# block 1

### Zoomed window, block 1

The bar under the picture is 10 um long. Window x 57 to 97, y 26 to 66 um. Cells in gray, sequential cells in the stronger gray; small squares are vias.
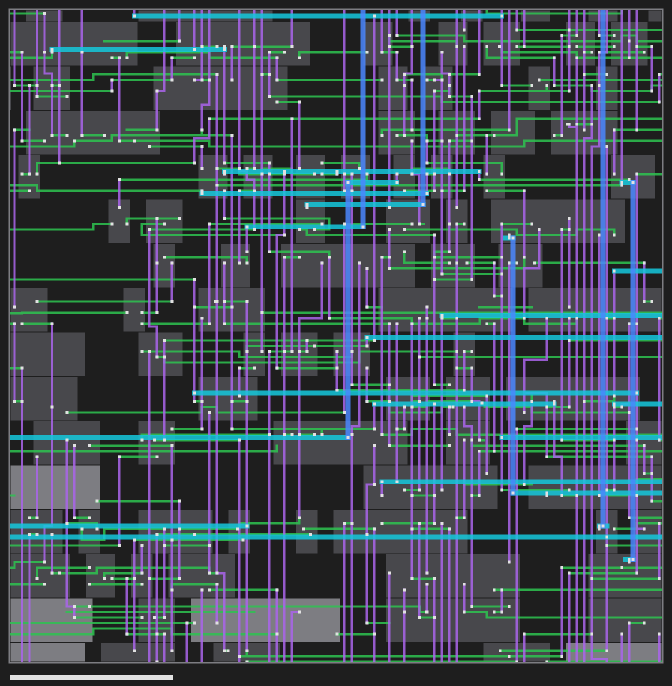

--- src/rtl/hazard_pkg.sv ---
// hazard_pkg
//   Shared definitions for the hazard scoreboard: parameter defaults,
//   Tnew/Tuse encodings for the five-stage pipe, the mul/div op select
//   and a helper returning the busy length of a mul/div operation.
package hazard_pkg;

  localparam int NREG_DEF       = 32;
  localparam int AW_DEF         = 5;
  localparam int TW_DEF         = 3;
  localparam int MUL_CYCLES_DEF = 5;
  localparam int DIV_CYCLES_DEF = 10;
  localparam int CW_DEF         = 4;

  // Tuse: cycles from D until the operand is consumed.
  localparam logic [TW_DEF-1:0] TUSE_D = 3'd0;  // branch compare in D
  localparam logic [TW_DEF-1:0] TUSE_E = 3'd1;  // ALU operand in E
  localparam logic [TW_DEF-1:0] TUSE_M = 3'd2;  // store data in M

  // Tnew, measured while the producer sits in E.
  localparam logic [TW_DEF-1:0] TNEW_E = 3'd0;  // forwardable from E/M
  localparam logic [TW_DEF-1:0] TNEW_M = 3'd1;  // ALU result
  localparam logic [TW_DEF-1:0] TNEW_W = 3'd2;  // load result

  typedef enum logic {
    MD_MUL = 1'b0,
    MD_DIV = 1'b1
  } md_op_e;

  function automatic int md_cycles(input md_op_e op, input int mul_c, input int div_c);
    return (op == MD_DIV) ? div_c : mul_c;
  endfunction

endpackage

--- src/rtl/md_busy_counter.sv ---
// md_busy_counter
//   Tracks how long the mul/div unit stays busy.
//   clk   : clock, rising edge
//   reset : asynchronous active-high clear
//   load  : an operation is issued this cycle (restarts the count)
//   div   : with load, 1 = divide, 0 = multiply
//   busy  : counter nonzero
module md_busy_counter
  import hazard_pkg::*;
#(
  parameter int MUL_CYCLES = MUL_CYCLES_DEF,
  parameter int DIV_CYCLES = DIV_CYCLES_DEF,
  parameter int CW         = CW_DEF
) (
  input  logic clk,
  input  logic reset,
  input  logic load,
  input  logic div,
  output logic busy
);

  logic [CW-1:0] count_reg;
  md_op_e        op;

  assign op = div ? MD_DIV : MD_MUL;

  always_ff @(posedge clk or posedge reset) begin
    if (reset) begin
      count_reg <= '0;
    end else if (load) begin
      count_reg <= CW'(md_cycles(op, MUL_CYCLES, DIV_CYCLES));
    end else if (count_reg != '0) begin
      count_reg <= count_reg - 1'b1;
    end
  end

  assign busy = (count_reg != '0);

endmodule

--- src/rtl/hazard_scoreboard.sv ---
// hazard_scoreboard
//   Tnew/Tuse stall generator for a five-stage pipe. One down-counting
//   timer per architectural register holds the Tnew of its youngest
//   in-flight producer; a D-stage consumer stalls while that timer
//   exceeds its Tuse. A separate counter covers the mul/div unit.
//   clk, reset                    : clock / asynchronous active-high reset
//   D_valid                       : D holds a real instruction
//   D_rs, D_rt, D_tuse_rs/_rt     : sources read and their Tuse
//   D_A3, D_tnew                  : destination (0 = none) and its Tnew
//   D_md_use, D_md_start, D_md_div: mul/div usage / start / divide select
//   stall, stall_rs/_rt/_md       : combined and per-cause stall
//   md_busy                       : mul/div unit busy
module hazard_scoreboard
  import hazard_pkg::*;
#(
  parameter int NREG       = NREG_DEF,
  parameter int AW         = AW_DEF,
  parameter int TW         = TW_DEF,
  parameter int MUL_CYCLES = MUL_CYCLES_DEF,
  parameter int DIV_CYCLES = DIV_CYCLES_DEF,
  parameter int CW         = CW_DEF
) (
  input  logic          clk,
  input  logic          reset,
  input  logic          D_valid,
  input  logic [AW-1:0] D_rs,
  input  logic [AW-1:0] D_rt,
  input  logic [TW-1:0] D_tuse_rs,
  input  logic [TW-1:0] D_tuse_rt,
  input  logic [AW-1:0] D_A3,
  input  logic [TW-1:0] D_tnew,
  input  logic          D_md_use,
  input  logic          D_md_start,
  input  logic          D_md_div,
  output logic          stall,
  output logic          stall_rs,
  output logic          stall_rt,
  output logic          stall_md,
  output logic          md_busy
);

  // Address space may exceed NREG; unused slots and $0 read as zero.
  localparam int NSLOT = 1 << AW;

  logic [NSLOT*TW-1:0] timer_flat;
  logic [TW-1:0]       rs_timer;
  logic [TW-1:0]       rt_timer;
  logic                issue;

  assign issue = D_valid & ~stall;

  genvar gi;
  generate
    for (gi = 0; gi < NSLOT; gi++) begin : g_timer
      if (gi == 0 || gi >= NREG) begin : g_zero
        assign timer_flat[gi*TW +: TW] = '0;
      end else begin : g_track
        logic [TW-1:0] timer_reg;
        // A newly issued producer overrides the decrement of an older one.
        always_ff @(posedge clk or posedge reset) begin
          if (reset) begin
            timer_reg <= '0;
          end else if (issue && (D_A3 == AW'(gi))) begin
            timer_reg <= D_tnew;
          end else if (timer_reg != '0) begin
            timer_reg <= timer_reg - 1'b1;
          end
        end
        assign timer_flat[gi*TW +: TW] = timer_reg;
      end
    end
  endgenerate

  assign rs_timer = timer_flat[int'(D_rs)*TW +: TW];
  assign rt_timer = timer_flat[int'(D_rt)*TW +: TW];

  assign stall_rs = D_valid & (D_rs != '0) & (rs_timer > D_tuse_rs);
  assign stall_rt = D_valid & (D_rt != '0) & (rt_timer > D_tuse_rt);
  assign stall_md = D_valid & D_md_use & md_busy;
  assign stall    = stall_rs | stall_rt | stall_md;

  // Only an issued start loads; a start arriving while busy stalls on
  // stall_md and therefore cannot restart the count.
  md_busy_counter #(
    .MUL_CYCLES(MUL_CYCLES),
    .DIV_CYCLES(DIV_CYCLES),
    .CW        (CW)
  ) u_md_busy_counter (
    .clk  (clk),
    .reset(reset),
    .load (issue & D_md_start),
    .div  (D_md_div),
    .busy (md_busy)
  );

endmodule
--- config.mk ---
export PLATFORM = sky130hd
export DESIGN_NAME = hazard_scoreboard
export DESIGN_NICKNAME = d
export VERILOG_FILES = /design/src/rtl/hazard_pkg.sv /design/src/rtl/md_busy_counter.sv /design/src/rtl/hazard_scoreboard.sv
export SDC_FILE = /design/constraint.sdc
export NUM_CORES = 1
export LEC_CHECK = 0
export CELL_PAD_IN_SITES_DETAIL_PLACEMENT = 1
export CELL_PAD_IN_SITES_GLOBAL_PLACEMENT = 1
export CORE_MARGIN = 8
export CORE_UTILIZATION = 44
export CTS_CLUSTER_DIAMETER = 30
export DETAILED_ROUTE_END_ITERATION = 12
export HOLD_SLACK_MARGIN = 0.08
export PLACE_DENSITY_LB_ADDON = 0.1
export REMOVE_ABC_BUFFERS = 1
export SLEW_MARGIN = 25
export SYNTH_ARGS = -nofsm -noshare
export SYNTH_HDL_FRONTEND = slang
export SYNTH_HIERARCHICAL = 1
export SYNTH_SLANG_ARGS = --single-unit
--- constraint.sdc ---
create_clock -name clk -period 8.3 [get_ports clk]
set_input_delay 2.49 -clock clk [delete_from_list [all_inputs] [get_ports clk]]
set_output_delay 2.49 -clock clk [all_outputs]
set_load 0.005 [all_outputs]
# block 2

$ cat src/rtl/fifo_write_arbiter.sv
`default_nettype none
// ============================================================================
// Module      : fifo_write_arbiter
// Description : Shares the enqueue side of one mixed_clock_fifo between
//               NUM_PORTS producers. Round-robin arbitration with up to BURST
//               tokens per grant. It never overfills the FIFO because it
//               tracks the FIFO population plus the one enqueue in flight.
//               It also sequences a FIFO flush on request. Everything runs in
//               the FIFO write-clock domain.
// Ports       : clock, reset        - write clock, synchronous active-high reset
//               request/data_in     - per-port token offer; port i data sits at
//                                     [i*BIT_WIDTH +: BIT_WIDTH]
//               flush_request       - one-cycle pulse that starts a FIFO flush
//               population          - FIFO population (write-domain view)
//               grant               - combinational, one-hot or zero; the token
//                                     is taken at this clock edge
//               fifo_data_in/enqueue/flush - registered FIFO controls
//               busy                - registered, high while not idle
// Revision    : 1.0 - initial release
// ============================================================================
module fifo_write_arbiter #(
    parameter int NUM_PORTS = 4,
    parameter int BIT_WIDTH = 16,
    parameter int CAPACITY  = 5,
    parameter int BURST     = 2,
    parameter int FLUSH_LEN = 2
) (
    input  logic                            clock,
    input  logic                            reset,
    input  logic [NUM_PORTS-1:0]            request,
    input  logic [NUM_PORTS*BIT_WIDTH-1:0]  data_in,
    input  logic                            flush_request,
    input  logic [$clog2(CAPACITY+1)-1:0]   population,
    output logic [NUM_PORTS-1:0]            grant,
    output logic [BIT_WIDTH-1:0]            fifo_data_in,
    output logic                            fifo_enqueue,
    output logic                            fifo_flush,
    output logic                            busy
);

    localparam int C_PTR_W   = (NUM_PORTS > 1) ? $clog2(NUM_PORTS) : 1;
    localparam int C_IDX_W   = C_PTR_W + 1;
    localparam int C_POP_W   = $clog2(CAPACITY + 1);
    localparam int C_LVL_W   = C_POP_W + 1;
    localparam int C_BURST_W = $clog2(BURST + 1);
    localparam int C_FLUSH_W = (FLUSH_LEN > 1) ? $clog2(FLUSH_LEN) : 1;

    typedef enum logic [1:0] {
        ST_IDLE  = 2'd0,
        ST_SERVE = 2'd1,
        ST_FLUSH = 2'd2
    } state_t;

    state_t                 r_state;
    logic [C_PTR_W-1:0]     r_rr_ptr;
    logic [C_PTR_W-1:0]     r_cur;
    logic [C_BURST_W-1:0]   r_burst_cnt;
    logic [C_FLUSH_W-1:0]   r_flush_cnt;
    logic [BIT_WIDTH-1:0]   r_fifo_data_in;
    logic                   r_fifo_enqueue;
    logic                   r_fifo_flush;
    logic                   r_busy;

    state_t                 w_next_state;
    logic [C_PTR_W-1:0]     w_next_ptr;
    logic [C_PTR_W-1:0]     w_next_cur;
    logic [C_BURST_W-1:0]   w_next_burst;
    logic [C_FLUSH_W-1:0]   w_next_flush_cnt;
    logic                   w_take;
    logic [C_PTR_W-1:0]     w_take_port;
    logic [BIT_WIDTH-1:0]   w_take_data;
    logic                   w_found;
    logic [C_PTR_W-1:0]     w_winner;
    logic [C_IDX_W-1:0]     w_idx;
    logic [C_LVL_W-1:0]     w_level;
    logic                   w_space;

    function automatic logic [C_PTR_W-1:0] f_next_port(input logic [C_PTR_W-1:0] p);
        if (p == C_PTR_W'(NUM_PORTS - 1)) begin
            return '0;
        end
        return p + C_PTR_W'(1);
    endfunction

    // The enqueue currently on the FIFO port has not reached population yet,
    // so it counts as occupied. One extra bit keeps the sum from wrapping.
    assign w_level = {1'b0, population} + {{C_POP_W{1'b0}}, r_fifo_enqueue};
    assign w_space = (w_level < C_LVL_W'(CAPACITY));

    // Find the first requesting port at or after the round-robin pointer.
    always_comb begin
        w_found  = 1'b0;
        w_winner = '0;
        w_idx    = '0;
        for (int k = 0; k < NUM_PORTS; k++) begin
            w_idx = {1'b0, r_rr_ptr} + C_IDX_W'(k);
            if (w_idx >= C_IDX_W'(NUM_PORTS)) begin
                w_idx = w_idx - C_IDX_W'(NUM_PORTS);
            end
            if (!w_found && request[w_idx[C_PTR_W-1:0]]) begin
                w_found  = 1'b1;
                w_winner = w_idx[C_PTR_W-1:0];
            end
        end
    end

    always_comb begin
        w_next_state     = r_state;
        w_next_ptr       = r_rr_ptr;
        w_next_cur       = r_cur;
        w_next_burst     = r_burst_cnt;
        w_next_flush_cnt = r_flush_cnt;
        w_take           = 1'b0;
        w_take_port      = r_cur;
        case (r_state)
            ST_IDLE: begin
                if (flush_request) begin
                    w_next_state     = ST_FLUSH;
                    w_next_flush_cnt = '0;
                end else if (w_space && w_found) begin
                    w_take       = 1'b1;
                    w_take_port  = w_winner;
                    w_next_cur   = w_winner;
                    w_next_burst = C_BURST_W'(1);
                    if (BURST == 1) begin
                        w_next_ptr = f_next_port(w_winner);
                    end else begin
                        w_next_state = ST_SERVE;
                    end
                end
            end
            ST_SERVE: begin
                // A flush aborts the burst and hands priority to the next port.
                if (flush_request) begin
                    w_next_ptr       = f_next_port(r_cur);
                    w_next_state     = ST_FLUSH;
                    w_next_flush_cnt = '0;
                end else if (request[r_cur] && w_space &&
                             (r_burst_cnt < C_BURST_W'(BURST))) begin
                    w_take       = 1'b1;
                    w_next_burst = r_burst_cnt + C_BURST_W'(1);
                    if (r_burst_cnt == C_BURST_W'(BURST - 1)) begin
                        w_next_ptr   = f_next_port(r_cur);
                        w_next_state = ST_IDLE;
                    end
                end else if (!request[r_cur]) begin
                    w_next_ptr   = f_next_port(r_cur);
                    w_next_state = ST_IDLE;
                end
                // Otherwise the FIFO is full: keep the burst open and wait.
            end
            ST_FLUSH: begin
                if (r_flush_cnt == C_FLUSH_W'(FLUSH_LEN - 1)) begin
                    w_next_state = ST_IDLE;
                end else begin
                    w_next_flush_cnt = r_flush_cnt + C_FLUSH_W'(1);
                end
            end
            default: begin
                w_next_state = ST_IDLE;
            end
        endcase
    end

    assign w_take_data = data_in[w_take_port*BIT_WIDTH +: BIT_WIDTH];

    always_comb begin
        grant = '0;
        if (w_take && !reset) begin
            grant[w_take_port] = 1'b1;
        end
    end

    always_ff @(posedge clock) begin
        if (reset) begin
            r_state        <= ST_IDLE;
            r_rr_ptr       <= '0;
            r_cur          <= '0;
            r_burst_cnt    <= '0;
            r_flush_cnt    <= '0;
            r_fifo_data_in <= '0;
            r_fifo_enqueue <= 1'b0;
            r_fifo_flush   <= 1'b0;
            r_busy         <= 1'b0;
        end else begin
            r_state        <= w_next_state;
            r_rr_ptr       <= w_next_ptr;
            r_cur          <= w_next_cur;
            r_burst_cnt    <= w_next_burst;
            r_flush_cnt    <= w_next_flush_cnt;
            r_fifo_enqueue <= w_take;
            if (w_take) begin
                r_fifo_data_in <= w_take_data;
            end
            // Flush and busy track the state being entered so that they line
            // up cycle-for-cycle with the registered state.
            r_fifo_flush   <= (w_next_state == ST_FLUSH);
            r_busy         <= (w_next_state != ST_IDLE);
        end
    end

    assign fifo_data_in = r_fifo_data_in;
    assign fifo_enqueue = r_fifo_enqueue;
    assign fifo_flush   = r_fifo_flush;
    assign busy         = r_busy;

endmodule
`default_nettype wire

$ cat config.mk
export PLATFORM = sky130hd
export DESIGN_NAME = fifo_write_arbiter
export DESIGN_NICKNAME = d
export VERILOG_FILES = /design/src/rtl/fifo_write_arbiter.sv
export SDC_FILE = /design/constraint.sdc
export NUM_CORES = 1
export LEC_CHECK = 0
export CAP_MARGIN = 20
export CELL_PAD_IN_SITES_DETAIL_PLACEMENT = 0
export CELL_PAD_IN_SITES_GLOBAL_PLACEMENT = 1
export CORE_UTILIZATION = 29
export CTS_CLUSTER_SIZE = 24
export DETAILED_ROUTE_END_ITERATION = 16
export GPL_TIMING_DRIVEN = 0
export HOLD_SLACK_MARGIN = 0.06
export PLACE_DENSITY_LB_ADDON = 0.1
export SYNTH_ARGS = -nofsm -noshare
export SYNTH_HDL_FRONTEND = slang
export SYNTH_SLANG_ARGS = --single-unit
export TNS_END_PERCENT = 50
$ cat constraint.sdc
create_clock -name clock -period 6.09 [get_ports clock]
set_clock_uncertainty 0.15 [all_clocks]
set_input_delay 1.218 -clock clock [delete_from_list [all_inputs] [get_ports clock]]
set_output_delay 1.218 -clock clock [all_outputs]
set_load 0.01 [all_outputs]
# block 3

File: src/rtl/penguin_motion.sv
// Penguin position/animation controller: one evaluated move per frame_clk rise, outputs update one Clk after the tick.
// Latency 1 Clk from the tick cycle; no backpressure, inputs are sampled only in the tick cycle.
module penguin_motion #(
    parameter int unsigned STEP    = 2,
    parameter int unsigned START_X = 320,
    parameter int unsigned START_Y = 300,
    parameter int unsigned X_MIN   = 20,
    parameter int unsigned X_MAX   = 600,
    parameter int unsigned Y_MIN   = 20,
    parameter int unsigned Y_MAX   = 440
) (
    input  logic       Clk,
    input  logic       Reset,
    input  logic       frame_clk,
    input  logic [7:0] keycode,
    input  logic       touchingUpWallFlag,
    input  logic       touchingDownWallFlag,
    input  logic       touchingLeftWallFlag,
    input  logic       touchingRightWallFlag,
    output logic [9:0] penguinX,
    output logic [9:0] penguinY,
    output logic [1:0] facing,
    output logic       moving,
    output logic [1:0] animFrame
);

    localparam logic [9:0] STEP_W  = 10'(STEP);
    localparam logic [9:0] START_XW = 10'(START_X);
    localparam logic [9:0] START_YW = 10'(START_Y);
    localparam logic [9:0] X_MIN_W = 10'(X_MIN);
    localparam logic [9:0] X_MAX_W = 10'(X_MAX);
    localparam logic [9:0] Y_MIN_W = 10'(Y_MIN);
    localparam logic [9:0] Y_MAX_W = 10'(Y_MAX);

    localparam logic [1:0] DIR_UP    = 2'd0;
    localparam logic [1:0] DIR_DOWN  = 2'd1;
    localparam logic [1:0] DIR_LEFT  = 2'd2;
    localparam logic [1:0] DIR_RIGHT = 2'd3;

    typedef enum logic {IDLE, WALK} state_t;

    state_t     state_q, state_d;
    logic       frame_q;
    logic [9:0] x_q, x_d;
    logic [9:0] y_q, y_d;
    logic [1:0] facing_q, facing_d;
    logic [2:0] step_cnt_q, step_cnt_d;
    logic [1:0] anim_q, anim_d;

    logic       tick;
    logic       key_vld;
    logic [1:0] key_dir;
    logic       blocked;
    logic [9:0] x_tgt, y_tgt;
    logic       move;

    assign tick = frame_clk & ~frame_q;

    always_comb begin
        key_vld = 1'b1;
        key_dir = DIR_UP;
        case (keycode)
            8'h1A:   key_dir = DIR_UP;
            8'h16:   key_dir = DIR_DOWN;
            8'h04:   key_dir = DIR_LEFT;
            8'h07:   key_dir = DIR_RIGHT;
            default: key_vld = 1'b0;
        endcase
    end

    // Bounds are compared before subtracting/adding so nothing wraps in 10 bits.
    always_comb begin
        x_tgt   = x_q;
        y_tgt   = y_q;
        blocked = 1'b1;
        case (key_dir)
            DIR_UP: begin
                blocked = touchingUpWallFlag;
                y_tgt   = (y_q < Y_MIN_W + STEP_W) ? Y_MIN_W : y_q - STEP_W;
            end
            DIR_DOWN: begin
                blocked = touchingDownWallFlag;
                y_tgt   = (y_q > Y_MAX_W - STEP_W) ? Y_MAX_W : y_q + STEP_W;
            end
            DIR_LEFT: begin
                blocked = touchingLeftWallFlag;
                x_tgt   = (x_q < X_MIN_W + STEP_W) ? X_MIN_W : x_q - STEP_W;
            end
            default: begin
                blocked = touchingRightWallFlag;
                x_tgt   = (x_q > X_MAX_W - STEP_W) ? X_MAX_W : x_q + STEP_W;
            end
        endcase
        move = key_vld & ~blocked & ((x_tgt != x_q) | (y_tgt != y_q));
    end

    always_comb begin
        state_d    = state_q;
        x_d        = x_q;
        y_d        = y_q;
        facing_d   = facing_q;
        step_cnt_d = step_cnt_q;
        anim_d     = anim_q;
        if (tick) begin
            if (key_vld) begin
                facing_d = key_dir;
            end
            if (move) begin
                state_d = WALK;
                x_d     = x_tgt;
                y_d     = y_tgt;
                if (state_q == IDLE) begin
                    step_cnt_d = 3'd1;
                    anim_d     = 2'd0;
                end else begin
                    step_cnt_d = step_cnt_q + 3'd1;
                    if (step_cnt_q == 3'd7) begin
                        anim_d = anim_q + 2'd1;
                    end
                end
            end else begin
                state_d    = IDLE;
                step_cnt_d = 3'd0;
                anim_d     = 2'd0;
            end
        end
    end

    // frame_q resets high so a frame_clk already high at release is not a tick.
    always_ff @(posedge Clk) begin
        if (Reset) begin
            frame_q    <= 1'b1;
            state_q    <= IDLE;
            x_q        <= START_XW;
            y_q        <= START_YW;
            facing_q   <= DIR_DOWN;
            step_cnt_q <= 3'd0;
            anim_q     <= 2'd0;
        end else begin
            frame_q    <= frame_clk;
            state_q    <= state_d;
            x_q        <= x_d;
            y_q        <= y_d;
            facing_q   <= facing_d;
            step_cnt_q <= step_cnt_d;
            anim_q     <= anim_d;
        end
    end

    assign penguinX  = x_q;
    assign penguinY  = y_q;
    assign facing    = facing_q;
    assign moving    = (state_q == WALK);
    assign animFrame = anim_q;

endmodule

File: config.mk
export PLATFORM = sky130hd
export DESIGN_NAME = penguin_motion
export DESIGN_NICKNAME = d
export VERILOG_FILES = /design/src/rtl/penguin_motion.sv
export SDC_FILE = /design/constraint.sdc
export NUM_CORES = 1
export LEC_CHECK = 0
export ABC_CLOCK_PERIOD_IN_PS = 4300
export CORE_MARGIN = 4
export CORE_UTILIZATION = 28
export DETAILED_ROUTE_END_ITERATION = 6
export MAX_ROUTING_LAYER = met4
export SETUP_SLACK_MARGIN = 0.4
export SYNTH_ARGS = -nofsm -noshare
export SYNTH_HDL_FRONTEND = slang
export SYNTH_SLANG_ARGS = --single-unit
File: constraint.sdc
create_clock -name Clk -period 4.3 [get_ports Clk]
set_clock_uncertainty 0.2 [all_clocks]
set_input_delay 0.645 -clock Clk [delete_from_list [all_inputs] [get_ports Clk]]
set_output_delay 0.645 -clock Clk [all_outputs]
set_load 0.05 [all_outputs]
# block 4

File: config.mk
export PLATFORM = sky130hd
export DESIGN_NAME = circuit3_vector_driver
export DESIGN_NICKNAME = d
export VERILOG_FILES = /design/src/rtl/circuit3_vector_driver.sv
export SDC_FILE = /design/constraint.sdc
export NUM_CORES = 1
export LEC_CHECK = 0
export CORE_ASPECT_RATIO = 0.8
export CORE_MARGIN = 5
export CORE_UTILIZATION = 51
export DETAILED_ROUTE_END_ITERATION = 8
export PLACE_DENSITY = 0.86
export REMOVE_ABC_BUFFERS = 1
export SLEW_MARGIN = 20
export SYNTH_ARGS = -nofsm -noshare
export SYNTH_HDL_FRONTEND = slang
export SYNTH_SLANG_ARGS = --single-unit
File: constraint.sdc
create_clock -name clk -period 1.82 [get_ports clk]
set_input_delay 0.182 -clock clk [delete_from_list [all_inputs] [get_ports clk]]
set_output_delay 0.182 -clock clk [all_outputs]
set_load 0.01 [all_outputs]
File: src/rtl/circuit3_vector_driver.sv
// Stimulus/checker for circuit_3: applies all eight {a,b,c} vectors, samples o after settling,
// and accumulates mismatches. Define CIRCUIT3_DRV_GRAY_EN to apply vectors in Gray order.
module circuit3_vector_driver #(
  parameter int unsigned SETTLE_CYCLES = 20,
  parameter int unsigned CNT_W         = 5
) (
  input  logic       clk,
  input  logic       rst,
  input  logic       start,
  input  logic       o_dut,
  output logic       a,
  output logic       b,
  output logic       c,
  output logic       busy,
  output logic       done,
  output logic       pass,
  output logic [3:0] err_count,
  output logic [7:0] fail_vec
);

  typedef enum logic [2:0] {IDLE, DRIVE, SETTLE, SAMPLE, DONE} state_t;

  // Golden o indexed by {a,b,c}: only vector 6 yields 1.
  localparam logic [7:0]       GOLD     = 8'b0100_0000;
  localparam logic [CNT_W-1:0] CNT_LAST = CNT_W'(SETTLE_CYCLES - 1);

  state_t           state_q, state_d;
  logic [2:0]       idx_q, idx_d;
  logic [2:0]       abc_q, abc_d;
  logic [CNT_W-1:0] cnt_q, cnt_d;
  logic [3:0]       err_q, err_d;
  logic [7:0]       fail_q, fail_d;

  function automatic logic [2:0] vec(input logic [2:0] i);
`ifdef CIRCUIT3_DRV_GRAY_EN
    return i ^ (i >> 1);
`else
    return i;
`endif
  endfunction

  always_ff @(posedge clk or posedge rst) begin
    if (rst) begin
      state_q <= IDLE;
      idx_q   <= '0;
      abc_q   <= '0;
      cnt_q   <= '0;
      err_q   <= '0;
      fail_q  <= '0;
    end else begin
      state_q <= state_d;
      idx_q   <= idx_d;
      abc_q   <= abc_d;
      cnt_q   <= cnt_d;
      err_q   <= err_d;
      fail_q  <= fail_d;
    end
  end

  always_comb begin
    state_d = state_q;
    idx_d   = idx_q;
    abc_d   = abc_q;
    cnt_d   = cnt_q;
    err_d   = err_q;
    fail_d  = fail_q;
    case (state_q)
      IDLE, DONE: begin
        if (start) begin
          state_d = DRIVE;
          idx_d   = '0;
          err_d   = '0;
          fail_d  = '0;
        end
      end
      DRIVE: begin
        abc_d   = vec(idx_q);
        cnt_d   = '0;
        state_d = SETTLE;
      end
      SETTLE: begin
        cnt_d = cnt_q + CNT_W'(1);
        if (cnt_q == CNT_LAST) state_d = SAMPLE;
      end
      SAMPLE: begin
        // abc_q still holds vec(idx_q), so it doubles as the GOLD/fail_vec index.
        if (o_dut != GOLD[abc_q]) begin
          err_d         = err_q + 4'd1;
          fail_d[abc_q] = 1'b1;
        end
        if (idx_q == 3'd7) begin
          state_d = DONE;
        end else begin
          idx_d   = idx_q + 3'd1;
          state_d = DRIVE;
        end
      end
      default: state_d = IDLE;
    endcase
  end

  assign {a, b, c}  = abc_q;
  assign busy       = (state_q == DRIVE) || (state_q == SETTLE) || (state_q == SAMPLE);
  assign done       = (state_q == DONE);
  assign pass       = done && (err_q == 4'd0);
  assign err_count  = err_q;
  assign fail_vec   = fail_q;

endmodule

# block 5

## src/rtl/mem_stream_reader.sv

```systemverilog
// mem_stream_reader: streams a contiguous memory range through a small FIFO; MEM_STREAM_READER_CHECKSUM_EN adds a running XOR checksum
module mem_stream_reader #(
   parameter int MAX_MEM_SIZE = 128,
   parameter int DATA_W = 32,
   parameter int ADR_W = 8,
   parameter int FIFO_DEPTH = 2
) (
   input  logic              clk,
   input  logic              rst,
   input  logic              start,
   input  logic [ADR_W-1:0]  base_adr,
   input  logic [ADR_W-1:0]  word_cnt,
   output logic [ADR_W-1:0]  rd_adr,
   input  logic [DATA_W-1:0] rd_data,
   output logic [DATA_W-1:0] out_data,
   output logic              out_valid,
   input  logic              out_ready,
   output logic              busy,
   output logic              done
`ifdef MEM_STREAM_READER_CHECKSUM_EN
   ,
   output logic [DATA_W-1:0] checksum
`endif
);
   localparam int PW = $clog2(FIFO_DEPTH);
   localparam int CW = PW + 1;
   localparam logic [1:0] IDLE = 2'd0;
   localparam logic [1:0] FETCH = 2'd1;
   localparam logic [1:0] DRAIN = 2'd2;
   logic [1:0]        state;
   logic [ADR_W-1:0]  remaining;
   logic [ADR_W-1:0]  adr_nxt;
   logic [DATA_W-1:0] q_data;
   logic              q_valid;
   logic [DATA_W-1:0] mem [FIFO_DEPTH];
   logic [PW-1:0]     wr_ptr;
   logic [PW-1:0]     rd_ptr;
   logic [CW-1:0]     count;
   logic              accept;
   logic              fetch;
   logic              pop;
   logic              push;
   logic              last_pop;
   assign out_valid = count != '0;
   assign busy = state != IDLE;
   // handshake decodes: a fetch only happens with FIFO room, so the capture register always drains on a fetch
   always_comb begin
      accept = state == IDLE && start;
      fetch = state == FETCH && count < CW'(FIFO_DEPTH);
      pop = out_valid && out_ready;
      push = q_valid && (count < CW'(FIFO_DEPTH) || pop);
      last_pop = state == DRAIN && pop && count == CW'(1) && !q_valid;
      adr_nxt = (rd_adr == ADR_W'(MAX_MEM_SIZE - 1)) ? '0 : rd_adr + ADR_W'(1);
   end
   // burst control: address walk, word countdown and completion pulse
   always_ff @(posedge clk) begin
      if (rst) begin
         state <= IDLE;
         rd_adr <= '0;
         remaining <= '0;
         done <= 1'b0;
      end else begin
         done <= 1'b0;
         if (accept) begin
            rd_adr <= base_adr % ADR_W'(MAX_MEM_SIZE);
            remaining <= word_cnt;
            state <= (word_cnt != '0) ? FETCH : IDLE;
            done <= word_cnt == '0;
         end else if (fetch) begin
            rd_adr <= adr_nxt;
            remaining <= remaining - ADR_W'(1);
            state <= (remaining == ADR_W'(1)) ? DRAIN : FETCH;
         end else if (last_pop) begin
            state <= IDLE;
            done <= 1'b1;
         end
      end
   end
   // read capture register isolates the combinational memory path from the FIFO
   always_ff @(posedge clk) begin
      if (rst) begin
         q_valid <= 1'b0;
         q_data <= '0;
      end else if (fetch) begin
         q_valid <= 1'b1;
         q_data <= rd_data;
      end else if (push) begin
         q_valid <= 1'b0;
      end
   end
   // FIFO storage
   always_ff @(posedge clk) begin
      if (push) mem[wr_ptr] <= q_data;
   end
   // FIFO pointers and occupancy
   always_ff @(posedge clk) begin
      if (rst) begin
         wr_ptr <= '0;
         rd_ptr <= '0;
         count <= '0;
      end else begin
         if (push) wr_ptr <= wr_ptr + PW'(1);
         if (pop) rd_ptr <= rd_ptr + PW'(1);
         count <= count + CW'(push) - CW'(pop);
      end
   end
   // registered head word; holds its last value while the FIFO is empty
   always_ff @(posedge clk) begin
      if (rst) begin
         out_data <= '0;
      end else if (pop) begin
         if (count > CW'(1)) out_data <= mem[rd_ptr + PW'(1)];
         else if (push) out_data <= q_data;
      end else if (count == '0 && push) begin
         out_data <= q_data;
      end
   end
`ifdef MEM_STREAM_READER_CHECKSUM_EN
   // running XOR of consumed words, restarted by each accepted burst
   always_ff @(posedge clk) begin
      if (rst) checksum <= '0;
      else if (accept) checksum <= '0;
      else if (pop) checksum <= checksum ^ out_data;
   end
`endif
endmodule

```

## config.mk

```make
export PLATFORM = sky130hd
export DESIGN_NAME = mem_stream_reader
export DESIGN_NICKNAME = d
export VERILOG_FILES = /design/src/rtl/mem_stream_reader.sv
export SDC_FILE = /design/constraint.sdc
export NUM_CORES = 1
export LEC_CHECK = 0
export ABC_AREA = 1
export CAP_MARGIN = 20
export CORE_ASPECT_RATIO = 0.5
export CORE_UTILIZATION = 51
export CTS_BUF_LIST = sky130_fd_sc_hd__clkbuf_4
export DETAILED_ROUTE_END_ITERATION = 6
export PLACE_DENSITY = 0.81
export SYNTH_ARGS = -nofsm -noshare
export SYNTH_HDL_FRONTEND = slang
export SYNTH_SLANG_ARGS = --single-unit
```

## constraint.sdc

```tcl
create_clock -name clk -period 2.76 [get_ports clk]
set_clock_uncertainty 0.15 [all_clocks]
set_input_delay 0.69 -clock clk [delete_from_list [all_inputs] [get_ports clk]]
set_output_delay 0.69 -clock clk [all_outputs]
set_load 0.02 [all_outputs]
```

### Sizing map, block 5

The bar under the picture is 50 um long.
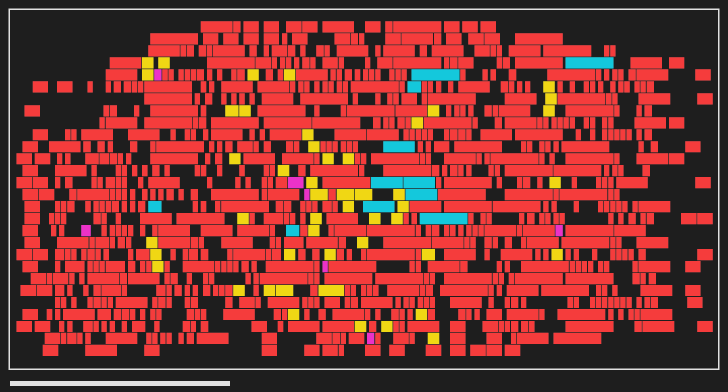
color	size	cells	share
red	x1 and smaller	849	93%
yellow	x3 and x4	48	5.2%
cyan	x6 and larger	11	1.2%
magenta	x2	7	0.77%

==> flow_metrics.env, block 5 <==
# implementation run metrics
export IMPL_wl_per_cell_um=13.4
export IMPL_reg2regPathDepth=6
export IMPL_status="completed"
export IMPL_die_area_sq_um=13100
export IMPL_clk_latency_ns=0.54
export IMPL_row_count=28
export IMPL_ys_chip_area_sq_um=6420
export IMPL_ios=95
export IMPL_syn2layout_area_growth_pct=23.9
export IMPL_clkbuf_count=18
export IMPL_hold_end="state[1]"
export IMPL_final_comb_area_sq_um=2370
export IMPL_power_total_mw=7.68
export IMPL_largest_register_ffs=64
export IMPL_met1_length_mm=6.54
export IMPL_gr_total_overflow=0
export IMPL_core_sq_um=12100
export IMPL_period_used_pct=94.7
export IMPL_finalCriticalPeriod_ns=2.61
export IMPL_syn_area_sq_um=6420
export IMPL_fp_util_pct=53.3
export IMPL_synth_area_per_cell_sq_um=8.00
export IMPL_async_flop_share_pct=0
export IMPL_drc=0
export IMPL_ctsHoldBuffers=0
export IMPL_r2r_setup_slack_ns=0.50
export IMPL_seq_power_share_pct=42.4
export IMPL_ys_flops=152
export IMPL_critPathKind="reg2out"
export IMPL_netlist_instances=803
export IMPL_cp_depth=3
export IMPL_synth_nets=860
export IMPL_root_buffer="clkbuf_4"
export IMPL_r2r_end="q_data[1]"
export IMPL_hold_ws_ns=0.341
export IMPL_pg_comb_mw=2.96
export IMPL_swShare_pct=38.2
export IMPL_ff_type="dfxtp_1"
export IMPL_grt_use_met1_pct=29.9
export IMPL_yosysUniqueCellTypes=27
export IMPL_register_area_sq_um=3680
export IMPL_fin_area_sq_um=7960
export IMPL_track_usage_pct=23.3
export IMPL_warning_count=29
export IMPL_final_util_pct=66.1
export IMPL_final_cells=1080
export IMPL_end_kind="output pin"
export IMPL_crit_buf_inv=2
export IMPL_critPathMaxFanout=6
export IMPL_seq_cell_count=152
export IMPL_cp_startpoint="count[1]"
export IMPL_wl_mm=14.5
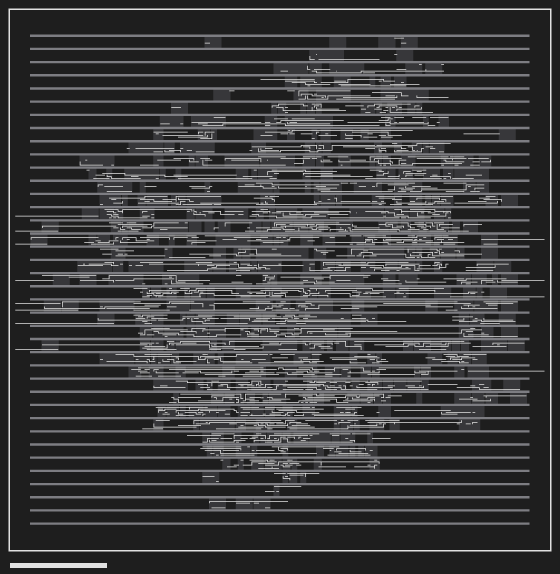
*Met1 routing, block 3*
The bar under the picture is 20 um long. Supply wires on this layer in gray. Cells faint in the background.
main direction	horizontal
longest straight run	31.3 um
nets with wire on the layer	435

==> flow_metrics.env, block 3 <==
# implementation run metrics
export IMPL_warning_count=29
export IMPL_clock_sinks=29
export IMPL_status="completed"
export IMPL_cpLargestDelayFamily="simple AND/OR/NAND/NOR gates"
export IMPL_ctsHoldBuffers=0
export IMPL_synth_area_per_cell_sq_um=7.58
export IMPL_p_sw_mw=0.151
export IMPL_detailedPlace_worstSlack_ns=0.0900
export IMPL_grtUsageMet3_pct=4.02
export IMPL_tightestPinTransition_ns=0.763
export IMPL_required_ns=4.32
export IMPL_hold_ws_ns=0.260
export IMPL_syn2layout_area_growth_pct=30.4
export IMPL_cap_viol_max_count=0
export IMPL_critPathMaxFanout=7
export IMPL_ios=40
export IMPL_r2r_start="penguinX[2]"
export IMPL_hp_start="step_cnt_q[1]"
export IMPL_ys_chip_area_sq_um=2990
export IMPL_initialDrtViolationCount=269
export IMPL_clock_area_share_pct=2.98
export IMPL_setup_tns_ns=0
export IMPL_root_buffer="clkbuf_8"
export IMPL_synth_edff_count=0
export IMPL_met1_length_mm=5.16
export IMPL_cts_tree="done"
export IMPL_cp_startpoint="keycode[3]"
export IMPL_gr_total_overflow=0
export IMPL_drive_above_1_share_pct=18.8
export IMPL_pg_comb_mw=0.0650
export IMPL_fin_area_sq_um=3900
export IMPL_layout_setup_ws_ns=0.555
export IMPL_avgViaCountPerCell=5.97
export IMPL_holdPathStages=2
export IMPL_drv_slew=0
export IMPL_crit_top_cell="buf_4"
export IMPL_crit_end="penguinY[3]"
export IMPL_grt_most_used_layer="met2"
export IMPL_top_layer="met4"
export IMPL_htree_levels=2
export IMPL_grt_pass1_wl_mm=18.3
export IMPL_setup_violations_final=0
export IMPL_logic_gates=325
export IMPL_finalCriticalPeriod_ns=3.74
export IMPL_inv_count=10
export IMPL_wl_mm=11.0
export IMPL_dr_pass1_iters=5
export IMPL_largestPowerGroup="the clock network"
export IMPL_logic_family="AND-OR/OR-AND gates"
export IMPL_reg2regPathDepth=11
export IMPL_synth_top_cell_by_area="dfxtp_1"
export IMPL_final_util_pct=37.6
export IMPL_grt_max_degree=21
export IMPL_ys_sh_xor_pct=2.63
export IMPL_yosys_cells=395
export IMPL_compound_area_share_pct=38.3
export IMPL_worst_ep_arrival_time_ns=3.77
export IMPL_final_cells=588
export IMPL_row_count=37
export IMPL_seq_share_pct=14.9
export IMPL_comb_share_pct=58.9
export IMPL_p_leak_nw=1.34
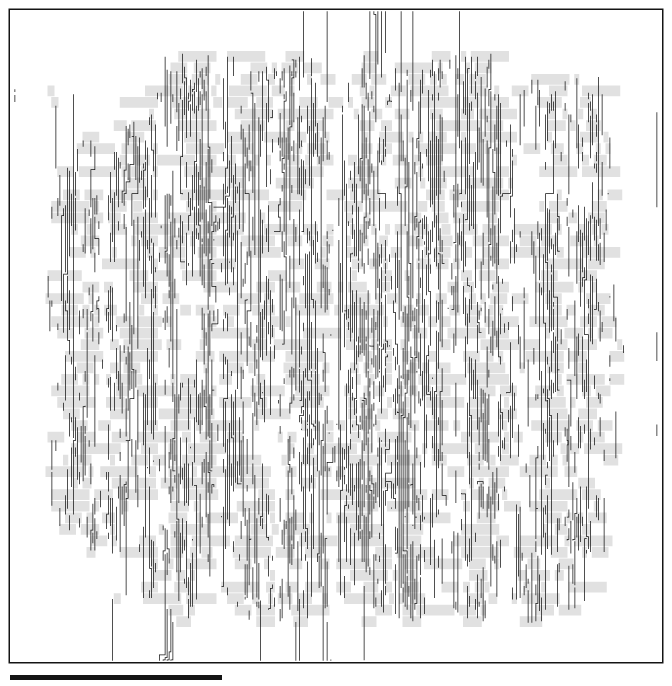
*Metal 2, block 1*
The bar under the picture is 50 um long. Cells faint in the background.
wire length on this layer	11800 um
nets with wire on the layer	824
longest straight run	80.9 um
main direction	vertical
share of all routed wire	50%

About 'Zoomed window' of block 1:
color	layer
cyan	M3
blue	M4
green	M1
purple	M2
netlist names of flops here include	g_timer.g_track.timer_reg (3)
most frequent	mux4_2 (16), nand3_1 (10), nand2_1 (9)
cells with their middle in the window	79
sequential cells in the window	3

==> flow_metrics.env, block 1 <==
# implementation run metrics
export IMPL_status="completed"
export IMPL_htree_levels=3
export IMPL_row_count=50
export IMPL_port_buffers=34
export IMPL_routed_via_count=6183
export IMPL_grt_pass1_wl_mm=38.9
export IMPL_yosysUniqueCellTypes=55
export IMPL_diodes=0
export IMPL_combinationalPowerShare_pct=53.4
export IMPL_drive_above_1_share_pct=14.5
export IMPL_power_total_mw=3.24
export IMPL_final_util_pct=50.0
export IMPL_crit_buf_inv=4
export IMPL_drc=0
export IMPL_fin_nets=928
export IMPL_swShare_pct=40.4
export IMPL_comb_share_pct=58.9
export IMPL_ys_sh_simple_pct=16.4
export IMPL_final_cells=1067
export IMPL_cap_viol_max_count=0
export IMPL_area_leaders="dfrtp_1 29%, mux2_1 16%, ha_1 10%"
export IMPL_pg_seq_mw=1.04
export IMPL_seq_cell_count=97
export IMPL_holdCritPathClass="reg2reg"
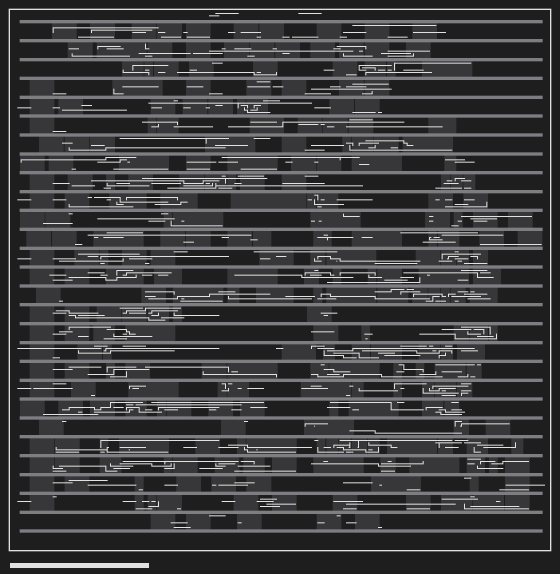
*Met1 routing, block 2*
The bar under the picture is 20 um long. Supply wires on this layer in gray. Cells faint in the background.
wire length on this layer	2060 um
nets with wire on the layer	301

==> flow_metrics.env, block 2 <==
# implementation run metrics
export IMPL_status="completed"
export IMPL_routed_via_count=1616
export IMPL_ys_flops=28
export IMPL_logic_family="multiplexers"
export IMPL_avgViaCountPerCell=4.70
export IMPL_hpwl_mm=3.65
export IMPL_critPathMaxFanout=10
export IMPL_slew_headroom_pct=65.6
export IMPL_slowest_stage="clkdlybuf4s50_1"
export IMPL_die_w_um=77.9
export IMPL_hp_start="r_burst_cnt[1]"
export IMPL_combinationalPowerShare_pct=30.4
export IMPL_dr_pass1_iters=4
export IMPL_timing_fmax_ghz=0.180
export IMPL_r2r_setup_slack_ns=3.35
export IMPL_pg_comb_mw=0.156
export IMPL_synth_edff_count=0
export IMPL_clk_latency_ns=0.28
export IMPL_comb_share_pct=34.9
export IMPL_p_leak_nw=1.24
export IMPL_intPower_mw=0.384
export IMPL_clkPwrFrac_pct=29.1
export IMPL_path_clk_slew_ns=0.10
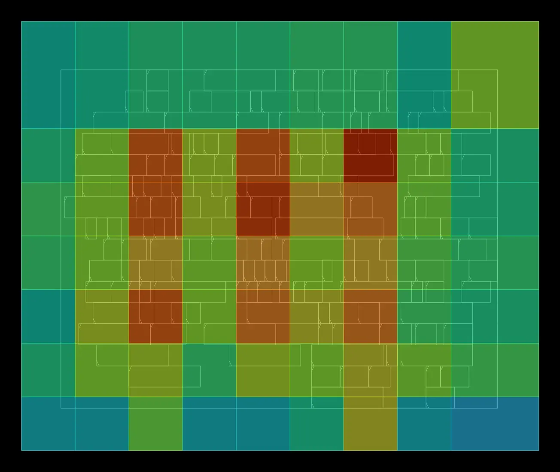
*Congestion heat map, block 4*
met1 Use GR: 19.9%
per-cell routed wire length: 14.6 um

==> flow_metrics.env, block 4 <==
# implementation run metrics
export IMPL_status="completed"
export IMPL_fill_cells=199
export IMPL_drive_above_1_share_pct=16.8
export IMPL_worst_ep_arrival_time_ns=1.53
export IMPL_antenna_found_initial=0
export IMPL_seq_cell_count=26
export IMPL_power_total_mw=2.10
export IMPL_grt_most_used_layer="met2"
export IMPL_finalCriticalPeriod_ns=1.72
export IMPL_clkbuf_count=4
export IMPL_grtUsageMet3_pct=6.06
export IMPL_syn_area_sq_um=1300
export IMPL_clk_latency_ns=0.32
export IMPL_cp_startpoint="state_q[2]"
export IMPL_slowest_stage="clkdlybuf4s50_1"
export IMPL_largest_register_ffs=8

## Gallery

Zoomed window.
Plate I
The bar under the picture is 10 um long. Window x 19 to 59, y 3 to 43 um. Cells in gray, sequential cells in the stronger gray; small squares are vias.
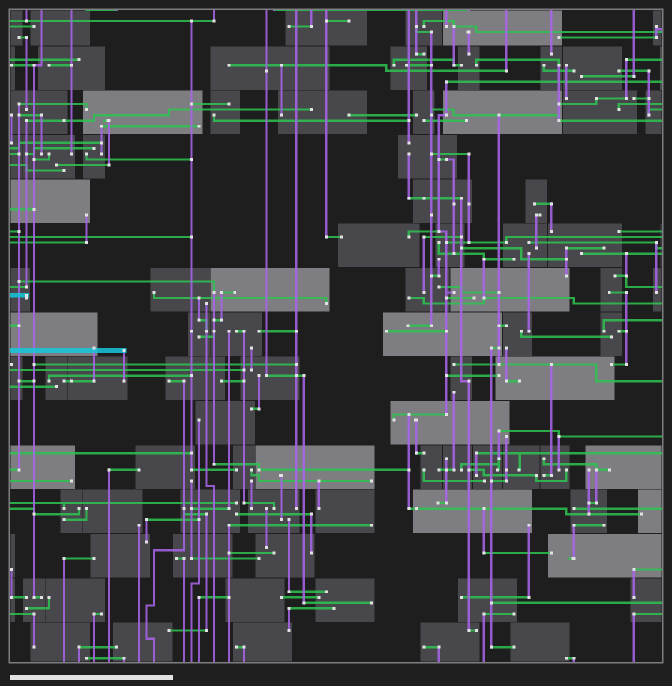
Plate II
The bar under the picture is 10 um long. Window x 36 to 76, y 13 to 53 um. Cells in gray, sequential cells in the stronger gray; small squares are vias.
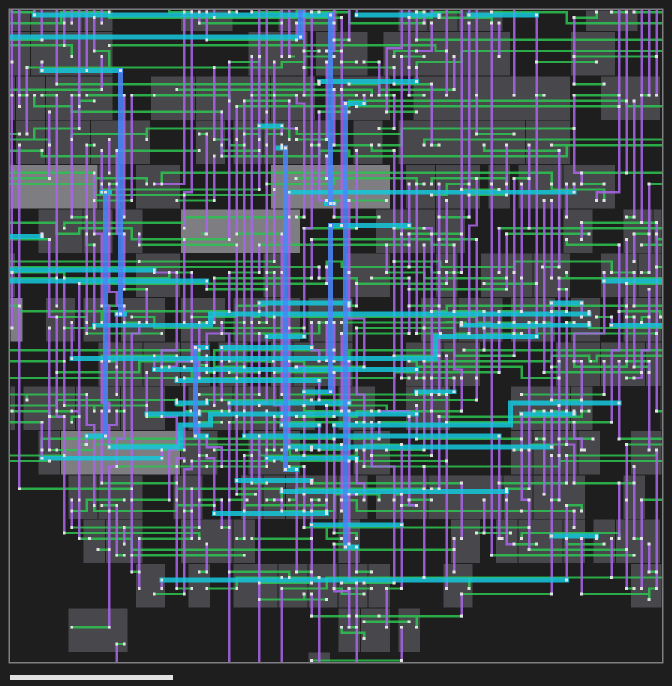
Plate III
The bar under the picture is 10 um long. Window x 60 to 100, y 4 to 44 um. Cells in gray, sequential cells in the stronger gray; small squares are vias.
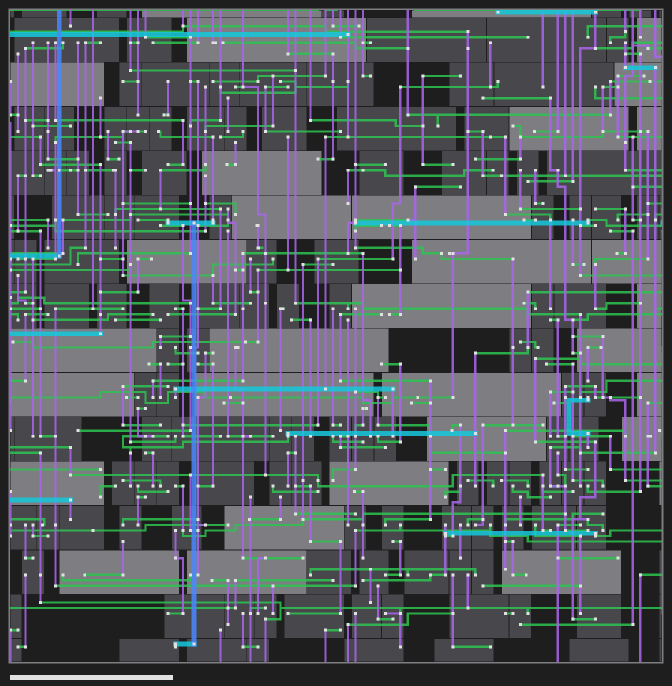
Of these, smallest die: Plate I
Block 5 is Plate III.
Block 3 is Plate II.
Block 2 is Plate I.


# block 6

### Zoomed window, block 6

The bar under the picture is 10 um long. Window x 81 to 121, y 23 to 63 um. Cells in gray, sequential cells in the stronger gray; small squares are vias.
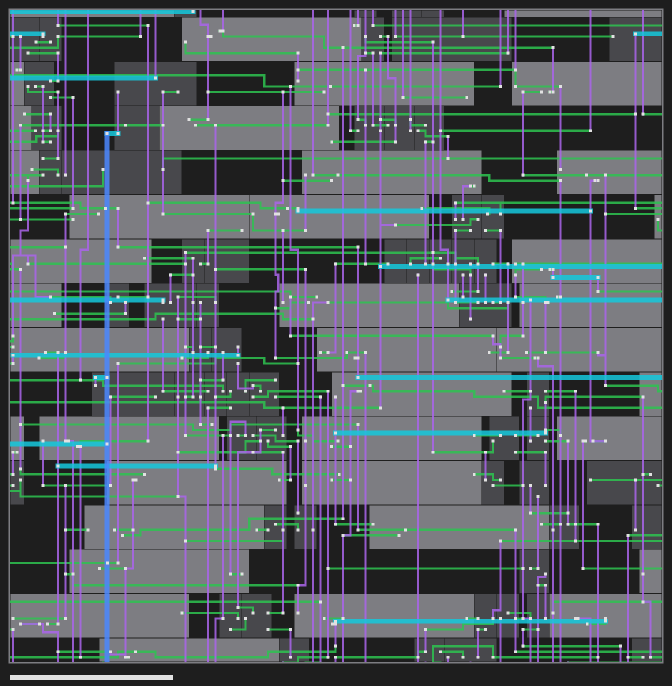

File: config.mk
export PLATFORM = sky130hd
export DESIGN_NAME = mesh_terminal_rx
export DESIGN_NICKNAME = d
export VERILOG_FILES = /design/src/rtl/mesh_terminal_rx.sv
export SDC_FILE = /design/constraint.sdc
export NUM_CORES = 1
export LEC_CHECK = 0
export ABC_AREA = 1
export CORE_ASPECT_RATIO = 0.7
export CORE_UTILIZATION = 45
export CTS_BUF_LIST = sky130_fd_sc_hd__clkbuf_2 sky130_fd_sc_hd__clkbuf_4 sky130_fd_sc_hd__clkbuf_8
export DETAILED_ROUTE_END_ITERATION = 10
export GPL_TIMING_DRIVEN = 1
export PLACE_DENSITY = 0.69
export SLEW_MARGIN = 10
export SYNTH_ARGS = -nofsm -noshare
export SYNTH_HDL_FRONTEND = slang
export SYNTH_SLANG_ARGS = --single-unit
File: constraint.sdc
create_clock -name clk_i -period 3.9 [get_ports clk_i]
set_clock_uncertainty 0.05 [all_clocks]
set_input_delay 0.78 -clock clk_i [delete_from_list [all_inputs] [get_ports clk_i]]
set_output_delay 0.78 -clock clk_i [all_outputs]
set_load 0.02 [all_outputs]
File: src/rtl/mesh_terminal_rx.sv
// mesh_terminal_rx: receive endpoint for one mesh_gnrtr terminal port.
// Pops packets from the router, keeps the ones addressed to this terminal (or broadcast) in a
// circular buffer with a first-word-fall-through read port, and drops misrouted ones.
// Optional build macro TERM_RX_TIMESTAMP_EN adds a 32-bit cycle counter, per-entry POP
// timestamps and the ts_o output.
module mesh_terminal_rx #(
    parameter int unsigned PAKG_SIZE = 32,
    parameter int unsigned BUF_DEPTH = 8,
    parameter logic [3:0]  ROW_ID    = 4'd0,
    parameter logic [3:0]  COL_ID    = 4'd0,
    parameter logic [7:0]  BDCST     = 8'hFF,
    parameter int unsigned CNT_W     = 16
) (
    input  logic                 clk_i,
    input  logic                 rst_i,
    input  logic                 pndng_i,
    input  logic [PAKG_SIZE-1:0] data_i,
    output logic                 pop_o,
    input  logic                 rd_en_i,
    output logic [PAKG_SIZE-1:0] rd_data_o,
    output logic                 rd_valid_o,
    output logic [CNT_W-1:0]     rx_count_o,
    output logic [CNT_W-1:0]     misroute_count_o,
    output logic                 full_o
`ifdef TERM_RX_TIMESTAMP_EN
    ,
    output logic [31:0]          ts_o
`endif
);

    localparam int unsigned AW = $clog2(BUF_DEPTH);
    localparam logic [AW:0] DEPTH_C = (AW + 1)'(BUF_DEPTH);

    typedef enum logic [1:0] {StIdle, StPop, StSettle} state_e;

    state_e               state_q, state_d;
    logic [AW-1:0]        wr_ptr_q, rd_ptr_q;
    logic [AW:0]          count_q;
    logic [PAKG_SIZE-1:0] mem_q [BUF_DEPTH];
    logic [CNT_W-1:0]     rx_q, mis_q;

    logic [7:0] head_tgt;
    logic       hit, rd_fire, wr_fire, drop;

    assign head_tgt = data_i[PAKG_SIZE-9 -: 8];
    assign hit      = (head_tgt == {ROW_ID, COL_ID}) || (head_tgt == BDCST);

    assign rd_valid_o = (count_q != '0);
    assign full_o     = (count_q == DEPTH_C);
    assign rd_fire    = rd_en_i && rd_valid_o;
    // A concurrent read frees a slot, so a full buffer can still take the POP entry.
    assign wr_fire    = (state_q == StPop) && hit && (!full_o || rd_fire);
    assign drop       = (state_q == StPop) && !hit;

    assign rd_data_o        = rd_valid_o ? mem_q[rd_ptr_q] : '0;
    assign rx_count_o       = rx_q;
    assign misroute_count_o = mis_q;

    // Next-state and pop strobe for the IDLE/POP/SETTLE handshake.
    always_comb begin
        state_d = state_q;
        pop_o   = 1'b0;
        unique case (state_q)
            StIdle: begin
                // Mismatching heads are drained even when full so they cannot block the port.
                if (pndng_i && (!full_o || !hit)) state_d = StPop;
            end
            StPop: begin
                pop_o   = 1'b1;
                state_d = StSettle;
            end
            StSettle: state_d = StIdle;
            default:  state_d = StIdle;
        endcase
    end

    // State, buffer pointers/occupancy and saturating status counters.
    always_ff @(posedge clk_i) begin
        if (!rst_i) begin
            state_q  <= StIdle;
            wr_ptr_q <= '0;
            rd_ptr_q <= '0;
            count_q  <= '0;
            rx_q     <= '0;
            mis_q    <= '0;
        end else begin
            state_q <= state_d;
            if (wr_fire) wr_ptr_q <= wr_ptr_q + AW'(1);
            if (rd_fire) rd_ptr_q <= rd_ptr_q + AW'(1);
            if (wr_fire && !rd_fire) begin
                count_q <= count_q + (AW + 1)'(1);
            end else if (rd_fire && !wr_fire) begin
                count_q <= count_q - (AW + 1)'(1);
            end
            if (wr_fire && (rx_q != '1)) rx_q <= rx_q + CNT_W'(1);
            if (drop && (mis_q != '1)) mis_q <= mis_q + CNT_W'(1);
        end
    end

    // Buffer storage; contents need no reset because the pointers define validity.
    always_ff @(posedge clk_i) begin
        if (wr_fire) mem_q[wr_ptr_q] <= data_i;
    end

`ifdef TERM_RX_TIMESTAMP_EN
    logic [31:0] cyc_q;
    logic [31:0] ts_mem_q [BUF_DEPTH];

    assign ts_o = rd_valid_o ? ts_mem_q[rd_ptr_q] : '0;

    // Free-running cycle counter, wraps at 2^32.
    always_ff @(posedge clk_i) begin
        if (!rst_i) cyc_q <= '0;
        else        cyc_q <= cyc_q + 32'd1;
    end

    // Timestamp of the POP cycle stored alongside each accepted entry.
    always_ff @(posedge clk_i) begin
        if (wr_fire) ts_mem_q[wr_ptr_q] <= cyc_q;
    end
`endif

endmodule

# block 7

==> src/rtl/mig_arb_pkg.sv <==
// Shared types and MIG command encodings for the MIG application-port arbiter.
package mig_arb_pkg;

    typedef enum logic [1:0] {
        S_INIT,
        S_IDLE,
        S_WR,
        S_RD
    } arb_state_e;

    localparam logic [2:0] CMD_WRITE = 3'b000;
    localparam logic [2:0] CMD_READ  = 3'b001;

endpackage

==> src/rtl/mig_rd_tracker.sv <==
// Outstanding-read counter, sticky underflow flag and one-cycle read-data register.
module mig_rd_tracker #(
    parameter int unsigned DATA_W     = 256,
    parameter int unsigned MAX_RD_OUT = 16
) (
    input  logic              ui_clk,
    input  logic              ui_clk_sync_rst,
    input  logic              rd_accept,
    input  logic [DATA_W-1:0] app_rd_data,
    input  logic              app_rd_data_valid,
    output logic [DATA_W-1:0] rd_data,
    output logic              rd_valid,
    output logic              rd_underflow_err,
    output logic              rd_full,
    output logic              rd_pending
);

    localparam int unsigned CntW = $clog2(MAX_RD_OUT) + 1;

    logic [CntW-1:0] cnt_q, cnt_d;
    logic            err_d;

    always_comb begin
        cnt_d = cnt_q;
        err_d = rd_underflow_err;
        if (rd_accept && !app_rd_data_valid) begin
            cnt_d = cnt_q + 1'b1;
        end else if (!rd_accept && app_rd_data_valid) begin
            // A return with nothing outstanding is a MIG/protocol fault; keep count at zero.
            if (cnt_q == '0) begin
                err_d = 1'b1;
            end else begin
                cnt_d = cnt_q - 1'b1;
            end
        end
    end

    always_ff @(posedge ui_clk) begin
        if (ui_clk_sync_rst) begin
            cnt_q            <= '0;
            rd_underflow_err <= 1'b0;
            rd_data          <= '0;
            rd_valid         <= 1'b0;
        end else begin
            cnt_q            <= cnt_d;
            rd_underflow_err <= err_d;
            rd_data          <= app_rd_data;
            rd_valid         <= app_rd_data_valid;
        end
    end

    assign rd_full    = (cnt_q == CntW'(MAX_RD_OUT));
    assign rd_pending = (cnt_q != '0);

endmodule

==> src/rtl/mig_app_arbiter.sv <==
// Two-requester (write/read) arbiter onto a MIG 7-series application port.
// Define MIG_ARB_RD_PRIORITY_EN to make an eligible read always win over a write.
module mig_app_arbiter
    import mig_arb_pkg::*;
#(
    parameter int unsigned ADDR_W     = 29,
    parameter int unsigned DATA_W     = 256,
    parameter int unsigned MAX_RD_OUT = 16
) (
    input  logic              ui_clk,
    input  logic              ui_clk_sync_rst,
    input  logic              wr_req,
    input  logic [ADDR_W-1:0] wr_addr,
    input  logic [DATA_W-1:0] wr_data,
    output logic              wr_ack,
    input  logic              rd_req,
    input  logic [ADDR_W-1:0] rd_addr,
    output logic              rd_ack,
    output logic [DATA_W-1:0] rd_data,
    output logic              rd_valid,
    output logic              app_en,
    output logic [2:0]        app_cmd,
    output logic [ADDR_W-1:0] app_addr,
    output logic [DATA_W-1:0] app_wdf_data,
    output logic              app_wdf_wren,
    output logic              app_wdf_end,
    input  logic              app_rdy,
    input  logic              app_wdf_rdy,
    input  logic [DATA_W-1:0] app_rd_data,
    input  logic              app_rd_data_valid,
    input  logic              init_calib_complete,
    output logic              rd_underflow_err,
    output logic              busy
);

    arb_state_e        state_q, state_d;
    logic [ADDR_W-1:0] addr_q, addr_d;
    logic [DATA_W-1:0] data_q, data_d;
    logic              rr_wr_q, rr_wr_d;  // 1: write wins the next tie
    logic              rd_full, rd_pending;
    logic              rd_elig, grant_rd, grant_wr;
    logic              unused_addr_lsb;

    assign rd_elig = rd_req && !rd_full;
`ifdef MIG_ARB_RD_PRIORITY_EN
    assign grant_rd = rd_elig;
`else
    assign grant_rd = rd_elig && (!wr_req || !rr_wr_q);
`endif
    assign grant_wr = wr_req && !grant_rd;

    always_comb begin
        state_d      = state_q;
        addr_d       = addr_q;
        data_d       = data_q;
        rr_wr_d      = rr_wr_q;
        app_en       = 1'b0;
        app_wdf_wren = 1'b0;
        app_cmd      = CMD_WRITE;
        wr_ack       = 1'b0;
        rd_ack       = 1'b0;
        unique case (state_q)
            S_INIT: begin
                if (init_calib_complete) state_d = S_IDLE;
            end
            S_IDLE: begin
                if (!init_calib_complete) begin
                    state_d = S_INIT;
                end else if (grant_wr) begin
                    state_d = S_WR;
                    addr_d  = wr_addr;
                    data_d  = wr_data;
                    rr_wr_d = 1'b0;
                end else if (grant_rd) begin
                    state_d = S_RD;
                    addr_d  = rd_addr;
                    rr_wr_d = 1'b1;
                end
            end
            S_WR: begin
                app_en       = 1'b1;
                app_wdf_wren = 1'b1;
                if (app_rdy && app_wdf_rdy) begin
                    wr_ack  = 1'b1;
                    state_d = init_calib_complete ? S_IDLE : S_INIT;
                end
            end
            S_RD: begin
                app_en  = 1'b1;
                app_cmd = CMD_READ;
                if (app_rdy) begin
                    rd_ack  = 1'b1;
                    state_d = init_calib_complete ? S_IDLE : S_INIT;
                end
            end
            default: state_d = S_INIT;
        endcase
    end

    always_ff @(posedge ui_clk) begin
        if (ui_clk_sync_rst) begin
            state_q <= S_INIT;
            addr_q  <= '0;
            data_q  <= '0;
            rr_wr_q <= 1'b1;
        end else begin
            state_q <= state_d;
            addr_q  <= addr_d;
            data_q  <= data_d;
            rr_wr_q <= rr_wr_d;
        end
    end

    // Commands are issued on 8-address burst boundaries.
    assign app_addr        = {addr_q[ADDR_W-1:3], 3'b000};
    assign unused_addr_lsb = ^addr_q[2:0];
    assign app_wdf_data    = data_q;
    assign app_wdf_end     = app_wdf_wren;
    assign busy            = (state_q != S_IDLE) || rd_pending;

    mig_rd_tracker #(
        .DATA_W     (DATA_W),
        .MAX_RD_OUT (MAX_RD_OUT)
    ) u_rd_tracker (
        .ui_clk            (ui_clk),
        .ui_clk_sync_rst   (ui_clk_sync_rst),
        .rd_accept         (rd_ack),
        .app_rd_data       (app_rd_data),
        .app_rd_data_valid (app_rd_data_valid),
        .rd_data           (rd_data),
        .rd_valid          (rd_valid),
        .rd_underflow_err  (rd_underflow_err),
        .rd_full           (rd_full),
        .rd_pending        (rd_pending)
    );

endmodule

==> config.mk <==
export PLATFORM = sky130hd
export DESIGN_NAME = mig_app_arbiter
export DESIGN_NICKNAME = d
export VERILOG_FILES = /design/src/rtl/mig_arb_pkg.sv /design/src/rtl/mig_rd_tracker.sv /design/src/rtl/mig_app_arbiter.sv
export SDC_FILE = /design/constraint.sdc
export NUM_CORES = 1
export LEC_CHECK = 0
export ABC_CLOCK_PERIOD_IN_PS = 3950
export CORE_AREA = 2 2 435 437
export CTS_CLUSTER_SIZE = 28
export DETAILED_ROUTE_END_ITERATION = 10
export DIE_AREA = 0 0 437 439
export MAX_ROUTING_LAYER = met4
export SLEW_MARGIN = 30
export SYNTH_ARGS = -nofsm -noshare
export SYNTH_HDL_FRONTEND = slang
export SYNTH_SLANG_ARGS = --single-unit
==> constraint.sdc <==
create_clock -name ui_clk -period 3.95 [get_ports ui_clk]
set_input_delay 0.395 -clock ui_clk [delete_from_list [all_inputs] [get_ports ui_clk]]
set_output_delay 0.395 -clock ui_clk [all_outputs]
set_load 0.1 [all_outputs]
# block 8

--- src/rtl/fetch_prefetch_queue_if.sv ---
// Signal bundle linking the fetch stage to Decode/EX control and to the instruction memory controller.
// The fetch stage connects through the master modport and its environment through the slave modport.
interface fetch_prefetch_queue_if #(
  parameter int ADDR_WIDTH = 32,
  parameter int DATA_WIDTH = 32
);
  logic                  ex_if_stall;
  logic                  id_if_selpcsource;
  logic [1:0]            id_if_selpctype;
  logic [ADDR_WIDTH-1:0] id_if_rega;
  logic [ADDR_WIDTH-1:0] id_if_pcimd2ext;
  logic [ADDR_WIDTH-1:0] id_if_pcindex;
  logic [DATA_WIDTH-1:0] if_id_instruc;
  logic [ADDR_WIDTH-1:0] if_id_nextpc;
  logic                  if_id_valid;
  logic                  if_mc_en;
  logic [ADDR_WIDTH-1:0] if_mc_addr;
  logic                  mc_if_valid;
  logic [DATA_WIDTH-1:0] mc_if_data;

  modport master (
    input  ex_if_stall, id_if_selpcsource, id_if_selpctype,
    input  id_if_rega, id_if_pcimd2ext, id_if_pcindex,
    input  mc_if_valid, mc_if_data,
    output if_id_instruc, if_id_nextpc, if_id_valid,
    output if_mc_en, if_mc_addr
  );

  modport slave (
    output ex_if_stall, id_if_selpcsource, id_if_selpctype,
    output id_if_rega, id_if_pcimd2ext, id_if_pcindex,
    output mc_if_valid, mc_if_data,
    input  if_id_instruc, if_id_nextpc, if_id_valid,
    input  if_mc_en, if_mc_addr
  );
endinterface

--- src/rtl/fetch_prefetch_queue.sv ---
// Instruction fetch stage with a DEPTH-entry prefetch queue over an in-order, variable-latency memory port.
// Redirects flush the queue; responses still in flight at a redirect are counted and dropped on return.
module fetch_prefetch_queue #(
  parameter int                    ADDR_WIDTH = 32,
  parameter int                    DATA_WIDTH = 32,
  parameter int                    DEPTH      = 4,
  parameter logic [ADDR_WIDTH-1:0] RESET_PC   = '0,
  parameter logic [ADDR_WIDTH-1:0] EXC_VECTOR = ADDR_WIDTH'(64)
) (
  input  logic                   clock,
  input  logic                   reset,
  fetch_prefetch_queue_if.master bus
);
  localparam int CW = $clog2(DEPTH + 1);
  localparam int PW = $clog2(DEPTH);
  localparam logic [ADDR_WIDTH-1:0] STEP      = ADDR_WIDTH'(DATA_WIDTH / 8);
  localparam logic [CW:0]           DEPTH_LIM = (CW + 1)'(DEPTH);

  typedef enum logic {MODE_FETCH, MODE_DRAIN} mode_e;

  mode_e                 mode_q, mode_d;
  logic [ADDR_WIDTH-1:0] pc_q, pc_d;
  logic [CW-1:0]         count_q, count_d;
  logic [CW-1:0]         outstanding_q, outstanding_d;
  logic [CW-1:0]         discard_q, discard_d;
  logic [PW-1:0]         q_head_q, q_head_d, q_tail_q, q_tail_d;
  logic [PW-1:0]         a_head_q, a_head_d, a_tail_q, a_tail_d;
  logic [DATA_WIDTH-1:0] if_id_instruc_q, if_id_instruc_d;
  logic [ADDR_WIDTH-1:0] if_id_nextpc_q, if_id_nextpc_d;
  logic                  if_id_valid_q, if_id_valid_d;

  // Buffered words with their next-PC, and the PCs of every read still in flight.
  logic [DATA_WIDTH-1:0] q_data [DEPTH];
  logic [ADDR_WIDTH-1:0] q_npc  [DEPTH];
  logic [ADDR_WIDTH-1:0] a_pc   [DEPTH];

  logic                  redirect, issue, resp, keep, pop, bypass, push;
  logic [ADDR_WIDTH-1:0] target, resp_npc;
  logic [CW:0]           credit_sum;

  always_comb begin
    redirect        = bus.id_if_selpcsource & ~bus.ex_if_stall;
    credit_sum      = {1'b0, count_q} + {1'b0, outstanding_q};
    issue           = ~reset & ~redirect & (credit_sum < DEPTH_LIM);
    resp            = bus.mc_if_valid & (outstanding_q != '0);
    keep            = resp & (mode_q == MODE_FETCH) & ~redirect;
    resp_npc        = a_pc[a_head_q] + STEP;
    pop             = ~bus.ex_if_stall & ~redirect & (count_q != '0);
    bypass          = ~bus.ex_if_stall & ~redirect & (count_q == '0) & keep;
    push            = keep & ~bypass;

    target          = EXC_VECTOR;
    mode_d          = mode_q;
    pc_d            = pc_q;
    count_d         = count_q;
    outstanding_d   = outstanding_q + CW'(issue) - CW'(resp);
    discard_d       = discard_q;
    q_head_d        = q_head_q + PW'(pop);
    q_tail_d        = q_tail_q + PW'(push);
    a_head_d        = a_head_q + PW'(resp);
    a_tail_d        = a_tail_q + PW'(issue);
    if_id_instruc_d = if_id_instruc_q;
    if_id_nextpc_d  = if_id_nextpc_q;
    if_id_valid_d   = if_id_valid_q;

    case (bus.id_if_selpctype)
      2'b00:   target = bus.id_if_pcimd2ext;
      2'b01:   target = bus.id_if_rega;
      2'b10:   target = bus.id_if_pcindex;
      default: target = EXC_VECTOR;
    endcase

    if (redirect) begin
      // Everything still in flight after this cycle is stale, including reads
      // that were already stale from an earlier redirect.
      pc_d            = target;
      count_d         = '0;
      q_head_d        = '0;
      q_tail_d        = '0;
      discard_d       = outstanding_q - CW'(resp);
      if_id_instruc_d = '0;
      if_id_nextpc_d  = '0;
      if_id_valid_d   = 1'b0;
    end else begin
      if (issue) begin
        pc_d = pc_q + STEP;
      end
      if (resp && mode_q == MODE_DRAIN) begin
        discard_d = discard_q - 1'b1;
      end
      count_d = count_q + CW'(push) - CW'(pop);
      if (!bus.ex_if_stall) begin
        if (pop) begin
          if_id_instruc_d = q_data[q_head_q];
          if_id_nextpc_d  = q_npc[q_head_q];
          if_id_valid_d   = 1'b1;
        end else if (bypass) begin
          if_id_instruc_d = bus.mc_if_data;
          if_id_nextpc_d  = resp_npc;
          if_id_valid_d   = 1'b1;
        end else begin
          if_id_instruc_d = '0;
          if_id_valid_d   = 1'b0;
        end
      end
    end

    mode_d = (discard_d == '0) ? MODE_FETCH : MODE_DRAIN;
  end

  always_ff @(posedge clock) begin
    if (reset) begin
      mode_q          <= MODE_FETCH;
      pc_q            <= RESET_PC;
      count_q         <= '0;
      outstanding_q   <= '0;
      discard_q       <= '0;
      q_head_q        <= '0;
      q_tail_q        <= '0;
      a_head_q        <= '0;
      a_tail_q        <= '0;
      if_id_instruc_q <= '0;
      if_id_nextpc_q  <= '0;
      if_id_valid_q   <= 1'b0;
    end else begin
      mode_q          <= mode_d;
      pc_q            <= pc_d;
      count_q         <= count_d;
      outstanding_q   <= outstanding_d;
      discard_q       <= discard_d;
      q_head_q        <= q_head_d;
      q_tail_q        <= q_tail_d;
      a_head_q        <= a_head_d;
      a_tail_q        <= a_tail_d;
      if_id_instruc_q <= if_id_instruc_d;
      if_id_nextpc_q  <= if_id_nextpc_d;
      if_id_valid_q   <= if_id_valid_d;
    end
  end

  always_ff @(posedge clock) begin
    if (push) begin
      q_data[q_tail_q] <= bus.mc_if_data;
      q_npc[q_tail_q]  <= resp_npc;
    end
    if (issue) begin
      a_pc[a_tail_q] <= pc_q;
    end
  end

  assign bus.if_mc_en      = issue;
  assign bus.if_mc_addr    = pc_q;
  assign bus.if_id_instruc = if_id_instruc_q;
  assign bus.if_id_nextpc  = if_id_nextpc_q;
  assign bus.if_id_valid   = if_id_valid_q;
endmodule

--- src/flat_wrapper.sv ---
// flat-port wrapper written by rule: the top's interface ports become plain ports
module fetch_prefetch_queue_flat 
#(
  parameter int                    ADDR_WIDTH = 32,
  parameter int                    DATA_WIDTH = 32,
  parameter int                    DEPTH      = 4,
  parameter logic [ADDR_WIDTH-1:0] RESET_PC   = '0,
  parameter logic [ADDR_WIDTH-1:0] EXC_VECTOR = ADDR_WIDTH'(64)
)
  (clock, reset, bus_ex_if_stall, bus_id_if_selpcsource, bus_id_if_selpctype, bus_id_if_rega, bus_id_if_pcimd2ext, bus_id_if_pcindex, bus_mc_if_valid, bus_mc_if_data, bus_if_id_instruc, bus_if_id_nextpc, bus_if_id_valid, bus_if_mc_en, bus_if_mc_addr);
  fetch_prefetch_queue_if #(.ADDR_WIDTH(ADDR_WIDTH), .DATA_WIDTH(DATA_WIDTH)) bus_i ();
  input  logic clock;
  input  logic reset;
  input wire logic [$bits(bus_i.ex_if_stall)-1:0] bus_ex_if_stall;
  input wire logic [$bits(bus_i.id_if_selpcsource)-1:0] bus_id_if_selpcsource;
  input wire logic [$bits(bus_i.id_if_selpctype)-1:0] bus_id_if_selpctype;
  input wire logic [$bits(bus_i.id_if_rega)-1:0] bus_id_if_rega;
  input wire logic [$bits(bus_i.id_if_pcimd2ext)-1:0] bus_id_if_pcimd2ext;
  input wire logic [$bits(bus_i.id_if_pcindex)-1:0] bus_id_if_pcindex;
  input wire logic [$bits(bus_i.mc_if_valid)-1:0] bus_mc_if_valid;
  input wire logic [$bits(bus_i.mc_if_data)-1:0] bus_mc_if_data;
  output wire logic [$bits(bus_i.if_id_instruc)-1:0] bus_if_id_instruc;
  output wire logic [$bits(bus_i.if_id_nextpc)-1:0] bus_if_id_nextpc;
  output wire logic [$bits(bus_i.if_id_valid)-1:0] bus_if_id_valid;
  output wire logic [$bits(bus_i.if_mc_en)-1:0] bus_if_mc_en;
  output wire logic [$bits(bus_i.if_mc_addr)-1:0] bus_if_mc_addr;
  assign bus_i.ex_if_stall = bus_ex_if_stall;
  assign bus_i.id_if_selpcsource = bus_id_if_selpcsource;
  assign bus_i.id_if_selpctype = bus_id_if_selpctype;
  assign bus_i.id_if_rega = bus_id_if_rega;
  assign bus_i.id_if_pcimd2ext = bus_id_if_pcimd2ext;
  assign bus_i.id_if_pcindex = bus_id_if_pcindex;
  assign bus_i.mc_if_valid = bus_mc_if_valid;
  assign bus_i.mc_if_data = bus_mc_if_data;
  assign bus_if_id_instruc = bus_i.if_id_instruc;
  assign bus_if_id_nextpc = bus_i.if_id_nextpc;
  assign bus_if_id_valid = bus_i.if_id_valid;
  assign bus_if_mc_en = bus_i.if_mc_en;
  assign bus_if_mc_addr = bus_i.if_mc_addr;
  fetch_prefetch_queue #(.ADDR_WIDTH(ADDR_WIDTH), .DATA_WIDTH(DATA_WIDTH), .DEPTH(DEPTH), .RESET_PC(RESET_PC), .EXC_VECTOR(EXC_VECTOR)) u_core (.clock(clock), .reset(reset), .bus(bus_i));
endmodule
--- config.mk ---
export PLATFORM = sky130hd
export DESIGN_NAME = fetch_prefetch_queue_flat
export DESIGN_NICKNAME = d
export VERILOG_FILES = /design/src/rtl/fetch_prefetch_queue_if.sv /design/src/rtl/fetch_prefetch_queue.sv /design/src/flat_wrapper.sv
export SDC_FILE = /design/constraint.sdc
export NUM_CORES = 1
export LEC_CHECK = 0
export CAP_MARGIN = 20
export CORE_UTILIZATION = 50
export DETAILED_ROUTE_END_ITERATION = 10
export PLACE_DENSITY_LB_ADDON = 0.05
export SETUP_SLACK_MARGIN = 0.1
export SLEW_MARGIN = 15
export SYNTH_ARGS = -nofsm -noshare
export SYNTH_HDL_FRONTEND = slang
export SYNTH_SLANG_ARGS = --single-unit
--- constraint.sdc ---
create_clock -name clock -period 5.99 [get_ports clock]
set_clock_uncertainty 0.05 [all_clocks]
set_input_delay 0.599 -clock clock [delete_from_list [all_inputs] [get_ports clock]]
set_output_delay 0.599 -clock clock [all_outputs]
set_load 0.02 [all_outputs]
# block 9

$ cat src/rtl/uart_pkg.sv
// Shared definitions for the UART transmit path: state encoding, parity modes, defaults.
package uart_pkg;

    localparam logic [2:0] ST_IDLE   = 3'd0;
    localparam logic [2:0] ST_START  = 3'd1;
    localparam logic [2:0] ST_DATA   = 3'd2;
    localparam logic [2:0] ST_PARITY = 3'd3;
    localparam logic [2:0] ST_STOP   = 3'd4;

    localparam int unsigned PAR_NONE = 0;
    localparam int unsigned PAR_ODD  = 1;
    localparam int unsigned PAR_EVEN = 2;

    localparam int unsigned DEF_BPS_MAX = 5208;
    localparam int unsigned DEF_BIT_MAX = 8;

    // Zero-extension of narrower data words leaves the XOR reduction unchanged.
    function automatic logic calc_parity(input logic [7:0] data, input int unsigned mode);
        return (mode == PAR_EVEN) ? ^data : ~^data;
    endfunction

endpackage

$ cat src/rtl/uart_baud_cnt.sv
// Bit-time counter: counts 0..BPS_MAX-1 while enabled, held at zero otherwise.
module uart_baud_cnt #(
    parameter int unsigned BPS_MAX = 5208
) (
    input  logic                       clk,
    input  logic                       rst,
    input  logic                       en,
    output logic [$clog2(BPS_MAX)-1:0] cnt,
    output logic                       end_bps
);

    localparam int unsigned CW = $clog2(BPS_MAX);

    assign end_bps = en && (cnt == CW'(BPS_MAX - 1));

    always_ff @(posedge clk or posedge rst) begin
        if (rst) begin
            cnt <= '0;
        end else if (!en || end_bps) begin
            cnt <= '0;
        end else begin
            cnt <= cnt + CW'(1);
        end
    end

endmodule

$ cat src/rtl/uart_tx.sv
// UART transmitter: one byte per valid/ready handshake, start / LSB-first data /
// optional parity / stop bits serialised onto a registered tx line.
module uart_tx
    import uart_pkg::*;
#(
    parameter int unsigned BPS_MAX   = DEF_BPS_MAX,
    parameter int unsigned BIT_MAX   = DEF_BIT_MAX,
    parameter int unsigned PARITY    = PAR_NONE,
    parameter int unsigned STOP_BITS = 1
) (
    input  logic               clk,
    input  logic               rst,
    input  logic [BIT_MAX-1:0] tx_data,
    input  logic               tx_valid,
    output logic               tx_ready,
    output logic               tx_busy,
    output logic               tx_done,
    output logic               tx
);

    localparam int unsigned BCW     = $clog2(BPS_MAX);
    localparam int unsigned NCW     = $clog2(BIT_MAX);
    localparam bit          HAS_PAR = (PARITY != PAR_NONE);

    logic [2:0]         state, state_nxt;
    logic [BIT_MAX-1:0] shift_q, shift_nxt;
    logic [NCW-1:0]     bit_cnt, bit_cnt_nxt;
    logic               par_q, par_nxt;
    logic               tx_nxt, done_nxt;
    logic [BCW-1:0]     bps_cnt;
    logic               end_bps;

    uart_baud_cnt #(.BPS_MAX(BPS_MAX)) u_baud (
        .clk     (clk),
        .rst     (rst),
        .en      (state != ST_IDLE),
        .cnt     (bps_cnt),
        .end_bps (end_bps)
    );

    assign tx_ready = (state == ST_IDLE);
    assign tx_busy  = ~tx_ready;

    always_ff @(posedge clk or posedge rst) begin
        if (rst) begin
            state   <= ST_IDLE;
            shift_q <= '0;
            bit_cnt <= '0;
            par_q   <= 1'b0;
            tx      <= 1'b1;
            tx_done <= 1'b0;
        end else begin
            state   <= state_nxt;
            shift_q <= shift_nxt;
            bit_cnt <= bit_cnt_nxt;
            par_q   <= par_nxt;
            tx      <= tx_nxt;
            tx_done <= done_nxt;
        end
    end

    // bit_cnt indexes data bits in DATA and is reused to count stop bits in STOP.
    always_comb begin
        state_nxt   = state;
        shift_nxt   = shift_q;
        bit_cnt_nxt = bit_cnt;
        par_nxt     = par_q;
        tx_nxt      = tx;
        done_nxt    = 1'b0;
        case (state)
            ST_IDLE: begin
                if (tx_valid) begin
                    shift_nxt = tx_data;
                    par_nxt   = calc_parity(8'(tx_data), PARITY);
                    tx_nxt    = 1'b0;
                    state_nxt = ST_START;
                end
            end
            ST_START: begin
                if (end_bps) begin
                    tx_nxt    = shift_q[0];
                    shift_nxt = shift_q >> 1;
                    state_nxt = ST_DATA;
                end
            end
            ST_DATA: begin
                if (end_bps) begin
                    if (bit_cnt == NCW'(BIT_MAX - 1)) begin
                        bit_cnt_nxt = '0;
                        if (HAS_PAR) begin
                            tx_nxt    = par_q;
                            state_nxt = ST_PARITY;
                        end else begin
                            tx_nxt    = 1'b1;
                            state_nxt = ST_STOP;
                        end
                    end else begin
                        bit_cnt_nxt = bit_cnt + NCW'(1);
                        tx_nxt      = shift_q[0];
                        shift_nxt   = shift_q >> 1;
                    end
                end
            end
            ST_PARITY: begin
                if (end_bps) begin
                    tx_nxt    = 1'b1;
                    state_nxt = ST_STOP;
                end
            end
            ST_STOP: begin
                if (end_bps) begin
                    if (bit_cnt == NCW'(STOP_BITS - 1)) begin
                        bit_cnt_nxt = '0;
                        done_nxt    = 1'b1;
                        state_nxt   = ST_IDLE;
                    end else begin
                        bit_cnt_nxt = bit_cnt + NCW'(1);
                    end
                end
            end
            default: begin
                tx_nxt    = 1'b1;
                state_nxt = ST_IDLE;
            end
        endcase
    end

    // The bit-time counter must be parked at zero whenever no frame is in flight.
    a_idle_cnt: assert property (@(posedge clk) disable iff (rst)
        (state == ST_IDLE) |-> (bps_cnt == '0));

endmodule

$ cat config.mk
export PLATFORM = sky130hd
export DESIGN_NAME = uart_tx
export DESIGN_NICKNAME = d
export VERILOG_FILES = /design/src/rtl/uart_pkg.sv /design/src/rtl/uart_baud_cnt.sv /design/src/rtl/uart_tx.sv
export SDC_FILE = /design/constraint.sdc
export NUM_CORES = 1
export LEC_CHECK = 0
export CORE_MARGIN = 4
export CORE_UTILIZATION = 45
export DETAILED_ROUTE_END_ITERATION = 10
export DONT_BUFFER_PORTS = 1
export SETUP_SLACK_MARGIN = 0.1
export SYNTH_ARGS = -nofsm -noshare
export SYNTH_HDL_FRONTEND = slang
export SYNTH_SLANG_ARGS = --single-unit
$ cat constraint.sdc
create_clock -name clk -period 2.04 [get_ports clk]
set_input_delay 0.408 -clock clk [delete_from_list [all_inputs] [get_ports clk]]
set_output_delay 0.408 -clock clk [all_outputs]
set_load 0.01 [all_outputs]
### Metal 2, block 6

The bar under the picture is 50 um long. Cells faint in the background.
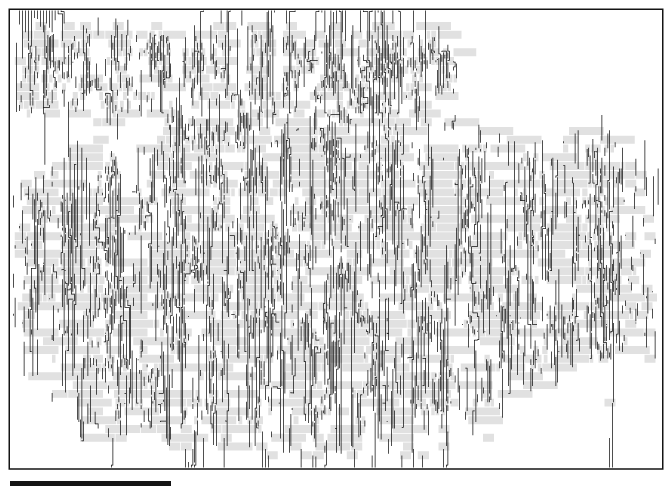
share of all routed wire	45%
wire length on this layer	13100 um
longest straight run	50.3 um
main direction	vertical

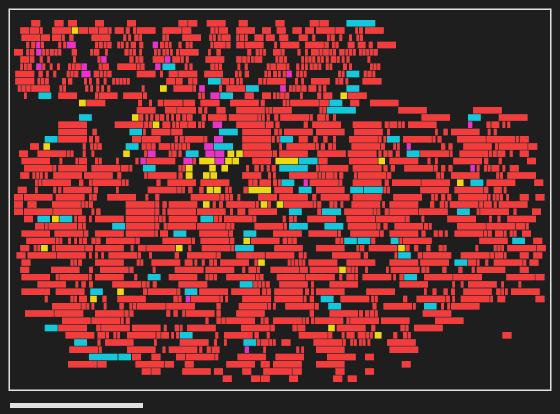
*Sizing map, block 6*
The bar under the picture is 50 um long.
color	size	cells	share
magenta	x2	29	2.2%
red	x1 and smaller	1201	90%
yellow	x3 and x4	39	2.9%
cyan	x6 and larger	61	4.6%

About 'Zoomed window' of block 6:
color	layer
purple	M2
green	M1
blue	M4
cyan	M3
netlist names of flops here include	mem_q (28)
sequential cells in the window	28
most frequent	edfxtp_1 (28), nor2_1 (24), o21ai_0 (19)
cells with their middle in the window	83

==> flow_metrics.env, block 6 <==
# implementation run metrics
export IMPL_status="completed"
export IMPL_fp_dieH_um=142
export IMPL_startpoint_type="flip-flop"
export IMPL_yosys_cells=1176
export IMPL_crit_top_cell="nor2_1"
export IMPL_ys_flops=303
export IMPL_yosysWarningCount=0
export IMPL_end_kind="output pin"
export IMPL_place_gp_congestion=0.830
export IMPL_required_ns=3.07
export IMPL_tightestPinTransition_ns=0.665
export IMPL_synth_top_cell_by_area="edfxtp_1"
export IMPL_clk_latency_ns=0.56
export IMPL_holdCritPathClass="reg2reg"
export IMPL_setup_tns_ns=0
export IMPL_yosysTopAreaCellShare_pct=60.7
export IMPL_grt_pass1_vias=8404
export IMPL_final_cell_mix="328 x nor2_1, 256 x edfxtp_1, 157 x o21ai_0, 117 x nand2_1, 102 x clkdlybuf4s50_1"
export IMPL_grt_pass1_wl_mm=46.0
export IMPL_r2r_start="count_q[0]"
export IMPL_dr_wl_met2_mm=13.1
export IMPL_track_usage_pct=20.4
export IMPL_fin_nets=1335
export IMPL_syn_area_sq_um=12700
export IMPL_warning_count=27
export IMPL_met1_length_mm=13.8
export IMPL_post_cts_repair_setup_buffers=0
export IMPL_grtUsageMet3_pct=4.01
export IMPL_crit_end="rd_data_o[13]"
export IMPL_worst_ep_arrival_time_ns=2.82
export IMPL_cp_depth=7
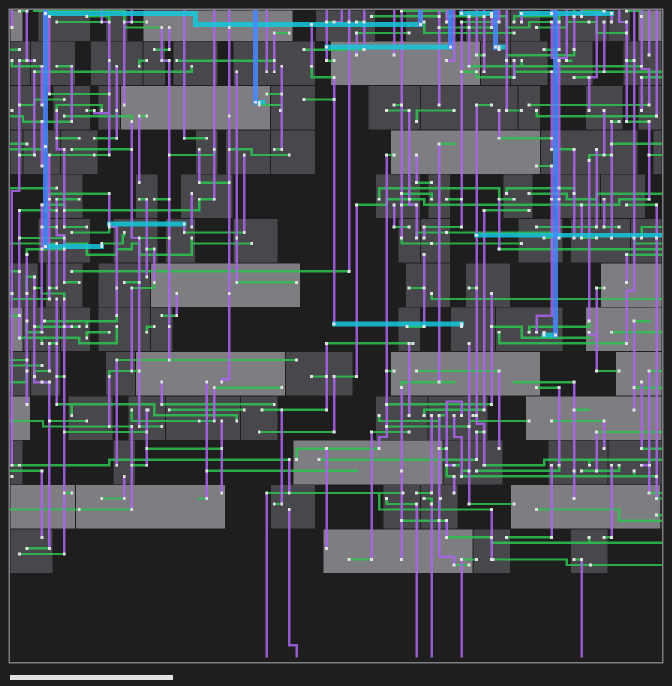
*Zoomed window, block 9*
The bar under the picture is 10 um long. Window x 13 to 53, y 0 to 40 um. Cells in gray, sequential cells in the stronger gray; small squares are vias.
color	layer
blue	M4
purple	M2
green	M1
cyan	M3
most frequent	dfrtp_1 (13), nor2_1 (12), buf_4 (12)
sequential cells in the window	13
cells with their middle in the window	95
netlist names of flops here include	shift_q (6), u_baud.cnt (5), state (2)

==> flow_metrics.env, block 9 <==
# implementation run metrics
export IMPL_status="finished with violations"
export IMPL_violations="negative setup slack"
export IMPL_ctsLongestPathBuffers=2
export IMPL_pg_seq_mw=0.721
export IMPL_register_area_sq_um=727
export IMPL_power_total_mw=1.40
export IMPL_logic_gates=104
export IMPL_htree_levels=2
export IMPL_grt_pass1_wl_mm=5.35
export IMPL_top_layer="met4"
export IMPL_lay_top_count="dfrtp_1"
export IMPL_yosysWarningCount=0
export IMPL_ant_nets=0
export IMPL_syn_area_sq_um=1480
export IMPL_final_cell_mix="28 x dfrtp_1, 21 x nor2_1, 19 x buf_4, 11 x and3_1"
export IMPL_synth_cells_most_frequent="28 x dfrtp_1, 21 x nor2_1, 11 x and3_1, 7 x a221o_1, 7 x xnor2_1"
export IMPL_fp_dieH_um=65.4
export IMPL_met3_length_um=150
export IMPL_setup_violations_final=2
export IMPL_place_area_sq_um=1650
export IMPL_final_util_pct=58.0
export IMPL_clkbuf_count=7
export IMPL_die_w_um=65.4
export IMPL_gr_total_overflow=0
export IMPL_inv_count=6
export IMPL_slowest_stage="or4b_4"
export IMPL_yosys_cells=146
export IMPL_fp_util_pct=47.8
export IMPL_diodes=0
export IMPL_seq_cell_count=29
export IMPL_port_buffers=0
export IMPL_ir_drop_mv=0.423
export IMPL_buf_share_pct=7.92
export IMPL_hold_viol=0
export IMPL_worst_ep_arrival_time_ns=2.32
export IMPL_cp_startpoint="u_baud.cnt[3]"
export IMPL_grt_max_degree=30
export IMPL_grt_pass1_vias=1181
export IMPL_clock_area_share_pct=3.89
export IMPL_logic_family="simple AND/OR/NAND/NOR gates"
export IMPL_netlist_instances=146
export IMPL_finalCriticalPeriod_ns=2.09
export IMPL_initialDrtViolationCount=74
export IMPL_period_used_pct=103
export IMPL_ys_flops=29
export IMPL_cts_buffers_inserted=5
export IMPL_crit_buf_inv=0
export IMPL_setup_tns_ns=-0.106
export IMPL_largestPowerGroup="registers"
export IMPL_track_usage_pct=16.5
export IMPL_layout_setup_ws_ns=-0.0538
export IMPL_clk_latency_ns=0.33
export IMPL_avgViaCountPerCell=5.48
export IMPL_n_all_buffers=19
export IMPL_core_sq_um=3100
export IMPL_tightestPinTransition_ns=0.409
export IMPL_final_cells=210
export IMPL_dr_wl_met2_mm=1.57
export IMPL_r2r_end="bit_cnt[1]"
export IMPL_end_kind="flip-flop"
export IMPL_ys_sh_mux_pct=2.28
export IMPL_fin_area_sq_um=1800
export IMPL_r2r_start="u_baud.cnt[3]"
export IMPL_cp_depth=4
export IMPL_p_leak_nw=0.842
export IMPL_clock_sinks=29
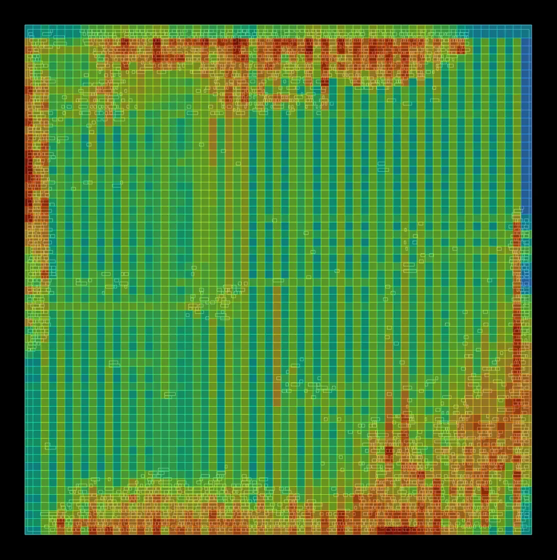
*Congestion heat map, block 7*
GRT met3 Usage: 5.80%
per-cell routed wire length: 21.8 um
Finished Core Util: 17.9%

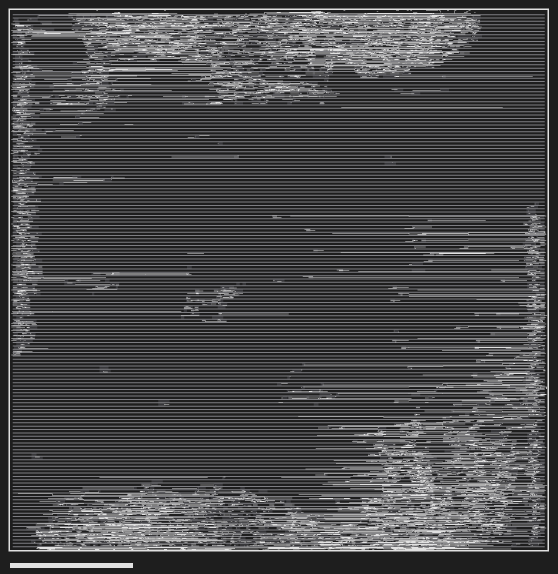
*Met1 routing, block 7*
The bar under the picture is 100 um long. Supply wires on this layer in gray. Cells faint in the background.
nets with wire on the layer	3221
share of all routed wire	38%
main direction	horizontal

==> flow_metrics.env, block 7 <==
# implementation run metrics
export IMPL_status="completed"
export IMPL_yosysWarningCount=0
export IMPL_clkPwrFrac_pct=41.4
export IMPL_synth_top_cell_by_area="dfxtp_1"
export IMPL_track_usage_pct=12.3
export IMPL_logic_gates=1172
export IMPL_initialDrtViolationCount=1206
export IMPL_most_common_cell="dfxtp_1"
export IMPL_met2_usage_pct=19.0
export IMPL_ant_nets=0
export IMPL_ir_drop_mv=0.296
export IMPL_cp_depth=3
export IMPL_required_ns=3.56
export IMPL_synth_cells_most_frequent="548 x dfxtp_1, 520 x nand2_1, 261 x a21oi_1, 258 x nor2b_1, 69 x clkbuf_1"
export IMPL_row_count=159
export IMPL_area_leaders="dfxtp_1 62%, nand2_1 11%, nor2b_1 9.2%"
export IMPL_die_area_sq_um=192000
export IMPL_clk_latency_ns=0.66
export IMPL_yosys_area_share_adder_pct=0.469
export IMPL_largestPowerGroup="the clock network"
export IMPL_place_gp_congestion=1.00
export IMPL_drc=0
export IMPL_met1_length_mm=45.8
export IMPL_final_cells=5547
export IMPL_inv_count=7
export IMPL_r2r_end="app_wdf_data[184]"
export IMPL_logic_family="simple AND/OR/NAND/NOR gates"
export IMPL_drv_slew=0
export IMPL_critPathKind="reg2out"
export IMPL_dr_wl_met2_mm=56.1
export IMPL_compound_area_share_pct=9.18
export IMPL_seq_power_share_pct=36.5
export IMPL_cts_buffers_inserted=68
export IMPL_fin_nets=3525
export IMPL_holdCritPathClass="in2reg"
export IMPL_lay_top_count="clkdlybuf4s50_1"
export IMPL_diodes=59
export IMPL_r2r_start="u_rd_tracker.cnt_q[0]"
export IMPL_yosys_cells=1857
export IMPL_slowest_stage="clkdlybuf4s50_1"
export IMPL_die_w_um=437
export IMPL_largestClassByArea="buffers"
export IMPL_grt_pass1_wl_mm=154
export IMPL_crit_buf_inv=1
export IMPL_pg_seq_mw=5.92
export IMPL_detailedPlace_worstSlack_ns=1.14
export IMPL_startpoint_type="flip-flop"
export IMPL_combinationalPowerShare_pct=22.1
export IMPL_seq_cell_count=548
export IMPL_timing_fmax_ghz=0.311
export IMPL_final_comb_area_sq_um=5890
export IMPL_top_layer="met4"
export IMPL_fill_cells=20700
export IMPL_comb_share_pct=17.6
export IMPL_p_leak_nw=11.9
export IMPL_p_per_area_nw_per_um2=484
export IMPL_met3_length_mm=14.5
export IMPL_setup_violations_final=0
export IMPL_period_used_pct=81.4
export IMPL_n_tap_cell=2495
export IMPL_clock_power_mw=6.72
export IMPL_syn_area_sq_um=17600
export IMPL_path_clk_slew_ns=0.06
export IMPL_slowest_delay_ns=1.02
export IMPL_place_area_sq_um=31000
export IMPL_power_total_mw=16.2
export IMPL_avgViaCountPerCell=3.15
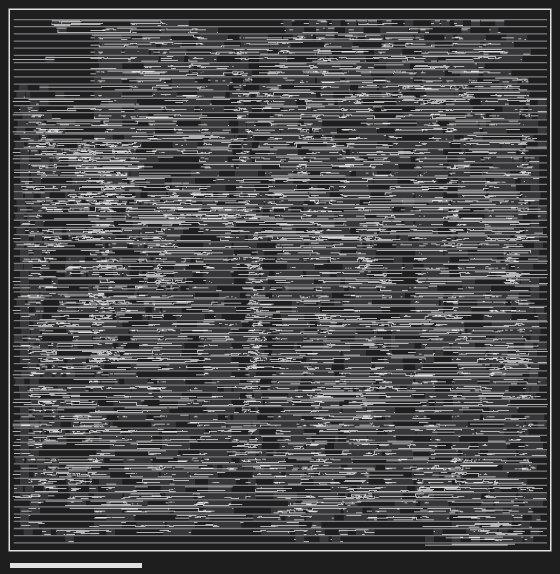
*Met1 routing, block 8*
The bar under the picture is 50 um long. Supply wires on this layer in gray. Cells faint in the background.
main direction	horizontal
nets with wire on the layer	1539

==> flow_metrics.env, block 8 <==
# implementation run metrics
export IMPL_hp_start="u_core.bus.if_id_valid"
export IMPL_inv_count=24
export IMPL_place_gp_congestion=0.831
export IMPL_synth_nets=1461
export IMPL_crit_end="bus_if_mc_en"
export IMPL_clkPwrFrac_pct=32.7
export IMPL_met2_usage_pct=39.4
export IMPL_clk_latency_ns=0.56
export IMPL_fin_nets=1684
export IMPL_detailedPlace_worstSlack_ns=2.16
export IMPL_met1_length_mm=19.8
export IMPL_place_area_sq_um=23400
export IMPL_status="completed"
export IMPL_top_layer="met4"
export IMPL_period_used_pct=70.2
export IMPL_gr_total_overflow=0
export IMPL_worstPathCellList="ha_1 > nor3_1 > nand4_1 > inv_1 > clkdlybuf4s50_1"
export IMPL_yosysTopAreaCellShare_pct=56.0
export IMPL_setup_violations_final=0
export IMPL_worst_ep_arrival_time_ns=3.56
export IMPL_rsz0062_at_grt="false"
export IMPL_layout_setup_ws_ns=1.78
export IMPL_drive_above_1_share_pct=13.9
export IMPL_final_comb_area_sq_um=6290
export IMPL_ys_sh_simple_pct=7.09
export IMPL_compound_area_share_pct=7.03
export IMPL_r2r_end="u_core.outstanding_q[2]"
export IMPL_swShare_pct=26.8
export IMPL_dr_pass1_iters=5
export IMPL_final_util_pct=62.1
export IMPL_slowest_delay_ns=0.78
export IMPL_grt_most_used_layer="met2"
export IMPL_pg_comb_mw=1.78
export IMPL_post_cts_resized=0
export IMPL_r2r_setup_slack_ns=2.36
export IMPL_ys_seq_share_pct=67.2
export IMPL_crit_buf_inv=2
export IMPL_syn2layout_area_growth_pct=21.2
export IMPL_drc=0
export IMPL_die_w_um=205
export IMPL_n_all_buffers=256
export IMPL_dp_cells=2007
export IMPL_synth_top_cell_by_area="edfxtp_1"
export IMPL_critPathMaxFanout=8
export IMPL_register_area_sq_um=13800
export IMPL_synth_cells_most_frequent="384 x edfxtp_1, 115 x dfxtp_1, 83 x nor2_1, 81 x mux4_2, 62 x clkbuf_1"


==> gallery <==
Metal 2.
panel A
The bar under the picture is 50 um long. Cells faint in the background.
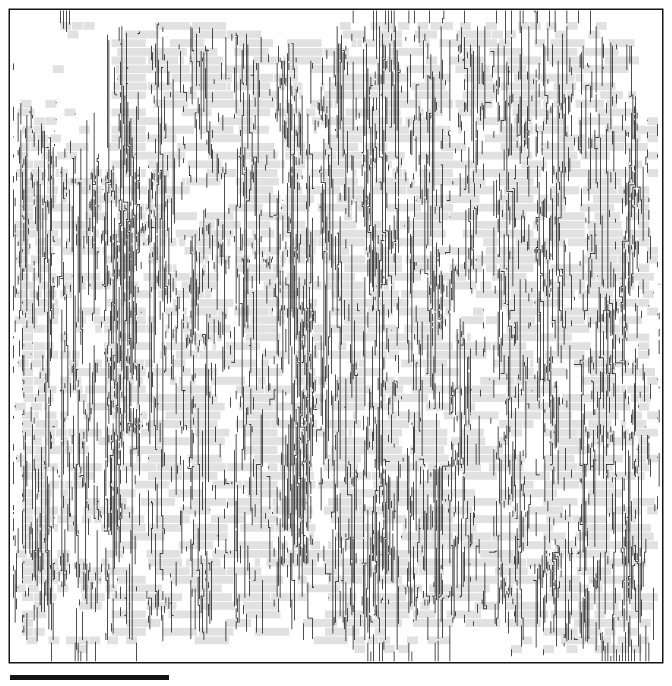
panel B
The bar under the picture is 20 um long. Cells faint in the background.
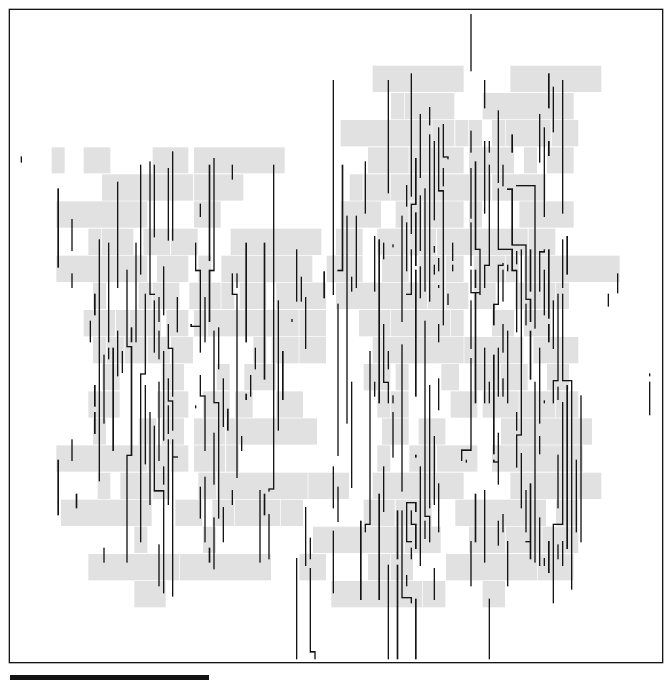
panel C
The bar under the picture is 20 um long. Cells faint in the background.
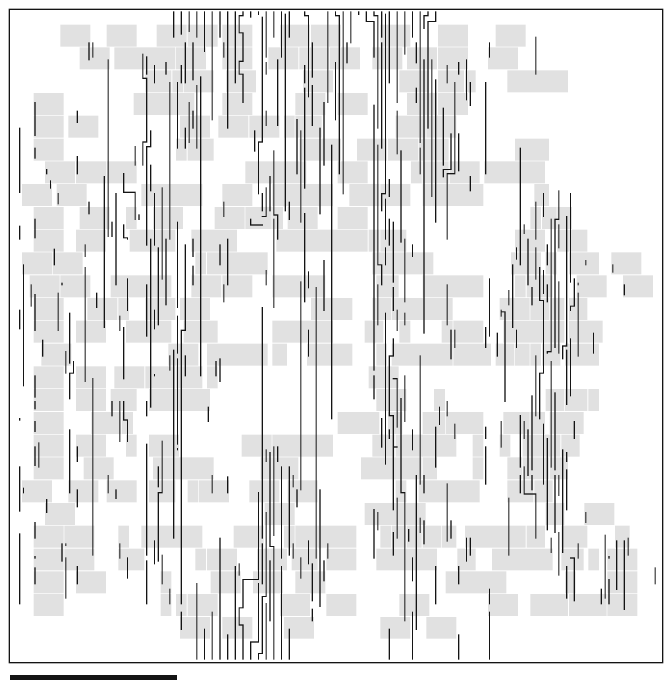
panel D
The bar under the picture is 20 um long. Cells faint in the background.
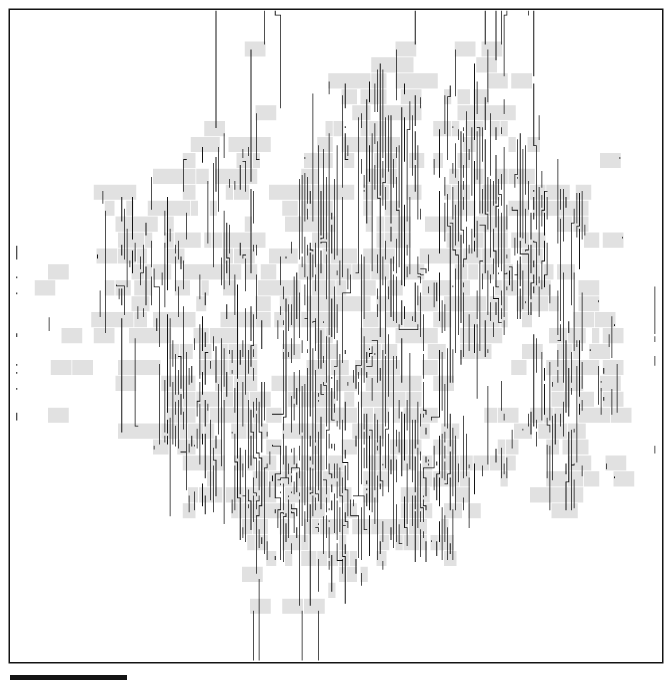
panel E
The bar under the picture is 100 um long. Cells faint in the background.
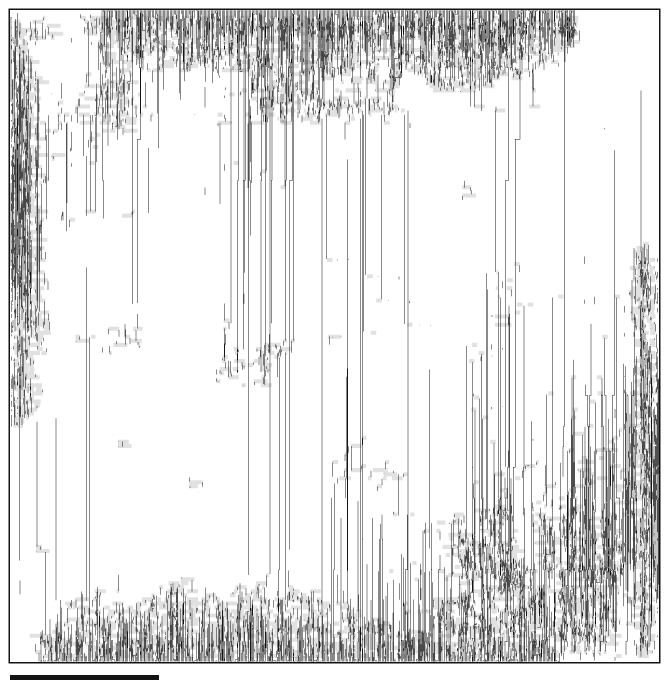
panel F
The bar under the picture is 20 um long. Cells faint in the background.
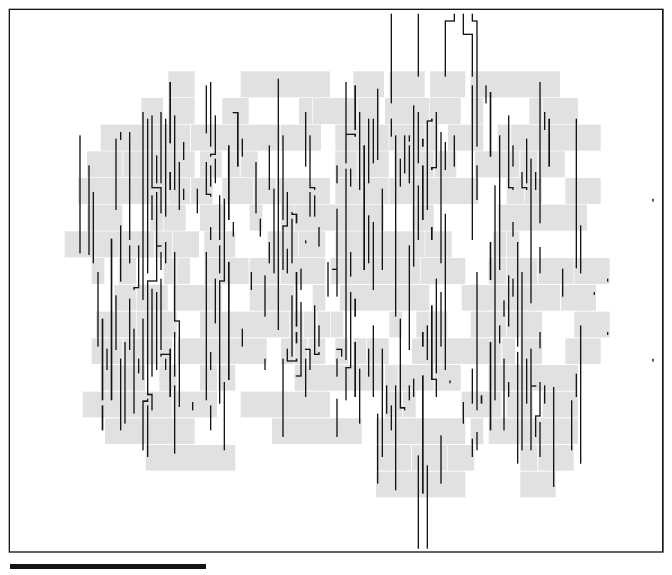
- panel B = block 9
- panel F = block 4
- panel D = block 3
- panel C = block 2
- panel A = block 8
- panel E = block 7


==> notes/layouts.md <==
Pictures saved along the way, in no particular order.

Congestion heat map.
shot_01.png
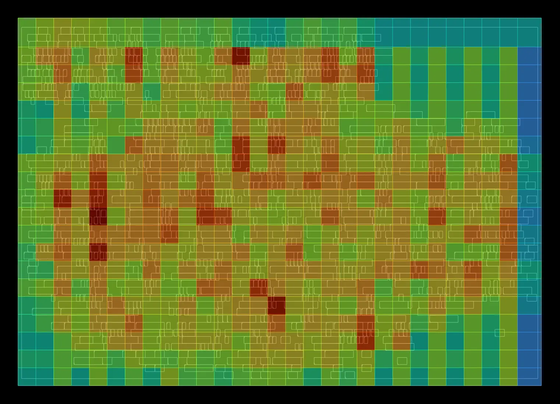
shot_02.png
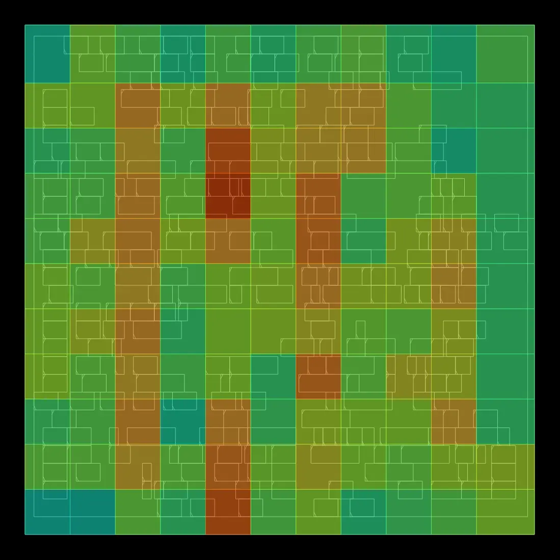
shot_03.png
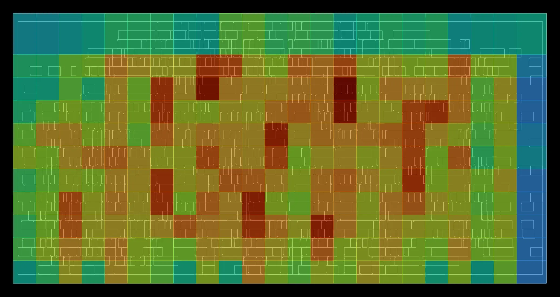
shot_04.png
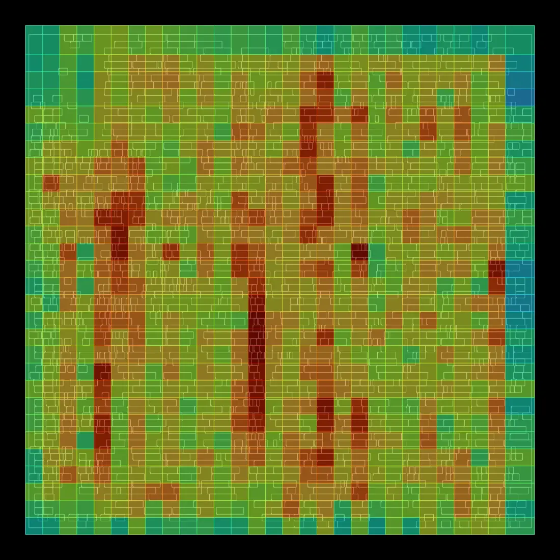
shot_05.png
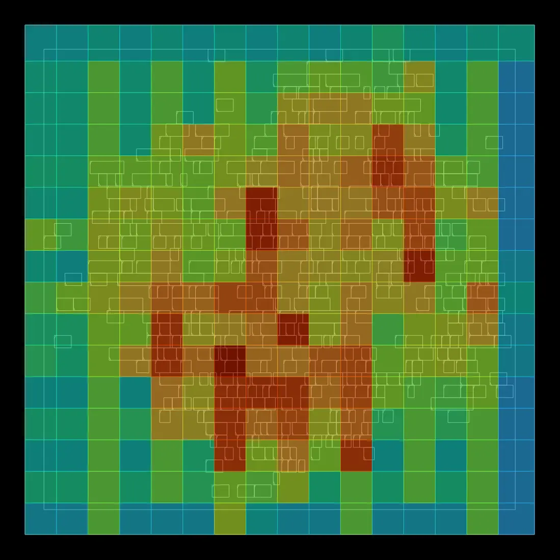
shot_06.png
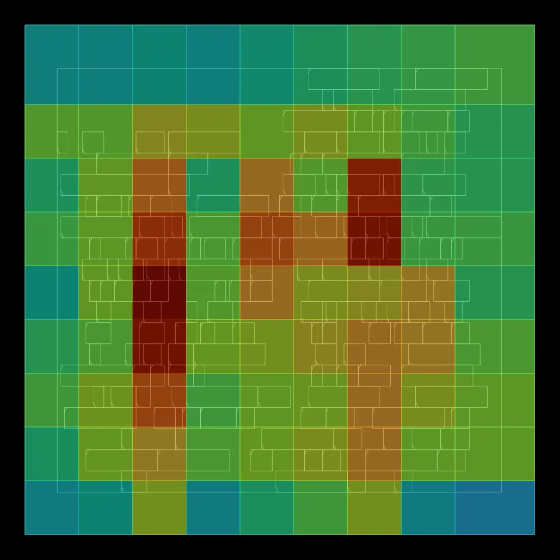
shot_05.png comes from block 3.
shot_06.png comes from block 9.
shot_03.png comes from block 5.
shot_04.png comes from block 8.
shot_01.png comes from block 6.
shot_02.png comes from block 2.
The one with the lowest utilization is shot_05.png.

